# stimulus_gen

**stimulus_gen: cell outlines without signal wires**

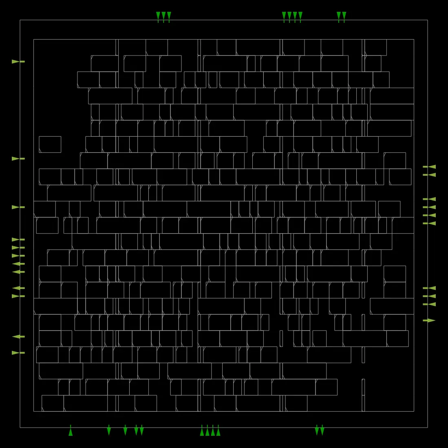

--- src/rtl/stimulus_gen.sv ---
// Parametrised pattern source: rotate-left, rotate-right or Galois LFSR
// bursts with parallel load, abort and per-step/burst-done flags.
module stimulus_gen #(
  parameter int               WIDTH = 8,
  parameter logic [WIDTH-1:0] INIT  = WIDTH'(1),
  parameter logic [WIDTH-1:0] TAPS  = WIDTH'(8'hB8),
  parameter int               CNT_W = 16
) (
  input  logic             clk,
  input  logic             reset_n,
  input  logic             load,
  input  logic [WIDTH-1:0] data,
  input  logic [1:0]       mode,
  input  logic             start,
  input  logic [CNT_W-1:0] length,
  input  logic             stop,
  output logic [WIDTH-1:0] number,
  output logic             valid,
  output logic             busy,
  output logic             done
);

  typedef enum logic [1:0] {
    IDLE = 2'b00,
    RUN  = 2'b01,
    DONE = 2'b10
  } state_t;

  state_t           state_q, state_d;
  logic [WIDTH-1:0] number_q, number_d;
  logic [CNT_W-1:0] rem_q, rem_d;
  logic             valid_q, valid_d;
  logic             busy_q, busy_d;
  logic             done_q, done_d;

  function automatic logic [WIDTH-1:0] step_f(
    input logic [1:0]       m,
    input logic [WIDTH-1:0] n
  );
    logic [WIDTH-1:0] r;
    r = n;
    unique case (m)
      2'b00: r = {n[WIDTH-2:0], n[WIDTH-1]};
      2'b01: r = {n[0], n[WIDTH-1:1]};
      2'b10: begin
        // an all-zero register would lock the LFSR, so reseed
        if (n == '0) r = INIT;
        else r = (n >> 1) ^ (n[0] ? TAPS : '0);
      end
      default: r = n;
    endcase
    return r;
  endfunction

  always_comb begin
    state_d  = state_q;
    number_d = number_q;
    rem_d    = rem_q;
    valid_d  = 1'b0;
    done_d   = 1'b0;
    if (load) number_d = data;
    unique case (state_q)
      IDLE: begin
        if (start) begin
          if (length != '0) begin
            state_d = RUN;
            rem_d   = length;
          end else begin
            state_d = DONE;
          end
        end
      end
      RUN: begin
        if (stop) begin
          state_d = IDLE;
          rem_d   = '0;
        end else if (!load) begin
          number_d = step_f(mode, number_q);
          valid_d  = 1'b1;
          rem_d    = rem_q - CNT_W'(1);
          if (rem_q == CNT_W'(1)) state_d = DONE;
        end
      end
      DONE: begin
        state_d = IDLE;
        done_d  = 1'b1;
      end
      default: state_d = IDLE;
    endcase
    busy_d = (state_d == RUN);
  end

  always_ff @(posedge clk) begin
    if (!reset_n) begin
      state_q  <= IDLE;
      number_q <= INIT;
      rem_q    <= '0;
      valid_q  <= 1'b0;
      busy_q   <= 1'b0;
      done_q   <= 1'b0;
    end else begin
      state_q  <= state_d;
      number_q <= number_d;
      rem_q    <= rem_d;
      valid_q  <= valid_d;
      busy_q   <= busy_d;
      done_q   <= done_d;
    end
  end

  assign number = number_q;
  assign valid  = valid_q;
  assign busy   = busy_q;
  assign done   = done_q;

endmodule

--- config.mk ---
export PLATFORM = sky130hd
export DESIGN_NAME = stimulus_gen
export DESIGN_NICKNAME = d
export VERILOG_FILES = /design/src/rtl/stimulus_gen.sv
export SDC_FILE = /design/constraint.sdc
export NUM_CORES = 1
export LEC_CHECK = 0
export CAP_MARGIN = 15
export CORE_MARGIN = 2
export CORE_UTILIZATION = 45
export CTS_CLUSTER_DIAMETER = 50
export DETAILED_ROUTE_END_ITERATION = 10
export GPL_ROUTABILITY_DRIVEN = 0
export PLACE_DENSITY_LB_ADDON = 0.2
export SLEW_MARGIN = 25
export SYNTH_ARGS = -nofsm -noshare
export SYNTH_HDL_FRONTEND = slang
export SYNTH_SLANG_ARGS = --single-unit
export TNS_END_PERCENT = 1
--- constraint.sdc ---
create_clock -name clk -period 2.1 [get_ports clk]
set_clock_uncertainty 0.15 [all_clocks]
set_input_delay 0.42 -clock clk [delete_from_list [all_inputs] [get_ports clk]]
set_output_delay 0.42 -clock clk [all_outputs]
set_load 0.01 [all_outputs]
# vending_fsm_param

<file path="src/rtl/vending_fsm_param.sv">
// Parametrised two-coin cola vending controller.
// Takes 0.5- and 1-unit coin pulses against a configurable price, then
// dispenses one cola and returns any change once the credit reaches the price.
// A cancel request refunds the held credit. All outputs are registered.
module vending_fsm_param #(
    parameter int         PRICE   = 5,
    parameter int         CNT_W   = 4,
    parameter logic [1:0] IDLE    = 2'b01,
    parameter logic [1:0] COLLECT = 2'b10
) (
    input  logic             clk,
    input  logic             rst_n,
    input  logic             pi_money_half,
    input  logic             pi_money_one,
    input  logic             pi_cancel,
    output logic             po_cola,
    output logic             po_change_vld,
    output logic [CNT_W-1:0] po_change,
    output logic [CNT_W-1:0] po_credit
);

    // Price at two widths: one for the widened compare, one for change arithmetic.
    localparam logic [CNT_W:0]   PRICE_W  = (CNT_W+1)'(PRICE);
    localparam logic [CNT_W-1:0] PRICE_LO = CNT_W'(PRICE);

    logic [1:0]       state;
    logic [1:0]       state_d;
    logic [CNT_W-1:0] credit_q;
    logic [CNT_W-1:0] credit_d;
    logic [CNT_W-1:0] change_q;
    logic [CNT_W-1:0] change_d;
    logic             cola_q;
    logic             cola_d;
    logic             changeVld_q;
    logic             changeVld_d;

    logic [CNT_W:0]   coinValue;
    logic [CNT_W:0]   heldCredit;
    logic [CNT_W:0]   sum;
    logic [CNT_W-1:0] sumLo;
    logic [CNT_W-1:0] changeAmt;
    logic             vend;
    logic             refund;

    // Credit only counts while collecting, so IDLE always starts from zero.
    // The sum is one bit wider than the credit so the price compare cannot wrap.
    assign coinValue  = {{(CNT_W-1){1'b0}}, pi_money_one, pi_money_half};
    assign heldCredit = (state == COLLECT) ? {1'b0, credit_q} : '0;
    assign sum        = heldCredit + coinValue;
    assign sumLo      = sum[CNT_W-1:0];
    assign changeAmt  = sumLo - PRICE_LO;
    assign vend       = (sum >= PRICE_W);
    assign refund     = pi_cancel && (sum != '0);

    // State, credit and the registered outputs; reset discards credit silently.
    always_ff @(posedge clk or negedge rst_n) begin
        if (!rst_n) begin
            state       <= IDLE;
            credit_q    <= '0;
            cola_q      <= 1'b0;
            changeVld_q <= 1'b0;
            change_q    <= '0;
        end else begin
            state       <= state_d;
            credit_q    <= credit_d;
            cola_q      <= cola_d;
            changeVld_q <= changeVld_d;
            change_q    <= change_d;
        end
    end

    // Next state: vend beats cancel, cancel beats accumulating.
    always_comb begin
        state_d  = state;
        credit_d = credit_q;
        if (vend || refund) begin
            state_d  = IDLE;
            credit_d = '0;
        end else begin
            credit_d = sumLo;
            state_d  = (sum != '0) ? COLLECT : IDLE;
        end
    end

    // Output pulses; the change amount holds its last value between pulses.
    always_comb begin
        cola_d      = 1'b0;
        changeVld_d = 1'b0;
        change_d    = change_q;
        if (vend) begin
            cola_d = 1'b1;
            if (changeAmt != '0) begin
                changeVld_d = 1'b1;
                change_d    = changeAmt;
            end
        end else if (refund) begin
            changeVld_d = 1'b1;
            change_d    = sumLo;
        end
    end

    assign po_cola       = cola_q;
    assign po_change_vld = changeVld_q;
    assign po_change     = change_q;
    assign po_credit     = credit_q;

endmodule

</file>
<file path="config.mk">
export PLATFORM = sky130hd
export DESIGN_NAME = vending_fsm_param
export DESIGN_NICKNAME = d
export VERILOG_FILES = /design/src/rtl/vending_fsm_param.sv
export SDC_FILE = /design/constraint.sdc
export NUM_CORES = 1
export LEC_CHECK = 0
export CELL_PAD_IN_SITES_DETAIL_PLACEMENT = 1
export CELL_PAD_IN_SITES_GLOBAL_PLACEMENT = 1
export CORE_ASPECT_RATIO = 1.2
export CORE_MARGIN = 1.5
export CORE_UTILIZATION = 35
export CTS_CLUSTER_SIZE = 16
export DETAILED_ROUTE_END_ITERATION = 6
export HOLD_SLACK_MARGIN = 0.08
export PLACE_DENSITY = 0.69
export SLEW_MARGIN = 20
export SYNTH_ARGS = -nofsm -noshare
export SYNTH_HDL_FRONTEND = slang
export SYNTH_SLANG_ARGS = --single-unit
export TNS_END_PERCENT = 20
</file>
<file path="constraint.sdc">
create_clock -name clk -period 3.02 [get_ports clk]
set_input_delay 0.604 -clock clk [delete_from_list [all_inputs] [get_ports clk]]
set_output_delay 0.604 -clock clk [all_outputs]
set_load 0.005 [all_outputs]
</file>
# sseg_scan_decoder

**src/rtl/sseg_pkg.sv**
```systemverilog
// Shared constants and types for the seven-segment scan decoder and its glyph lookup.
package sseg_pkg;
    localparam int N_DIGITS = 6;
    localparam logic [3:0] INVALID = 4'hF;

    // Active-low glyphs for 0-9; bit 7 (decimal point) is ignored when matching.
    localparam logic [7:0] GLYPH [10] = '{
        8'hC0, 8'hF9, 8'hA4, 8'hB0, 8'h99,
        8'h92, 8'h82, 8'hF8, 8'h80, 8'h90
    };

    typedef enum logic {HUNT, TRACK} state_t;
endpackage

```
**src/rtl/sseg_glyph_decode.sv**
```systemverilog
// Combinational lookup from seven active-low segment lines to a decimal digit.
module sseg_glyph_decode
    import sseg_pkg::*;
(
    input  logic [6:0] seg,
    output logic [3:0] value,
    output logic       valid
);

    always_comb begin
        value = INVALID;
        valid = 1'b0;
        for (int i = 0; i < 10; i++) begin
            if (seg == GLYPH[i][6:0]) begin
                value = 4'(i);
                valid = 1'b1;
            end
        end
    end

endmodule

```
**src/rtl/sseg_scan_decoder.sv**
```systemverilog
// Recovers a six-digit frame from a multiplexed seven-segment display scan,
// tracking scan order and publishing a frame after each in-order 0..5 sweep.
module sseg_scan_decoder
    import sseg_pkg::*;
#(
    parameter int STABLE_CYCLES  = 16,
    parameter int TIMEOUT_CYCLES = 1048576
) (
    input  logic        clk,
    input  logic        rst,
    input  logic [5:0]  en,
    input  logic [7:0]  sseg,
    output logic [23:0] digits,
    output logic [5:0]  dp,
    output logic [5:0]  seg_err,
    output logic        frame_valid,
    output logic        locked,
    output logic        scan_err
);

    localparam int SW = $clog2(STABLE_CYCLES + 1);
    localparam int TW = $clog2(TIMEOUT_CYCLES + 1);

    logic [5:0]    en_p0, en_p1, en_p2;
    logic [7:0]    sseg_p0, sseg_p1, sseg_p2;
    logic [SW-1:0] stable_cnt;
    logic [TW-1:0] tmo_cnt;
    logic          changed, cap, cap_single, tmo_hit;
    logic [2:0]    zeros, idx;
    logic [3:0]    glyph_val;
    logic          glyph_ok;

    state_t        state, state_d;
    logic [2:0]    exp_idx, exp_d, last_idx, last_d;
    logic          locked_d, err_d, store, drop, pub_d, pub_p;
    logic [23:0]   sh_digits;
    logic [5:0]    sh_dp, sh_err;

    // Stage p0/p1: two-flop synchronizer; p2 holds the previous synchronized sample.
    always_ff @(posedge clk or posedge rst) begin
        if (rst) begin
            en_p0   <= '1;
            en_p1   <= '1;
            en_p2   <= '1;
            sseg_p0 <= '1;
            sseg_p1 <= '1;
            sseg_p2 <= '1;
        end else begin
            en_p0   <= en;
            en_p1   <= en_p0;
            en_p2   <= en_p1;
            sseg_p0 <= sseg;
            sseg_p1 <= sseg_p0;
            sseg_p2 <= sseg_p1;
        end
    end

    assign changed = (en_p1 != en_p2) || (sseg_p1 != sseg_p2);
    assign cap     = !changed && (stable_cnt == SW'(STABLE_CYCLES - 1));

    // Counter saturates at STABLE_CYCLES so each stable period yields one capture.
    always_ff @(posedge clk or posedge rst) begin
        if (rst)
            stable_cnt <= '0;
        else if (changed)
            stable_cnt <= '0;
        else if (stable_cnt != SW'(STABLE_CYCLES))
            stable_cnt <= stable_cnt + 1'b1;
    end

    always_comb begin
        zeros = '0;
        idx   = '0;
        for (int i = 0; i < N_DIGITS; i++) begin
            if (!en_p1[i]) begin
                zeros = zeros + 3'd1;
                idx   = 3'(i);
            end
        end
    end

    assign cap_single = cap && (zeros == 3'd1);
    assign tmo_hit    = (tmo_cnt == TW'(TIMEOUT_CYCLES - 1));

    always_ff @(posedge clk or posedge rst) begin
        if (rst)
            tmo_cnt <= '0;
        else if (state != TRACK || cap_single)
            tmo_cnt <= '0;
        else if (!tmo_hit)
            tmo_cnt <= tmo_cnt + 1'b1;
    end

    sseg_glyph_decode u_glyph (
        .seg   (sseg_p1[6:0]),
        .value (glyph_val),
        .valid (glyph_ok)
    );

    always_ff @(posedge clk or posedge rst) begin
        if (rst) begin
            state    <= HUNT;
            exp_idx  <= '0;
            last_idx <= '0;
            locked   <= 1'b0;
            scan_err <= 1'b0;
        end else begin
            state    <= state_d;
            exp_idx  <= exp_d;
            last_idx <= last_d;
            locked   <= locked_d;
            scan_err <= err_d;
        end
    end

    // Multi-digit enables outrank everything, including a coincident timeout.
    always_comb begin
        state_d  = state;
        exp_d    = exp_idx;
        last_d   = last_idx;
        locked_d = locked;
        err_d    = 1'b0;
        store    = 1'b0;
        drop     = 1'b0;
        pub_d    = 1'b0;
        if (cap && zeros > 3'd1) begin
            err_d    = 1'b1;
            state_d  = HUNT;
            locked_d = 1'b0;
            drop     = 1'b1;
        end else if (cap_single) begin
            case (state)
                HUNT: begin
                    if (idx == 3'd0) begin
                        store    = 1'b1;
                        exp_d    = 3'd1;
                        last_d   = 3'd0;
                        locked_d = 1'b1;
                        state_d  = TRACK;
                    end
                end
                TRACK: begin
                    if (idx == exp_idx) begin
                        store  = 1'b1;
                        last_d = idx;
                        exp_d  = (idx == 3'd5) ? 3'd0 : idx + 3'd1;
                        pub_d  = (idx == 3'd5);
                    end else if (idx != last_idx) begin
                        err_d    = 1'b1;
                        state_d  = HUNT;
                        locked_d = 1'b0;
                        drop     = 1'b1;
                    end
                end
                default: state_d = HUNT;
            endcase
        end else if (state == TRACK && tmo_hit) begin
            state_d  = HUNT;
            locked_d = 1'b0;
            drop     = 1'b1;
        end
    end

    // Shadow frame, then publication one cycle after the digit-5 capture lands.
    always_ff @(posedge clk or posedge rst) begin
        if (rst) begin
            sh_digits   <= '0;
            sh_dp       <= '0;
            sh_err      <= '0;
            pub_p       <= 1'b0;
            digits      <= '0;
            dp          <= '0;
            seg_err     <= '0;
            frame_valid <= 1'b0;
        end else begin
            pub_p       <= pub_d;
            frame_valid <= pub_p;
            if (drop) begin
                sh_digits <= '0;
                sh_dp     <= '0;
                sh_err    <= '0;
            end else if (store) begin
                sh_digits[{idx, 2'b00} +: 4] <= glyph_val;
                sh_dp[idx]                   <= ~sseg_p1[7];
                sh_err[idx]                  <= ~glyph_ok;
            end
            if (pub_p) begin
                digits  <= sh_digits;
                dp      <= sh_dp;
                seg_err <= sh_err;
            end
        end
    end

endmodule

```
**config.mk**
```make
export PLATFORM = sky130hd
export DESIGN_NAME = sseg_scan_decoder
export DESIGN_NICKNAME = d
export VERILOG_FILES = /design/src/rtl/sseg_pkg.sv /design/src/rtl/sseg_glyph_decode.sv /design/src/rtl/sseg_scan_decoder.sv
export SDC_FILE = /design/constraint.sdc
export NUM_CORES = 1
export LEC_CHECK = 0
export ABC_AREA = 1
export CAP_MARGIN = 20
export CORE_MARGIN = 2
export CORE_UTILIZATION = 50
export DETAILED_ROUTE_END_ITERATION = 6
export MAX_ROUTING_LAYER = met4
export PLACE_DENSITY = 0.68
export SYNTH_ARGS = -nofsm -noshare
export SYNTH_HDL_FRONTEND = slang
export SYNTH_SLANG_ARGS = --single-unit
```
**constraint.sdc**
```tcl
create_clock -name clk -period 6.3 [get_ports clk]
set_input_delay 0.945 -clock clk [delete_from_list [all_inputs] [get_ports clk]]
set_output_delay 0.945 -clock clk [all_outputs]
set_load 0.01 [all_outputs]
```
# uart_block_codec

### src/rtl/uart_block_codec.sv
// uart_block_codec: bridges the UART byte stream and the 128-bit AES block stream.
//
// Gather half: packs BLK_BYTES received bytes (first byte ends up most significant) into
// one block. A programmable inter-byte timeout drops a stale partial block so that an
// aborted host transfer cannot shift the framing of later blocks.
// Scatter half: latches a result block and sends it out most-significant byte first.
//
// Ports:
//   Clk, Rst           clock, synchronous active-high reset
//   En                 global enable; low forces all tready/tvalid low and holds all state
//   s_byte_*           UART RX byte stream in (AXI4-Stream)
//   m_blk_*            gathered block out to the AES core
//   s_blk_*            AES result block in
//   m_byte_*           UART TX byte stream out
//   timeout            idle-cycle limit between bytes of a partial block, 0 = disabled
//   gather_level       bytes held in the partial block
//   scatter_busy       scatter is holding a block
//   timeout_err        one-cycle pulse when a partial block is discarded
module uart_block_codec #(
  parameter int unsigned BLK_BYTES = 16,
  parameter int unsigned TO_W      = 24
) (
  input  logic                   Clk,
  input  logic                   Rst,
  input  logic                   En,
  input  logic [7:0]             s_byte_tdata,
  input  logic                   s_byte_tvalid,
  output logic                   s_byte_tready,
  output logic [8*BLK_BYTES-1:0] m_blk_tdata,
  output logic                   m_blk_tvalid,
  input  logic                   m_blk_tready,
  input  logic [8*BLK_BYTES-1:0] s_blk_tdata,
  input  logic                   s_blk_tvalid,
  output logic                   s_blk_tready,
  output logic [7:0]             m_byte_tdata,
  output logic                   m_byte_tvalid,
  input  logic                   m_byte_tready,
  input  logic [TO_W-1:0]        timeout,
  output logic [4:0]             gather_level,
  output logic                   scatter_busy,
  output logic                   timeout_err
);

  localparam int unsigned BW   = 8 * BLK_BYTES;
  localparam int unsigned IdxW = $clog2(BLK_BYTES);
  localparam logic [4:0]      LastLvl = 5'(BLK_BYTES - 1);
  localparam logic [IdxW-1:0] LastIdx = IdxW'(BLK_BYTES - 1);

  typedef enum logic {StFill, StFull} gather_state_e;
  typedef enum logic {StIdle, StSend} scatter_state_e;

  gather_state_e   g_state;
  logic [BW-1:0]   g_data;
  logic [4:0]      g_level;
  logic [TO_W-1:0] idle_cnt;
  logic            to_err;

  scatter_state_e  s_state;
  logic [BW-1:0]   s_data;
  logic [IdxW-1:0] s_idx;

  logic byte_hs;
  logic to_hit;

  // Readies/valids are held low while reset is asserted so nothing handshakes then.
  assign s_byte_tready = En & ~Rst & (g_state == StFill);
  assign m_blk_tvalid  = En & ~Rst & (g_state == StFull);
  assign s_blk_tready  = En & ~Rst & (s_state == StIdle);
  assign m_byte_tvalid = En & ~Rst & (s_state == StSend);

  assign m_blk_tdata  = g_data;
  assign m_byte_tdata = s_data[BW-1 -: 8];
  assign gather_level = g_level;
  assign scatter_busy = (s_state == StSend);
  assign timeout_err  = to_err;

  assign byte_hs = s_byte_tready & s_byte_tvalid;

  // This idle cycle would be the timeout-th one since the last byte; extra bit avoids wrap.
  assign to_hit = (timeout != '0) &&
                  (({1'b0, idle_cnt} + {{TO_W{1'b0}}, 1'b1}) == {1'b0, timeout});

  // Gather FSM
  always_ff @(posedge Clk) begin
    if (Rst) begin
      g_state  <= StFill;
      g_data   <= '0;
      g_level  <= '0;
      idle_cnt <= '0;
      to_err   <= 1'b0;
    end else begin
      to_err <= 1'b0;
      if (En) begin
        unique case (g_state)
          StFill: begin
            if (byte_hs) begin
              // A byte on the limit cycle wins over the timeout.
              g_data   <= {g_data[BW-9:0], s_byte_tdata};
              g_level  <= g_level + 5'd1;
              idle_cnt <= '0;
              if (g_level == LastLvl) g_state <= StFull;
            end else if (g_level == '0) begin
              idle_cnt <= '0;
            end else if (to_hit) begin
              g_level  <= '0;
              idle_cnt <= '0;
              to_err   <= 1'b1;
            end else begin
              idle_cnt <= idle_cnt + 1'b1;
            end
          end
          StFull: begin
            if (m_blk_tready) begin
              g_level <= '0;
              g_state <= StFill;
            end
          end
          default: g_state <= StFill;
        endcase
      end
    end
  end

  // Scatter FSM; the block shifts left so the current byte is always on top.
  always_ff @(posedge Clk) begin
    if (Rst) begin
      s_state <= StIdle;
      s_data  <= '0;
      s_idx   <= '0;
    end else if (En) begin
      unique case (s_state)
        StIdle: begin
          if (s_blk_tvalid) begin
            s_data  <= s_blk_tdata;
            s_idx   <= '0;
            s_state <= StSend;
          end
        end
        StSend: begin
          if (m_byte_tready) begin
            s_data <= {s_data[BW-9:0], 8'h00};
            s_idx  <= s_idx + 1'b1;
            if (s_idx == LastIdx) s_state <= StIdle;
          end
        end
        default: s_state <= StIdle;
      endcase
    end
  end

endmodule

### config.mk
export PLATFORM = sky130hd
export DESIGN_NAME = uart_block_codec
export DESIGN_NICKNAME = d
export VERILOG_FILES = /design/src/rtl/uart_block_codec.sv
export SDC_FILE = /design/constraint.sdc
export NUM_CORES = 1
export LEC_CHECK = 0
export ABC_AREA = 1
export CORE_MARGIN = 2
export CORE_UTILIZATION = 50
export CTS_CLUSTER_SIZE = 20
export DETAILED_ROUTE_END_ITERATION = 10
export MAX_ROUTING_LAYER = met4
export PLACE_DENSITY_LB_ADDON = 0.1
export REMOVE_ABC_BUFFERS = 1
export SETUP_SLACK_MARGIN = 0.2
export SLEW_MARGIN = 10
export SYNTH_ARGS = -nofsm -noshare
export SYNTH_HDL_FRONTEND = slang
export SYNTH_SLANG_ARGS = --single-unit
### constraint.sdc
create_clock -name Clk -period 2.33 [get_ports Clk]
set_input_delay 0.466 -clock Clk [delete_from_list [all_inputs] [get_ports Clk]]
set_output_delay 0.466 -clock Clk [all_outputs]
set_load 0.02 [all_outputs]
**vending_fsm_param: clock distribution**

Scale bar: 10 um.
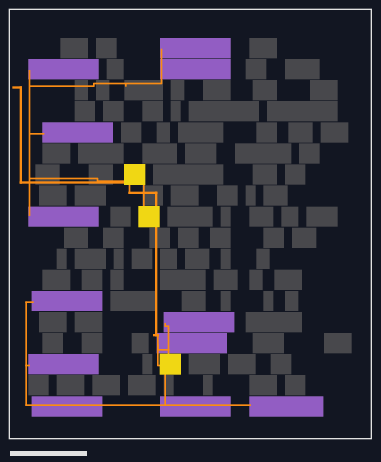
[yellow] clock drivers | count: 3
[orange] clock wires | length: 177 um
[purple] flip-flops | count: 12
routed clock nets: 4

**vending_fsm_param: placement by cell class**

Scale bar: 10 um.
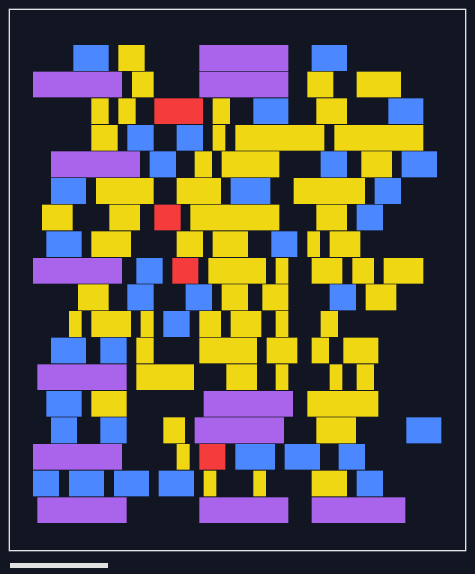
[blue] other buffers and delay cells | cells: 34
[yellow] combinational and other logic | cells: 61
[purple] flops | cells: 12
[red] clock drivers and dummy loads | cells: 4

==> results.cfg, vending_fsm_param <==
; yosys + openroad results
[outcome]
status = complete, but fails checks
failed_checks = setup timing

[timing]
skew_ps = 4.67
setup_ws_ps = -44.1
final.min_clock_period_ps = 3060
finalSetupViolations = 2
fin_hold_ws_ps = 501
worst_pin_slew_ps = 555

[routing]
drt_iter0_markers = 4
wl_per_cell_um = 15.0
dr_wl_met2_um = 1010
firstDrtPassIters = 2
remaining_drc_errors = 0

[clock_network]
cts.repair.resized = 8
clk_pin_slew_ps = 80

[critical_path]
criticalPathCategory = reg -> reg
r2r_start = state[0]
critical_path_buf_inv_count = 3
worstSetupEndpointType = register

[final_layout]
n_all_inverters = 7
dominant_cells = logic gates
layoutNonFillerInstCount = 141
n_antenna_cell = 0

[global_routing]
grt_max_degree = 13
grt-busiest-layer = met1
track_usage_pct = 18.2
grt_pass1_wl_um = 3490
antenna_found_initial = 0

[die]
io_pins = 15
initCoreUtil_pct = 38.0
core_region_area_um2 = 2090

[worst_hold_path]
hold_path.class = reg -> reg
worstHoldStart = po_change[1]
hold_path_depth = 1

[power]
p_leak_uw = 0.000558
combPwrFrac_pct = 36.4

[yosys]
synth-adder-area-share_pct = 10.4

[job]
drv_cap = 0
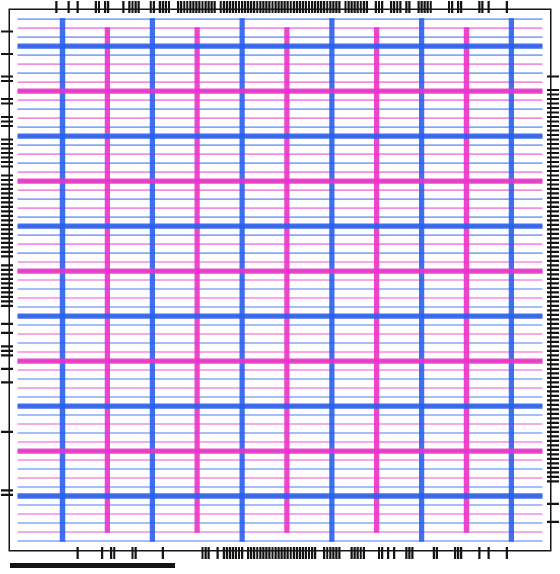
**Above:** uart_block_codec (floorplan with the power grid).
Scale bar: 50 um. Pins as bars on the die edge.
[magenta] VDD
[blue] VSS
met4 straps: 11
signal pins: 314
met5 straps: 11

==> results.cfg, uart_block_codec <==
; yosys + openroad results
[die]
nWellTaps = 330
io_pins = 314
rows = 58

[power]
switching_share_pct = 24.6
combPwrFrac_pct = 13.6
p_seq_uw = 5460
p_clk_share_pct = 43.8
p_per_area_nw_per_um2 = 716
peakVddDrop_mv = 0.687
p_int_uw = 9650

[critical_path]
worstSetupPathDepth = 17
cpMostUsedCell = nand2_2
crit_required_ps = 2700
worstSetupEndpointType = register
critical_path_buf_inv_count = 3
cp_slowest_cell = dfxtp_4
r2r_start = idle_cnt[0]
crit_path_max_incr_delay_ps = 370
ff2ff_setup_slack_ps = 10
criticalPathCategory = reg -> reg

[yosys]
synth_cell_type_count = 40
edf_count = 0
top_cell_area_share_pct = 46.1
ys_chip_area_um2 = 12700
synth_cells = 1804
mux_share_pct = 0

[final_layout]
drive_above_1_share_pct = 10.2
layout_top_cells = 411 x nand2_1, 319 x nor2_1, 308 x clkdlybuf4s50_1
final-clk-cell-share_pct = 6.67
regArea_um2 = 5870
layout.nonclk_buf_share_pct = 21.6
n_all_inverters = 67

[placed_design]
dp_hpwl_um = 23000
port_buffers = 313

[timing]
timing.final.crit_share_pct = 99.4
finalSetupTns_ps = 0
worst_pin_slew_ps = 743
rsz0062_at_grt = true

[clock_network]
h-tree-depth = 2
clock-sinks = 292
postCtsHoldBufs = 0
numCtsBuffers = 34

[routing]
totalWireLength_um = 35700
wl_met1_um = 14900
firstDrtPassIters = 6
highest_layer = met4

[global_routing]
overflow = 0

[outcome]
status = finished, final reports clean

[worst_hold_path]
hold_path.class = reg -> reg
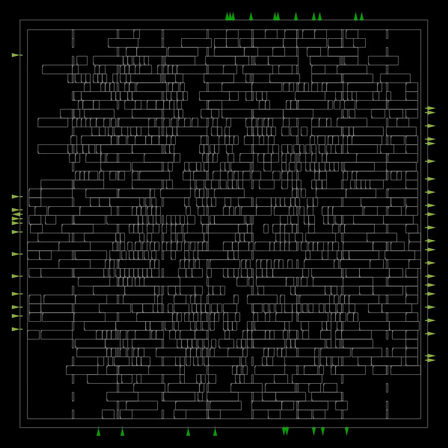
**Above:** sseg_scan_decoder (cell outlines without signal wires).
seq_cells: 151
# rows: 44
Core ar.: 14500 um^2

**sseg_scan_decoder: placement by cell class**

Scale bar: 50 um.
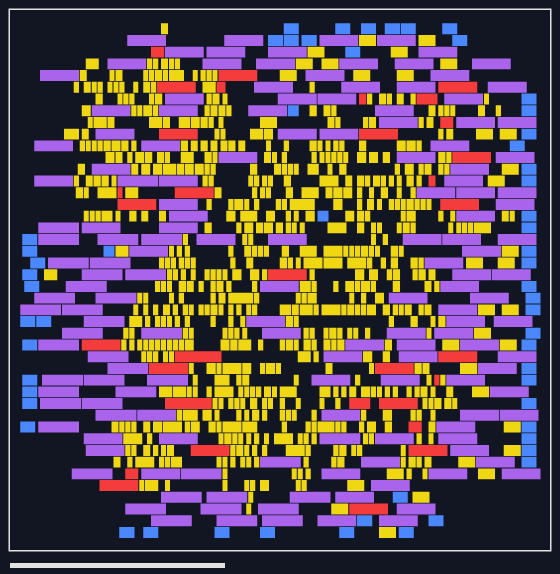
[blue] other buffers and delay cells | cells: 57
[yellow] combinational and other logic | cells: 669
[purple] flops | cells: 151
[red] clock drivers and dummy loads | cells: 32

==> results.cfg, sseg_scan_decoder <==
; yosys + openroad results
[routing]
wl_per_cell_um = 13.4
wl_met1_um = 7130
dr_wl_met2_um = 6630
via_count = 5533

[clock_network]
postCtsHoldBufs = 0
cts_tree = yes
h-tree-depth = 4

[critical_path]
r2r_start = en_p1[1]
critPathTopFamily = simple AND/OR/NAND/NOR gates
path_max_fanout = 13
crit_chain = inv_2, ha_1, inv_1, nand2_1, nand2_1, ha_1, nand2_1, nand2_1, ha_1, nand2_1, and2_1, inv_1, ha_1, or2_2, a21oi_4, nand2_4, nand2_2, inv_2, nand2_1, o21ai_0

[timing]
finalSetupViolations = 0
slew_headroom_pct = 40.7
final.min_clock_period_ps = 3980
rsz0062_at_grt = false

[global_routing]
use_met1_pct = 27.3
met3_usage_pct = 4.58
grt_max_degree = 99

[yosys]
synthTopCellsByCount = 206 x nand2_1, 109 x dfrtp_1, 90 x nor2_1
top_cell_area_share_pct = 37.0
syn_avg_cell_area_um2 = 8.79
flop_cell = dfrtp_1
xor_area_share_pct = 1.78

[final_layout]
layoutNonFillerInstCount = 1093
num-nonclk-buffers = 57
n_clock_buffer = 23
dominant_cells = sequential cells
drive_above_1_share_pct = 17.1
n_all_inverters = 102
n_antenna_cell = 0

[outcome]
status = finished, final reports clean
**stimulus_gen: clock distribution**

Scale bar: 20 um.
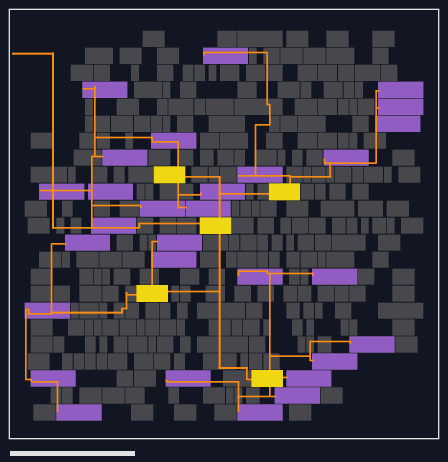
[yellow] clock drivers | count: 5
[orange] clock wires | length: 429 um
[purple] flip-flops | count: 29
routed clock nets: 6
flops lie: spread over the die

**stimulus_gen: floorplan with the power grid**

Scale bar: 20 um. Pins as bars on the die edge.
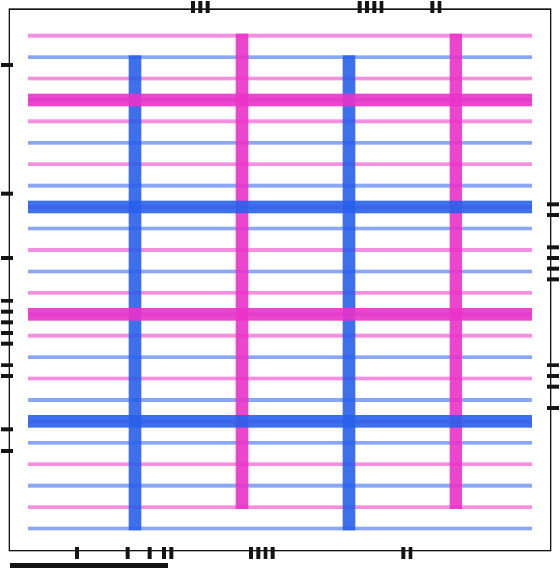
[magenta] VDD
[blue] VSS
rows: 23
met4 straps: 4

About 'cell outlines without signal wires' of stimulus_gen:
seq_cells: 29
Core ar.: 4000 um^2
flop share of the area: 20.7%
# rows: 23
tap cells: 50

==> results.cfg, stimulus_gen <==
; yosys + openroad results
[power]
combPwrFrac_pct = 34.8
p_clk_share_pct = 26.9
peakVddDrop_mv = 0.355
power_leader = registers
p_clk_uw = 451
p_int_uw = 1130
p_seq_uw = 643
switching_share_pct = 32.9
p_per_area_nw_per_um2 = 599

[critical_path]
r2r_start = rem_q[0]
rr_worst_depth = 8
ff2ff_setup_slack_ps = 100
worstSetupEndpointType = register
crit_chain = clkdlybuf4s50_1, inv_1, ha_1, or2_1, o21ai_1, buf_4, a21oi_1, a221o_1, nand3_1
crit_required_ps = 2180
crit_arrival_ps = 2160
critPathCapture = number[0]
criticalPathCategory = in -> reg
critical_path.startpoint = mode[1]
path_max_fanout = 5
start_kind = input pin

[routing]
drt_iter0_markers = 175
wl_met1_um = 2440
remaining_drc_errors = 0
firstDrtPassIters = 5
via_count = 2127
highest_layer = met4
vias_per_cell = 5.83

[timing]
finalSetupTns_ps = 0
finalSetupViolations = 0
fmax_ghz = 0.480
worst_pin_slew_ps = 426
setup_ws_ps = 16.2
final_hold_viol_count = 0
final.min_clock_period_ps = 2080

[yosys]
edf_count = 0
top_cells_by_area = dfxtp_1 31%, a21oi_1 4.0%, nor2_1 4.0%, nand2_1 3.8%, ha_1 3.3%
topCombFamilyByArea = AND-OR/OR-AND gates
netlist_area_um2 = 1870
syn_avg_cell_area_um2 = 7.98
top_area_cell = dfxtp_1
synth_cells = 235
mux_share_pct = 1.13
yosys-stat-cells = 235

[global_routing]
overflow = 0
antenna_found_initial = 0
grt_max_degree = 35
track_usage_pct = 24.8
grt-busiest-layer = met2

[placed_design]
port_buffers = 41

[clock_network]
cts.repair.resized = 4
clk_pin_slew_ps = 60
cts_root_buf = clkbuf_8
clock_path_buffers = 2

[outcome]
status = finished, final reports clean

[final_layout]
regMostFlops = rem_q
layoutNonFillerInstCount = 365
final-clk-cell-share_pct = 2.95
layout_top_cells = 44 x buf_4, 41 x clkdlybuf4s50_1, 29 x dfxtp_1
layout.nonclk_buf_share_pct = 28.1
fin_util_pct = 70.0
n_all_inverters = 13
area_growth_pct = 49.4

[worst_hold_path]
hold_path.class = reg -> reg
min_to = done

[die]
chipArea_um2 = 4700
io_pins = 42

==> screenshots <==
Metal layers overlaid.
Two of the layers only.
image #1
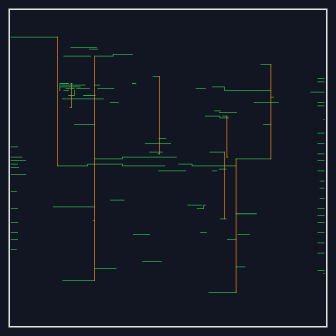
image #2
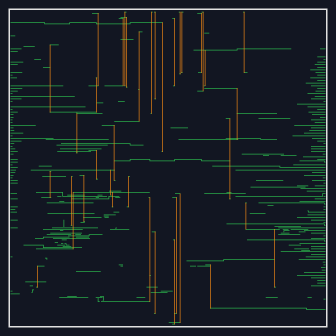
image #3
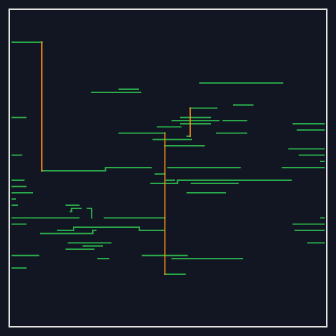
image #4
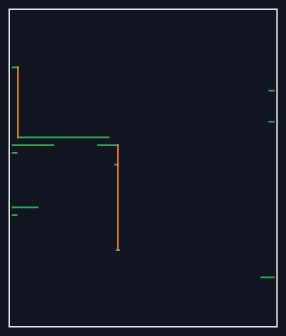
image #3 -> stimulus_gen
image #4 -> vending_fsm_param
image #2 -> uart_block_codec
image #1 -> sseg_scan_decoder
The one with the most wire is image #2.
The one with the least wire is image #4.

Key to image #2:
[green] metal 3 | wire length: 2660 um
[orange] metal 4 | wire length: 1230 um


# featuremap_pad_writer

**featuremap_pad_writer: cell outlines without signal wires**

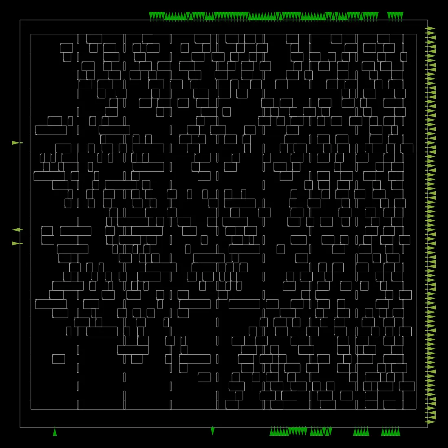

==> config.mk <==
export PLATFORM = sky130hd
export DESIGN_NAME = featuremap_pad_writer
export DESIGN_NICKNAME = d
export VERILOG_FILES = /design/src/rtl/featuremap_pad_writer.sv
export SDC_FILE = /design/constraint.sdc
export NUM_CORES = 1
export LEC_CHECK = 0
export CAP_MARGIN = 20
export CELL_PAD_IN_SITES_DETAIL_PLACEMENT = 2
export CELL_PAD_IN_SITES_GLOBAL_PLACEMENT = 2
export CORE_MARGIN = 3
export CORE_UTILIZATION = 14
export DETAILED_ROUTE_END_ITERATION = 6
export PLACE_DENSITY_LB_ADDON = 0.1
export SLEW_MARGIN = 20
export SYNTH_ARGS = -nofsm -noshare
export SYNTH_HDL_FRONTEND = slang
export SYNTH_SLANG_ARGS = --single-unit
==> constraint.sdc <==
create_clock -name clk -period 2.9 [get_ports clk]
set_input_delay 0.435 -clock clk [delete_from_list [all_inputs] [get_ports clk]]
set_output_delay 0.435 -clock clk [all_outputs]
set_load 0.02 [all_outputs]
==> src/rtl/featuremap_pad_writer.sv <==
// featuremap_pad_writer
// Takes one raw WIDTH x HEIGHT RGB frame from a valid/ready pixel stream. It
// writes the frame into the conv2D input FIFO as a (WIDTH+2) x (HEIGHT+2)
// frame in raster order, with a one-pixel ring of +0.0 words around it.
// FIFO writes are issued combinationally in the same cycle, so a pixel is
// consumed exactly when it is written. Nothing is buffered, and nothing can
// be dropped or duplicated.
module featuremap_pad_writer #(
  parameter int DATA_WIDTH = 32,
  parameter int WIDTH      = 112,
  parameter int HEIGHT     = 112
) (
  input  logic                      clk,
  input  logic                      rst,
  input  logic                      start,
  input  logic [DATA_WIDTH*3-1:0]   pix_in,
  input  logic                      pix_valid,
  output logic                      pix_ready,
  input  logic                      fifo_full,
  output logic                      wrreq,
  output logic [DATA_WIDTH*3-1:0]   fifo_data,
  output logic                      busy,
  output logic                      frame_done
);

  localparam int CW = $clog2(WIDTH + 2);
  localparam int RW = $clog2(HEIGHT + 2);
  localparam logic [CW-1:0] COL_LAST = CW'(WIDTH + 1);
  localparam logic [RW-1:0] ROW_LAST = RW'(HEIGHT + 1);

  typedef enum logic [1:0] {
    IDLE = 2'd0,
    RUN  = 2'd1,
    DONE = 2'd2
  } state_t;

  state_t        state;
  logic [CW-1:0] col;
  logic [RW-1:0] row;
  logic          border;
  logic          last_cell;

  // Position classification on the padded grid
  always_comb begin
    border    = (row == '0) || (row == ROW_LAST) || (col == '0) || (col == COL_LAST);
    last_cell = (row == ROW_LAST) && (col == COL_LAST);
  end

  // Zero-latency write path: border cells emit +0.0 and interior cells pass the pixel through
  always_comb begin
    pix_ready = 1'b0;
    wrreq     = 1'b0;
    fifo_data = '0;
    if (state == RUN) begin
      if (border) begin
        wrreq = !fifo_full;
      end else begin
        pix_ready = !fifo_full;
        wrreq     = pix_valid && !fifo_full;
        if (pix_valid && !fifo_full) begin
          fifo_data = pix_in;
        end
      end
    end
  end

  // Frame sequencer: position counters advance only on an actual write
  always_ff @(posedge clk or negedge rst) begin
    if (!rst) begin
      state      <= IDLE;
      row        <= '0;
      col        <= '0;
      busy       <= 1'b0;
      frame_done <= 1'b0;
    end else begin
      frame_done <= 1'b0;
      case (state)
        IDLE: begin
          if (start) begin
            state <= RUN;
            busy  <= 1'b1;
            row   <= '0;
            col   <= '0;
          end
        end
        RUN: begin
          if (wrreq) begin
            if (last_cell) begin
              state      <= DONE;
              busy       <= 1'b0;
              frame_done <= 1'b1;
              row        <= '0;
              col        <= '0;
            end else if (col == COL_LAST) begin
              col <= '0;
              row <= row + 1'b1;
            end else begin
              col <= col + 1'b1;
            end
          end
        end
        DONE: begin
          state <= IDLE;
        end
        default: begin
          state <= IDLE;
          busy  <= 1'b0;
        end
      endcase
    end
  end

endmodule
# uart_rx_phy

==> src/rtl/uart_rx_phy.sv <==
// UART receiver for the 8E1 command link: reassembles 8-byte packets into two
// 32-bit words behind a valid/ready handshake and flags line/packet errors.
`ifndef SYS_CLK_PERIOD
`define SYS_CLK_PERIOD 10
`endif

module uart_rx_phy #(
  parameter int band_rate    = 230400,
  parameter int timeout_bits = 22
) (
  input  logic        sys_clk,
  input  logic        reset_n,
  input  logic        uart_rx_in,
  output logic [31:0] rd_data1_out,
  output logic [31:0] rd_data2_out,
  output logic        rd_data_valid_out,
  input  logic        rd_data_ready_in,
  output logic        parity_err_out,
  output logic        frame_err_out,
  output logic        timeout_err_out,
  output logic        overrun_err_out
);
  localparam int BIT_CLKS = (1000000000 / band_rate) / `SYS_CLK_PERIOD;
  localparam int TO_CLKS  = timeout_bits * BIT_CLKS;
  localparam int TW       = $clog2(BIT_CLKS);
  localparam int IW       = $clog2(TO_CLKS);
  localparam logic [TW-1:0] T_LAST = TW'(BIT_CLKS - 1);
  localparam logic [TW-1:0] T_HALF = TW'(BIT_CLKS / 2 - 1);
  localparam logic [IW-1:0] I_LAST = IW'(TO_CLKS - 1);

  typedef enum logic [4:0] {
    S_IDLE   = 5'b00001,
    S_START  = 5'b00010,
    S_DATA   = 5'b00100,
    S_PARITY = 5'b01000,
    S_STOP   = 5'b10000
  } state_t;

  state_t          state, next_state;
  logic            sync1, sync2, sync3;
  logic            rx_s, fall;
  logic [TW-1:0]   timer;
  logic [2:0]      bit_cnt;
  logic [7:0]      shreg;
  logic            par_err;
  logic [2:0]      byte_cnt;
  logic [55:0]     pkt;
  logic [IW-1:0]   idle_cnt;
  logic            timer_clr, take_bit, take_par, take_stop, start_edge;

  // Synchroniser plus one extra stage for falling-edge detection; idle is high.
  always_ff @(posedge sys_clk or negedge reset_n) begin
    if (!reset_n) begin
      {sync1, sync2, sync3} <= 3'b111;
    end else begin
      sync1 <= uart_rx_in;
      sync2 <= sync1;
      sync3 <= sync2;
    end
  end

  assign rx_s = sync2;
  assign fall = sync3 & ~sync2;

  always_ff @(posedge sys_clk or negedge reset_n) begin
    if (!reset_n) state <= S_IDLE;
    else          state <= next_state;
  end

  always_comb begin
    next_state = state;
    timer_clr  = 1'b0;
    take_bit   = 1'b0;
    take_par   = 1'b0;
    take_stop  = 1'b0;
    start_edge = 1'b0;
    case (state)
      S_IDLE: begin
        if (fall) begin
          next_state = S_START;
          timer_clr  = 1'b1;
          start_edge = 1'b1;
        end
      end
      S_START: begin
        // Re-centre the timer on mid-bit once the start bit is confirmed.
        if (timer == T_HALF) begin
          timer_clr  = 1'b1;
          next_state = rx_s ? S_IDLE : S_DATA;
        end
      end
      S_DATA: begin
        if (timer == T_LAST) begin
          take_bit = 1'b1;
          if (bit_cnt == 3'd7) next_state = S_PARITY;
        end
      end
      S_PARITY: begin
        if (timer == T_LAST) begin
          take_par   = 1'b1;
          next_state = S_STOP;
        end
      end
      S_STOP: begin
        // Leave mid-stop so a back-to-back start edge half a bit later is seen.
        if (timer == T_LAST) begin
          take_stop  = 1'b1;
          next_state = S_IDLE;
        end
      end
      default: next_state = S_IDLE;
    endcase
  end

  always_ff @(posedge sys_clk or negedge reset_n) begin
    if (!reset_n)                      timer <= '0;
    else if (timer_clr)                timer <= '0;
    else if (state == S_IDLE)          timer <= '0;
    else if (timer == T_LAST)          timer <= '0;
    else                               timer <= timer + 1'b1;
  end

  always_ff @(posedge sys_clk or negedge reset_n) begin
    if (!reset_n) begin
      shreg   <= 8'h00;
      bit_cnt <= 3'd0;
      par_err <= 1'b0;
    end else begin
      if (take_bit) begin
        shreg   <= {rx_s, shreg[7:1]};
        bit_cnt <= bit_cnt + 3'd1;
      end
      if (take_par) par_err <= (^shreg) ^ rx_s;
    end
  end

  always_ff @(posedge sys_clk or negedge reset_n) begin
    if (!reset_n) begin
      pkt               <= '0;
      byte_cnt          <= 3'd0;
      idle_cnt          <= '0;
      rd_data1_out      <= 32'h0;
      rd_data2_out      <= 32'h0;
      rd_data_valid_out <= 1'b0;
      parity_err_out    <= 1'b0;
      frame_err_out     <= 1'b0;
      timeout_err_out   <= 1'b0;
      overrun_err_out   <= 1'b0;
    end else begin
      parity_err_out  <= 1'b0;
      frame_err_out   <= 1'b0;
      timeout_err_out <= 1'b0;
      overrun_err_out <= 1'b0;
      if (rd_data_valid_out && rd_data_ready_in) rd_data_valid_out <= 1'b0;

      if (start_edge || byte_cnt == 3'd0) idle_cnt <= '0;
      else                                idle_cnt <= idle_cnt + 1'b1;

      if (take_stop) begin
        if (!rx_s) begin
          frame_err_out <= 1'b1;
          byte_cnt      <= 3'd0;
        end else if (par_err) begin
          parity_err_out <= 1'b1;
          byte_cnt       <= 3'd0;
        end else if (byte_cnt == 3'd7) begin
          // Bytes 0..6 sit in pkt with byte 0 at the top; byte 7 is still in shreg.
          byte_cnt <= 3'd0;
          if (rd_data_valid_out) begin
            overrun_err_out <= 1'b1;
          end else begin
            rd_data1_out      <= pkt[55:24];
            rd_data2_out      <= {pkt[23:0], shreg};
            rd_data_valid_out <= 1'b1;
          end
        end else begin
          pkt      <= {pkt[47:0], shreg};
          byte_cnt <= byte_cnt + 3'd1;
        end
      end else if (state == S_IDLE && byte_cnt != 3'd0 && !start_edge &&
                   idle_cnt == I_LAST) begin
        timeout_err_out <= 1'b1;
        byte_cnt        <= 3'd0;
      end
    end
  end

endmodule

==> config.mk <==
export PLATFORM = sky130hd
export DESIGN_NAME = uart_rx_phy
export DESIGN_NICKNAME = d
export VERILOG_FILES = /design/src/rtl/uart_rx_phy.sv
export SDC_FILE = /design/constraint.sdc
export NUM_CORES = 1
export LEC_CHECK = 0
export ABC_AREA = 1
export CAP_MARGIN = 20
export CORE_UTILIZATION = 45
export CTS_BUF_LIST = sky130_fd_sc_hd__clkbuf_8
export CTS_CLUSTER_SIZE = 40
export DETAILED_ROUTE_END_ITERATION = 7
export PLACE_DENSITY_LB_ADDON = 0.08
export SLEW_MARGIN = 10
export SYNTH_ARGS = -nofsm -noshare
export SYNTH_HDL_FRONTEND = slang
export SYNTH_SLANG_ARGS = --single-unit
==> constraint.sdc <==
create_clock -name sys_clk -period 3.2 [get_ports sys_clk]
set_clock_uncertainty 0.2 [all_clocks]
set_input_delay 0.96 -clock sys_clk [delete_from_list [all_inputs] [get_ports sys_clk]]
set_output_delay 0.96 -clock sys_clk [all_outputs]
set_load 0.01 [all_outputs]
# sevseg_scan_ctrl_flat

===== src/rtl/sevseg_scan_ctrl_if.sv =====
// sevseg_scan_ctrl_if: Avalon-MM-style register port for the 7-segment scan controller.
interface sevseg_scan_ctrl_if;
    logic [2:0] address;
    logic       write;
    logic [7:0] writedata;
    logic       read;
    logic [7:0] readdata;
    modport master (output address, write, writedata, read, input readdata);
    modport slave (input address, write, writedata, read, output readdata);
endinterface


===== src/rtl/sevseg_scan_ctrl.sv =====
// sevseg_scan_ctrl: register-mapped multiplexer of BCD digits onto one 7-segment decoder and a common-anode bus.
module sevseg_scan_ctrl #(
    parameter int NUM_DIGITS = 4,
    parameter int SCAN_DIV   = 50000,
    parameter int GAP_CYC    = 16,
    parameter int CNT_W      = 16
) (
    input  logic                  clk,
    input  logic                  reset,
    sevseg_scan_ctrl_if.slave     bus,
    output logic [6:0]            seven_seg,
    output logic [NUM_DIGITS-1:0] digit_en
);
    localparam int IDX_W = (NUM_DIGITS > 1) ? $clog2(NUM_DIGITS) : 1;
    typedef enum logic [1:0] {IDLE, SHOW, GAP} state_t;
    state_t           r_state, w_state;
    logic [CNT_W-1:0] r_cnt, w_cnt;
    logic [IDX_W-1:0] r_idx, w_idx;
    logic [4:0]       r_digit [NUM_DIGITS];
    logic [1:0]       r_ctrl;
    logic [7:0]       r_rdata, w_rdata;
    logic [6:0]       w_seg_tab [NUM_DIGITS];
    logic             w_ctrl_sel, w_dig_sel;

    function automatic logic [6:0] dec(input logic [3:0] v);
        case (v)
            4'd0:    dec = 7'b1000000;
            4'd1:    dec = 7'b1111001;
            4'd2:    dec = 7'b0100100;
            4'd3:    dec = 7'b0110000;
            4'd4:    dec = 7'b0011001;
            4'd5:    dec = 7'b0010010;
            4'd6:    dec = 7'b0000010;
            4'd7:    dec = 7'b1111000;
            4'd8:    dec = 7'b0000000;
            4'd9:    dec = 7'b0011000;
            default: dec = 7'b1111111;
        endcase
    endfunction

    assign w_ctrl_sel   = bus.address == 3'd7;
    assign w_dig_sel    = !w_ctrl_sel && ({1'b0, bus.address} < 4'(NUM_DIGITS));
    assign w_rdata      = w_ctrl_sel ? {6'd0, r_ctrl} :
                          w_dig_sel  ? {3'd0, r_digit[bus.address[IDX_W-1:0]]} : 8'd0;
    assign bus.readdata = r_rdata;

    // A digit is suppressed only when it and every more-significant digit hold value 0.
    always_comb begin
        for (int k = 0; k < NUM_DIGITS; k++) begin
            logic z;
            z = 1'b1;
            for (int j = k; j < NUM_DIGITS; j++) z = z & (r_digit[j][3:0] == 4'd0);
            w_seg_tab[k] = (r_digit[k][4] || (r_ctrl[1] && k > 0 && z)) ? 7'h7F : dec(r_digit[k][3:0]);
        end
    end

    always_comb begin
        w_state = r_state;
        w_cnt   = '0;
        w_idx   = r_idx;
        case (r_state)
            IDLE: begin
                w_idx   = '0;
                w_state = r_ctrl[0] ? SHOW : IDLE;
            end
            SHOW: begin
                if (r_cnt == CNT_W'(SCAN_DIV - 1)) w_state = GAP;
                else w_cnt = r_cnt + 1'b1;
            end
            GAP: begin
                if (r_cnt == CNT_W'(GAP_CYC - 1)) begin
                    w_state = SHOW;
                    w_idx   = (r_idx == IDX_W'(NUM_DIGITS - 1)) ? '0 : r_idx + 1'b1;
                end else w_cnt = r_cnt + 1'b1;
            end
            default: w_state = IDLE;
        endcase
        if (!r_ctrl[0]) begin
            w_state = IDLE;
            w_idx   = '0;
            w_cnt   = '0;
        end
    end

    always_ff @(posedge clk or posedge reset) begin
        if (reset) begin
            r_state   <= IDLE;
            r_cnt     <= '0;
            r_idx     <= '0;
            r_ctrl    <= '0;
            r_rdata   <= '0;
            seven_seg <= 7'h7F;
            digit_en  <= '1;
            for (int k = 0; k < NUM_DIGITS; k++) r_digit[k] <= '0;
        end else begin
            r_state   <= w_state;
            r_cnt     <= w_cnt;
            r_idx     <= w_idx;
            seven_seg <= (w_state == SHOW) ? w_seg_tab[w_idx] : 7'h7F;
            digit_en  <= (w_state == SHOW) ? ~(NUM_DIGITS'(1) << w_idx) : '1;
            if (bus.read) r_rdata <= w_rdata;
            if (bus.write && w_ctrl_sel) r_ctrl <= bus.writedata[1:0];
            if (bus.write && w_dig_sel) r_digit[bus.address[IDX_W-1:0]] <= bus.writedata[4:0];
        end
    end
endmodule


===== src/flat_wrapper.sv =====
// flat-port wrapper written by rule: the top's interface ports become plain ports
module sevseg_scan_ctrl_flat 
#(
    parameter int NUM_DIGITS = 4,
    parameter int SCAN_DIV   = 50000,
    parameter int GAP_CYC    = 16,
    parameter int CNT_W      = 16
)
  (clk, reset, seven_seg, digit_en, bus_address, bus_write, bus_writedata, bus_read, bus_readdata);
  sevseg_scan_ctrl_if bus_i ();
  input  logic clk;
  input  logic reset;
  output logic [6:0] seven_seg;
  output logic [NUM_DIGITS-1:0] digit_en;
  input wire logic [$bits(bus_i.address)-1:0] bus_address;
  input wire logic [$bits(bus_i.write)-1:0] bus_write;
  input wire logic [$bits(bus_i.writedata)-1:0] bus_writedata;
  input wire logic [$bits(bus_i.read)-1:0] bus_read;
  output wire logic [$bits(bus_i.readdata)-1:0] bus_readdata;
  assign bus_i.address = bus_address;
  assign bus_i.write = bus_write;
  assign bus_i.writedata = bus_writedata;
  assign bus_i.read = bus_read;
  assign bus_readdata = bus_i.readdata;
  sevseg_scan_ctrl #(.NUM_DIGITS(NUM_DIGITS), .SCAN_DIV(SCAN_DIV), .GAP_CYC(GAP_CYC), .CNT_W(CNT_W)) u_core (.clk(clk), .reset(reset), .bus(bus_i), .seven_seg(seven_seg), .digit_en(digit_en));
endmodule

===== config.mk =====
export PLATFORM = sky130hd
export DESIGN_NAME = sevseg_scan_ctrl_flat
export DESIGN_NICKNAME = d
export VERILOG_FILES = /design/src/rtl/sevseg_scan_ctrl_if.sv /design/src/rtl/sevseg_scan_ctrl.sv /design/src/flat_wrapper.sv
export SDC_FILE = /design/constraint.sdc
export NUM_CORES = 1
export LEC_CHECK = 0
export ABC_AREA = 1
export CAP_MARGIN = 15
export CORE_ASPECT_RATIO = 0.8
export CORE_UTILIZATION = 23
export DETAILED_ROUTE_END_ITERATION = 7
export PLACE_DENSITY = 0.35
export SKIP_CTS_REPAIR_TIMING = 1
export SLEW_MARGIN = 30
export SYNTH_ARGS = -nofsm -noshare
export SYNTH_HDL_FRONTEND = slang
export SYNTH_SLANG_ARGS = --single-unit

===== constraint.sdc =====
create_clock -name clk -period 2.2 [get_ports clk]
set_input_delay 0.66 -clock clk [delete_from_list [all_inputs] [get_ports clk]]
set_output_delay 0.66 -clock clk [all_outputs]
set_load 0.05 [all_outputs]

# fsm_state_monitor_flat

`config.mk`:
```
export PLATFORM = sky130hd
export DESIGN_NAME = fsm_state_monitor_flat
export DESIGN_NICKNAME = d
export VERILOG_FILES = /design/src/rtl/fsm_state_monitor_pkg.sv /design/src/rtl/fsm_state_monitor_if.sv /design/src/rtl/fsm_dwell_counter.sv /design/src/rtl/fsm_state_monitor.sv /design/src/flat_wrapper.sv
export SDC_FILE = /design/constraint.sdc
export NUM_CORES = 1
export LEC_CHECK = 0
export ABC_AREA = 1
export CAP_MARGIN = 20
export CORE_AREA = 2 2 74 76
export CTS_CLUSTER_DIAMETER = 200
export CTS_CLUSTER_SIZE = 24
export DETAILED_ROUTE_END_ITERATION = 7
export DIE_AREA = 0 0 76 78
export GPL_ROUTABILITY_DRIVEN = 1
export PLACE_DENSITY = 0.69
export SETUP_SLACK_MARGIN = 0.05
export SYNTH_ARGS = -nofsm -noshare
export SYNTH_HDL_FRONTEND = slang
export SYNTH_HIERARCHICAL = 1
export SYNTH_SLANG_ARGS = --single-unit
```
`constraint.sdc`:
```
create_clock -name clk -period 1.45 [get_ports clk]
set_input_delay 0.29 -clock clk [delete_from_list [all_inputs] [get_ports clk]]
set_output_delay 0.29 -clock clk [all_outputs]
set_load 0.02 [all_outputs]
```
`src/rtl/fsm_state_monitor_pkg.sv`:
```
// Shared definitions for the sequencer and its receive-side monitor:
// sequencer state codes, per-state LED codes and monitor state encodings.
package fsm_state_monitor_pkg;

  typedef enum logic [2:0] {
    S_IDLE  = 3'd0,
    S_COUNT = 3'd1,
    S_WAIT  = 3'd2,
    S_DONE  = 3'd3
  } seq_state_e;

  localparam logic [7:0] LED_IDLE  = 8'd0;
  localparam logic [7:0] LED_COUNT = 8'd10;
  localparam logic [7:0] LED_WAIT  = 8'd5;
  localparam logic [7:0] LED_DONE  = 8'd15;

  typedef enum logic [1:0] {
    M_SYNC  = 2'd0,
    M_TRACK = 2'd1,
    M_FAULT = 2'd2
  } mon_state_e;

  // Bit positions inside err_flags
  localparam int ERR_ILLEGAL = 0;
  localparam int ERR_UNKNOWN = 1;
  localparam int ERR_LED     = 2;
  localparam int ERR_DWELL   = 3;

  function automatic logic [7:0] expected_led(input logic [1:0] code);
    logic [7:0] led;
    case (code)
      2'd0:    led = LED_IDLE;
      2'd1:    led = LED_COUNT;
      2'd2:    led = LED_WAIT;
      default: led = LED_DONE;
    endcase
    return led;
  endfunction

  // Successor in the IDLE->COUNT->WAIT->DONE->IDLE ring
  function automatic logic [2:0] next_code(input logic [2:0] code);
    logic [1:0] lo;
    lo = code[1:0] + 2'd1;
    return {1'b0, lo};
  endfunction

endpackage

```
`src/rtl/fsm_state_monitor_if.sv`:
```
// Pin-side bundle between the sequencer status outputs (plus board controls)
// and the state monitor.
interface fsm_state_monitor_if #(
  parameter int DWELL_W = 8,
  parameter int SEQ_W   = 8
);
  logic               sample_en;
  logic [2:0]         state_in;
  logic [7:0]         led_in;
  logic               clr_err;
  logic [1:0]         mon_state;
  logic [SEQ_W-1:0]   seq_count;
  logic [DWELL_W-1:0] dwell_last;
  logic [3:0]         err_flags;
  logic               err_any;

  modport master (
    output sample_en, state_in, led_in, clr_err,
    input  mon_state, seq_count, dwell_last, err_flags, err_any
  );

  modport slave (
    input  sample_en, state_in, led_in, clr_err,
    output mon_state, seq_count, dwell_last, err_flags, err_any
  );
endinterface

```
`src/rtl/fsm_dwell_counter.sv`:
```
// Saturating dwell counter: load-1 has priority over increment; otherwise holds.
module fsm_dwell_counter #(
  parameter int DWELL_W = 8
) (
  input  logic               clk,
  input  logic               reset,
  input  logic               load_one,
  input  logic               incr,
  output logic [DWELL_W-1:0] count
);

  localparam logic [DWELL_W-1:0] CNT_MAX = '1;
  localparam logic [DWELL_W-1:0] CNT_ONE = DWELL_W'(1);

  always_ff @(posedge clk) begin
    if (reset) begin
      count <= '0;
    end else if (load_one) begin
      count <= CNT_ONE;
    end else if (incr && (count != CNT_MAX)) begin
      count <= count + CNT_ONE;
    end
  end

endmodule

```
`src/rtl/fsm_state_monitor.sv`:
```
// Receive-side checker for the sequencer status pins: verifies the state ring,
// per-state LED code and COUNT dwell, and reports sequences and sticky errors.
module fsm_state_monitor
  import fsm_state_monitor_pkg::*;
#(
  parameter int DWELL_W         = 8,
  parameter int SEQ_W           = 8,
  parameter int EXP_COUNT_DWELL = 4
) (
  input  logic                clk,
  input  logic                reset,
  fsm_state_monitor_if.slave  bus
);

  localparam logic [DWELL_W-1:0] EXP_DWELL = DWELL_W'(EXP_COUNT_DWELL);

  logic               vld_p0;
  logic               clr_p0;
  logic [2:0]         state_p0;
  logic [7:0]         led_p0;

  mon_state_e         mon_q, mon_d;
  logic [2:0]         prev_q, prev_d;
  logic [SEQ_W-1:0]   seq_q;
  logic [DWELL_W-1:0] dwell_last_q;
  logic [3:0]         flags_q, flags_d;
  logic               err_any_q;

  logic [DWELL_W-1:0] dwell;
  logic               dwell_load, dwell_inc;
  logic               cap_last, seq_inc;
  logic [3:0]         new_err;
  logic               unknown, same, legal;

  // Stage p0: capture the pins; all checking works on this registered copy
  always_ff @(posedge clk) begin
    if (reset) begin
      vld_p0 <= 1'b0;
      clr_p0 <= 1'b0;
    end else begin
      vld_p0 <= bus.sample_en;
      clr_p0 <= bus.clr_err;
    end
  end

  always_ff @(posedge clk) begin
    state_p0 <= bus.state_in;
    led_p0   <= bus.led_in;
  end

  assign unknown = state_p0[2];
  assign same    = (state_p0 == prev_q);
  assign legal   = (state_p0 == next_code(prev_q));

  fsm_dwell_counter #(
    .DWELL_W (DWELL_W)
  ) u_dwell (
    .clk      (clk),
    .reset    (reset),
    .load_one (dwell_load),
    .incr     (dwell_inc),
    .count    (dwell)
  );

  // Stage p1: transition checker, LED checker and monitor FSM
  always_comb begin
    mon_d      = mon_q;
    prev_d     = prev_q;
    dwell_load = 1'b0;
    dwell_inc  = 1'b0;
    cap_last   = 1'b0;
    seq_inc    = 1'b0;
    new_err    = '0;

    if (vld_p0) begin
      if (mon_q == M_SYNC) begin
        if (state_p0 == S_IDLE) begin
          prev_d     = S_IDLE;
          dwell_load = 1'b1;
          mon_d      = M_TRACK;
        end
      end else if (unknown) begin
        // Unknown codes carry no usable state, so tracking holds
        new_err[ERR_UNKNOWN] = 1'b1;
      end else begin
        if (led_p0 != expected_led(state_p0[1:0])) begin
          new_err[ERR_LED] = 1'b1;
        end
        if (same) begin
          dwell_inc = 1'b1;
        end else begin
          cap_last   = 1'b1;
          dwell_load = 1'b1;
          prev_d     = state_p0;
          if (legal) begin
            if ((prev_q == S_COUNT) && (dwell != EXP_DWELL)) begin
              new_err[ERR_DWELL] = 1'b1;
            end
            if ((prev_q == S_DONE) && (mon_q == M_TRACK)) begin
              seq_inc = 1'b1;
            end
          end else begin
            new_err[ERR_ILLEGAL] = 1'b1;
          end
        end
      end
    end

    // A fresh error outranks a simultaneous clear
    flags_d = (clr_p0 ? 4'b0000 : flags_q) | new_err;
    if (new_err != 4'b0000) begin
      mon_d = M_FAULT;
    end else if (clr_p0) begin
      mon_d = M_SYNC;
    end
  end

  always_ff @(posedge clk) begin
    if (reset) begin
      mon_q        <= M_SYNC;
      prev_q       <= S_IDLE;
      seq_q        <= '0;
      dwell_last_q <= '0;
      flags_q      <= '0;
      err_any_q    <= 1'b0;
    end else begin
      mon_q     <= mon_d;
      prev_q    <= prev_d;
      flags_q   <= flags_d;
      err_any_q <= |flags_d;
      if (seq_inc) begin
        seq_q <= seq_q + SEQ_W'(1);
      end
      if (cap_last) begin
        dwell_last_q <= dwell;
      end
    end
  end

  assign bus.mon_state  = mon_q;
  assign bus.seq_count  = seq_q;
  assign bus.dwell_last = dwell_last_q;
  assign bus.err_flags  = flags_q;
  assign bus.err_any    = err_any_q;

endmodule
```
`src/flat_wrapper.sv`:
```
// flat-port wrapper written by rule: the top's interface ports become plain ports
module fsm_state_monitor_flat import fsm_state_monitor_pkg::*;
#(
  parameter int DWELL_W         = 8,
  parameter int SEQ_W           = 8,
  parameter int EXP_COUNT_DWELL = 4
)
  (clk, reset, bus_sample_en, bus_state_in, bus_led_in, bus_clr_err, bus_mon_state, bus_seq_count, bus_dwell_last, bus_err_flags, bus_err_any);
  fsm_state_monitor_if #(.DWELL_W(DWELL_W), .SEQ_W(SEQ_W)) bus_i ();
  input  logic clk;
  input  logic reset;
  input wire logic [$bits(bus_i.sample_en)-1:0] bus_sample_en;
  input wire logic [$bits(bus_i.state_in)-1:0] bus_state_in;
  input wire logic [$bits(bus_i.led_in)-1:0] bus_led_in;
  input wire logic [$bits(bus_i.clr_err)-1:0] bus_clr_err;
  output wire logic [$bits(bus_i.mon_state)-1:0] bus_mon_state;
  output wire logic [$bits(bus_i.seq_count)-1:0] bus_seq_count;
  output wire logic [$bits(bus_i.dwell_last)-1:0] bus_dwell_last;
  output wire logic [$bits(bus_i.err_flags)-1:0] bus_err_flags;
  output wire logic [$bits(bus_i.err_any)-1:0] bus_err_any;
  assign bus_i.sample_en = bus_sample_en;
  assign bus_i.state_in = bus_state_in;
  assign bus_i.led_in = bus_led_in;
  assign bus_i.clr_err = bus_clr_err;
  assign bus_mon_state = bus_i.mon_state;
  assign bus_seq_count = bus_i.seq_count;
  assign bus_dwell_last = bus_i.dwell_last;
  assign bus_err_flags = bus_i.err_flags;
  assign bus_err_any = bus_i.err_any;
  fsm_state_monitor #(.DWELL_W(DWELL_W), .SEQ_W(SEQ_W), .EXP_COUNT_DWELL(EXP_COUNT_DWELL)) u_core (.clk(clk), .reset(reset), .bus(bus_i));
endmodule
```
**uart_rx_phy: metal layers overlaid**

Two of the layers only.
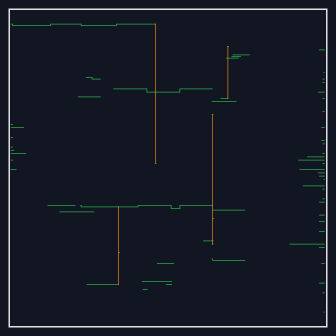
[orange] metal 4 | wire length: 167 um
[green] metal 3 | wire length: 409 um

**uart_rx_phy: cell outlines without signal wires**

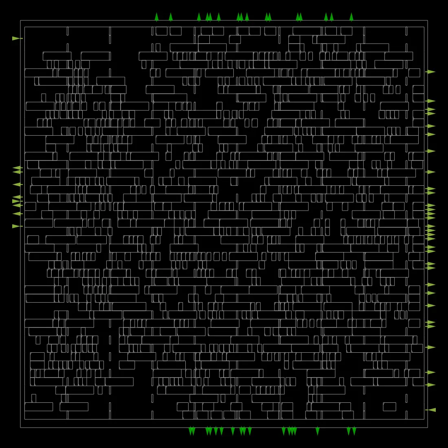
seq_cells: 171
Core ar.: 16600 um^2
fin cells: 1225
fillers: 1587
post-layout util: 54.0%

==> results.cfg, uart_rx_phy <==
; yosys + openroad results
[yosys]
synth_cell_type_count = 28
synth_seq_share_pct = 55.7
topCombFamilyByArea = simple AND/OR/NAND/NOR gates
synth-adder-area-share_pct = 1.46
edf_count = 0

[power]
p_switching_uw = 1080
total_power_uw = 4250
power_leader = registers
p_clk_uw = 1690
peakVddDrop_mv = 0.416

[global_routing]
grt_pass1_wl_um = 26700
grt_max_degree = 57
met3_usage_pct = 4.18

[critical_path]
worstSetupPathDepth = 1
start_kind = register
ff2ff_setup_slack_ps = 810
rr_worst_depth = 8
crit_arrival_ps = 1420

[timing]
drv_slew = 0
slew_headroom_pct = 60.7

[final_layout]
comb_area_um2 = 2450
layout_top_cells = 271 x nand2_1, 177 x inv_1, 167 x dfrtp_1
sh_seq_area_pct = 47.7
layout.nonclk_buf_share_pct = 9.62
final-clk-cell-share_pct = 4.92

[die]
nWellTaps = 220

[routing]
highest_layer = met4

[clock_network]
clock_path_buffers = 2

[worst_hold_path]
worstHoldStart = sync1
hold_path_depth = 0

[outcome]
status = finished, final reports clean
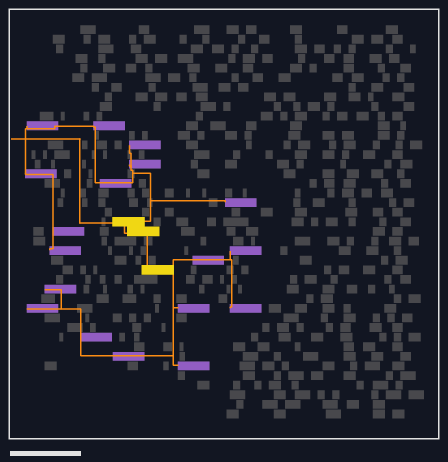
**Above:** featuremap_pad_writer (clock distribution).
Scale bar: 20 um.
[purple] flip-flops | count: 18
[yellow] clock drivers | count: 3
[orange] clock wires | length: 359 um
routed clock nets: 4

## Picture notes: 'cell outlines without signal wires' of featuremap_pad_writer
# rows: 41
seq_cells: 18
Core ar.: 12800 um^2
flop share of the area: 11.0%

==> results.cfg, featuremap_pad_writer <==
; yosys + openroad results
[yosys]
synth-seq-cells = 18
flop_cell = dfrtp_1
synth_cell_type_count = 41
topCombFamilyByArea = simple AND/OR/NAND/NOR gates
top_area_cell = and2_1
ys_sh_simple_pct = 53.5
synthTopCellsByCount = 96 x and2_1, 18 x dfrtp_1, 14 x nand2_1
post-synth-top-count-cell = and2_1
mux_share_pct = 1.21
top_cell_area_share_pct = 32.3
netlist_area_um2 = 1860
top_cells_by_area = and2_1 32%, dfrtp_1 24%, buf_6 4.2%, ha_1 4.0%, o21ai_0 3.0%

[power]
p_per_area_nw_per_um2 = 496
power_leader = combinational logic
combPwrFrac_pct = 66.5
p_int_uw = 1120
p_seq_uw = 401
total_power_uw = 2040
p_switching_uw = 915
p_clk_share_pct = 13.8
p_clk_uw = 281

[final_layout]
area_growth_pct = 121
logic_gate_count = 201
postLayoutCellArea_um2 = 4100
lay_top_count = clkdlybuf4s50_1
comb_area_um2 = 1290
layoutNonFillerInstCount = 609
n_all_inverters = 6
n_antenna_cell = 0
drive_above_1_share_pct = 7.55
reg_top3 = col x7, row x7, state x2

[timing]
finalSetupTns_ps = -88.7
slew_headroom_pct = 37.8
finalSetupViolations = 1
setup_ws_ps = -88.7
final_hold_viol_count = 0
fin_hold_ws_ps = 516

[critical_path]
cpMostUsedCell = buf_4
worstSetupPathDepth = 10
path_max_fanout = 18
r2r_start = row[0]
critPathTopFamily = buffers and inverters
worstSetupEndpointType = primary output
crit_arrival_ps = 2550
cp_slowest_cell = clkdlybuf4s50_1

[worst_hold_path]
min_to = row[6]
hold_path.class = reg -> reg

[placed_design]
pre_cts_slack_ps = 88.3
postPlaceCellArea_um2 = 4060

[die]
die_width_um = 121

[global_routing]
use_met1_pct = 19.2
grt_max_degree = 63
grt_pass1_wl_um = 16300
met2_usage_pct = 24.9
grt_pass1_vias = 2433

[clock_network]
post_cts_buffers = 0
h-tree-depth = 1
cts_tree = yes

[job]
drv_cap = 0

[outcome]
failed_checks = setup timing
status = complete, but fails checks

[routing]
drt_iter0_markers = 54
highest_layer = met4
firstDrtPassIters = 4
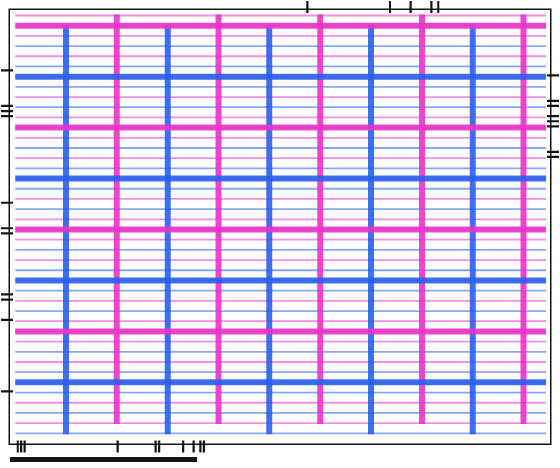
**Above:** sevseg_scan_ctrl_flat (floorplan with the power grid).
Scale bar: 50 um. Pins as bars on the die edge.
[blue] VSS
[magenta] VDD
signal pins: 34
met1 rails: 42

==> results.cfg, sevseg_scan_ctrl_flat <==
; yosys + openroad results
[final_layout]
logic_gate_count = 386
comb_share_pct = 44.1
flops = 58
layoutNonFillerInstCount = 763
n_all_inverters = 53

[yosys]
flop_cell = dfrtp_1
edf_count = 0
syn_avg_cell_area_um2 = 7.36
netlist_area_um2 = 3720
synth_cell_type_count = 36
synth_seq_share_pct = 39.4
top_cell_area_share_pct = 31.6
synth-seq-cells = 58

[die]
nWellTaps = 215

[worst_hold_path]
hold_path_depth = 1

[power]
p_clk_uw = 1340
peakVddDrop_mv = 0.365
combPwrFrac_pct = 28.8
p_per_area_nw_per_um2 = 839

[timing]
setup_ws_ps = 60.1

[critical_path]
timing.rr.end = u_core.seven_seg[1]
crit_path_max_incr_delay_ps = 810

[clock_network]
h-tree-depth = 3
clock-sinks = 58

[global_routing]
use_met1_pct = 19.4

[routing]
dr_wl_met2_um = 4150

[outcome]
status = finished, final reports clean
**fsm_state_monitor_flat: floorplan with the power grid**

Scale bar: 20 um. Pins as bars on the die edge.
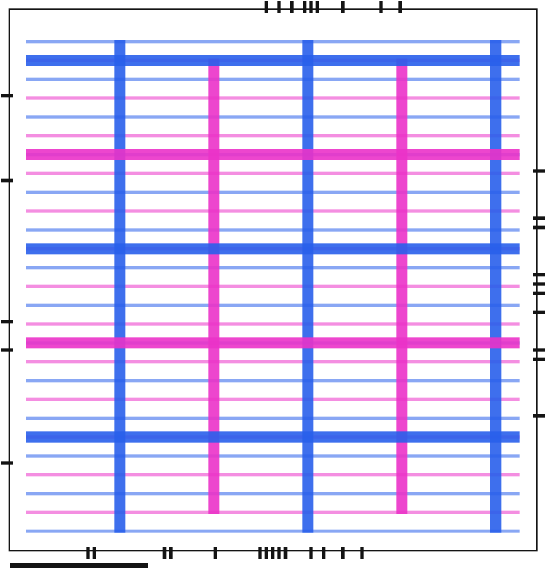
[blue] VSS
[magenta] VDD
met4 straps: 5
rows: 26
met1 rails: 27
signal pins: 38
met5 straps: 5

**fsm_state_monitor_flat: cell outlines without signal wires**

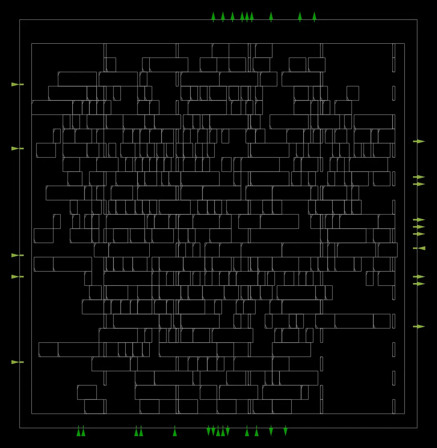
Core ar.: 5040 um^2
fin cells: 414
post-layout util: 56.4%
tap cells: 70
# rows: 26

==> results.cfg, fsm_state_monitor_flat <==
; yosys + openroad results
[critical_path]
worstSetupPathDepth = 11
critical_path.startpoint = u_core/prev_q[1]
ff2ff_setup_slack_ps = -6
crit_required_ps = 1640
critPathCapture = u_core/bus.seq_count[3]
worstSetupEndpointType = register

[global_routing]
track_usage_pct = 15.4
antenna_found_initial = 0
overflow = 0

[final_layout]
n_all_inverters = 40
regArea_um2 = 932
comb_share_pct = 37.6
postLayoutCellArea_um2 = 2850
final-clk-cell-share_pct = 3.83
num-nonclk-buffers = 55

[clock_network]
clock-sinks = 46
clk_pin_slew_ps = 80

[yosys]
edf_count = 0
synth_cells = 283
top_area_cell = dfxtp_1
synth_cell_type_count = 24
netlist_area_um2 = 2060
yosys-stat-cells = 283

[worst_hold_path]
hold_path.class = in -> reg
hold_path_depth = 1
min_to = u_core/state_p0[1]

[power]
switching_share_pct = 21.9
p_clk_share_pct = 38.9
peakVddDrop_mv = 0.430

[outcome]
failed_checks = setup timing
status = complete, but fails checks

[routing]
vias_per_cell = 4.61
dr_wl_met2_um = 2240

[placed_design]
pre_cts_slack_ps = -183

[timing]
finalSetupViolations = 1
setup_ws_ps = -5.93


## Gallery

Metal layers overlaid.
Two of the layers only.
(a)
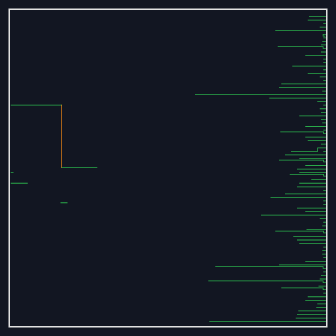
(b)
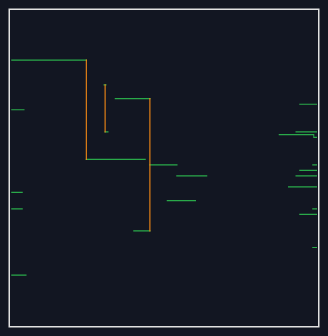
(c)
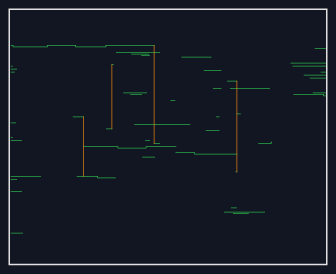
| picture | from |
|---|---|
| (b) | fsm_state_monitor_flat |
| (c) | sevseg_scan_ctrl_flat |
| (a) | featuremap_pad_writer |
- least wire: (b)


==> screenshots <==
Floorplan with the power grid.
shot_01.png
Scale bar: 50 um. Pins as bars on the die edge.
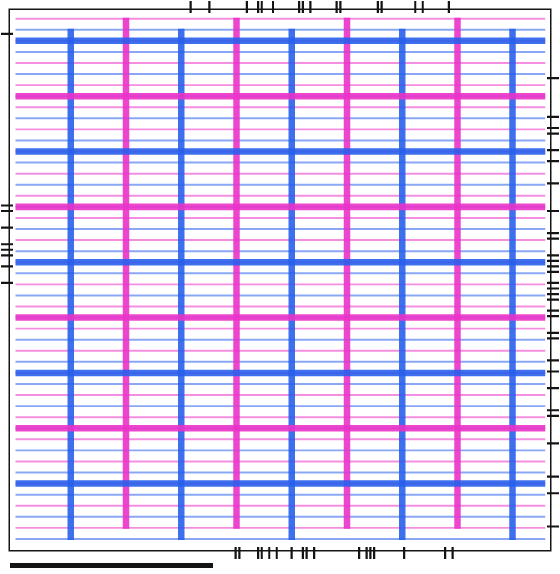
shot_02.png
Scale bar: 20 um. Pins as bars on the die edge.
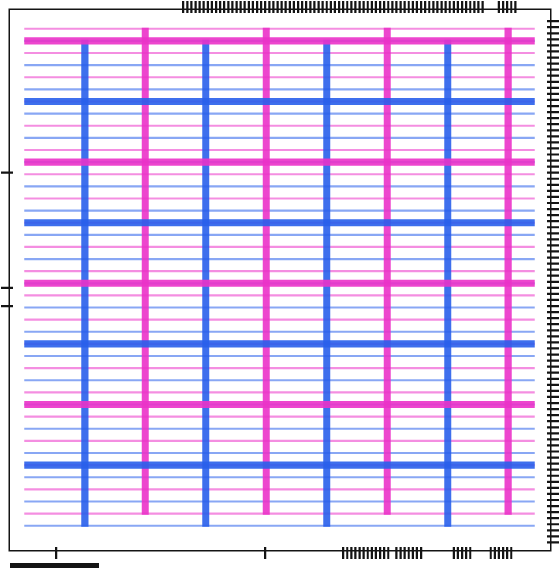
shot_03.png
Scale bar: 50 um. Pins as bars on the die edge.
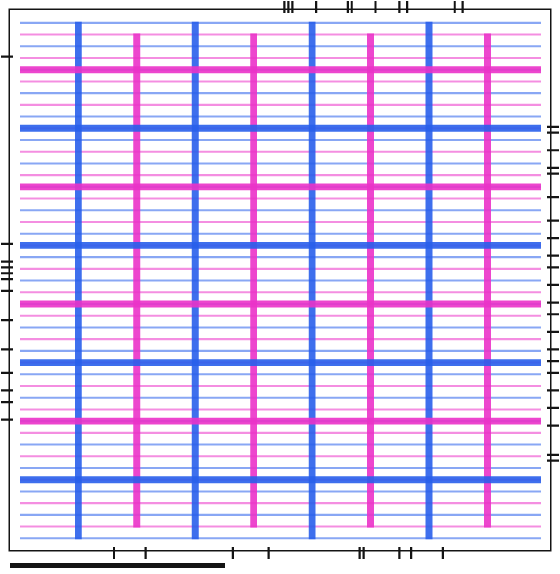
shot_04.png
Scale bar: 10 um. Pins as bars on the die edge.
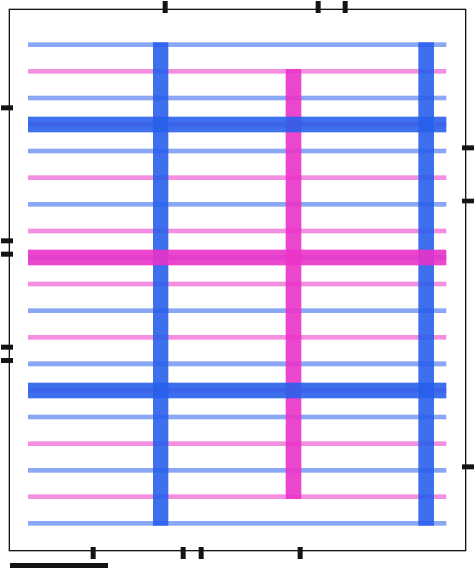
- smallest die: shot_04.png
- most pins: shot_02.png
shot_01.png: uart_rx_phy
shot_03.png: sseg_scan_decoder
shot_04.png: vending_fsm_param
shot_02.png: featuremap_pad_writer

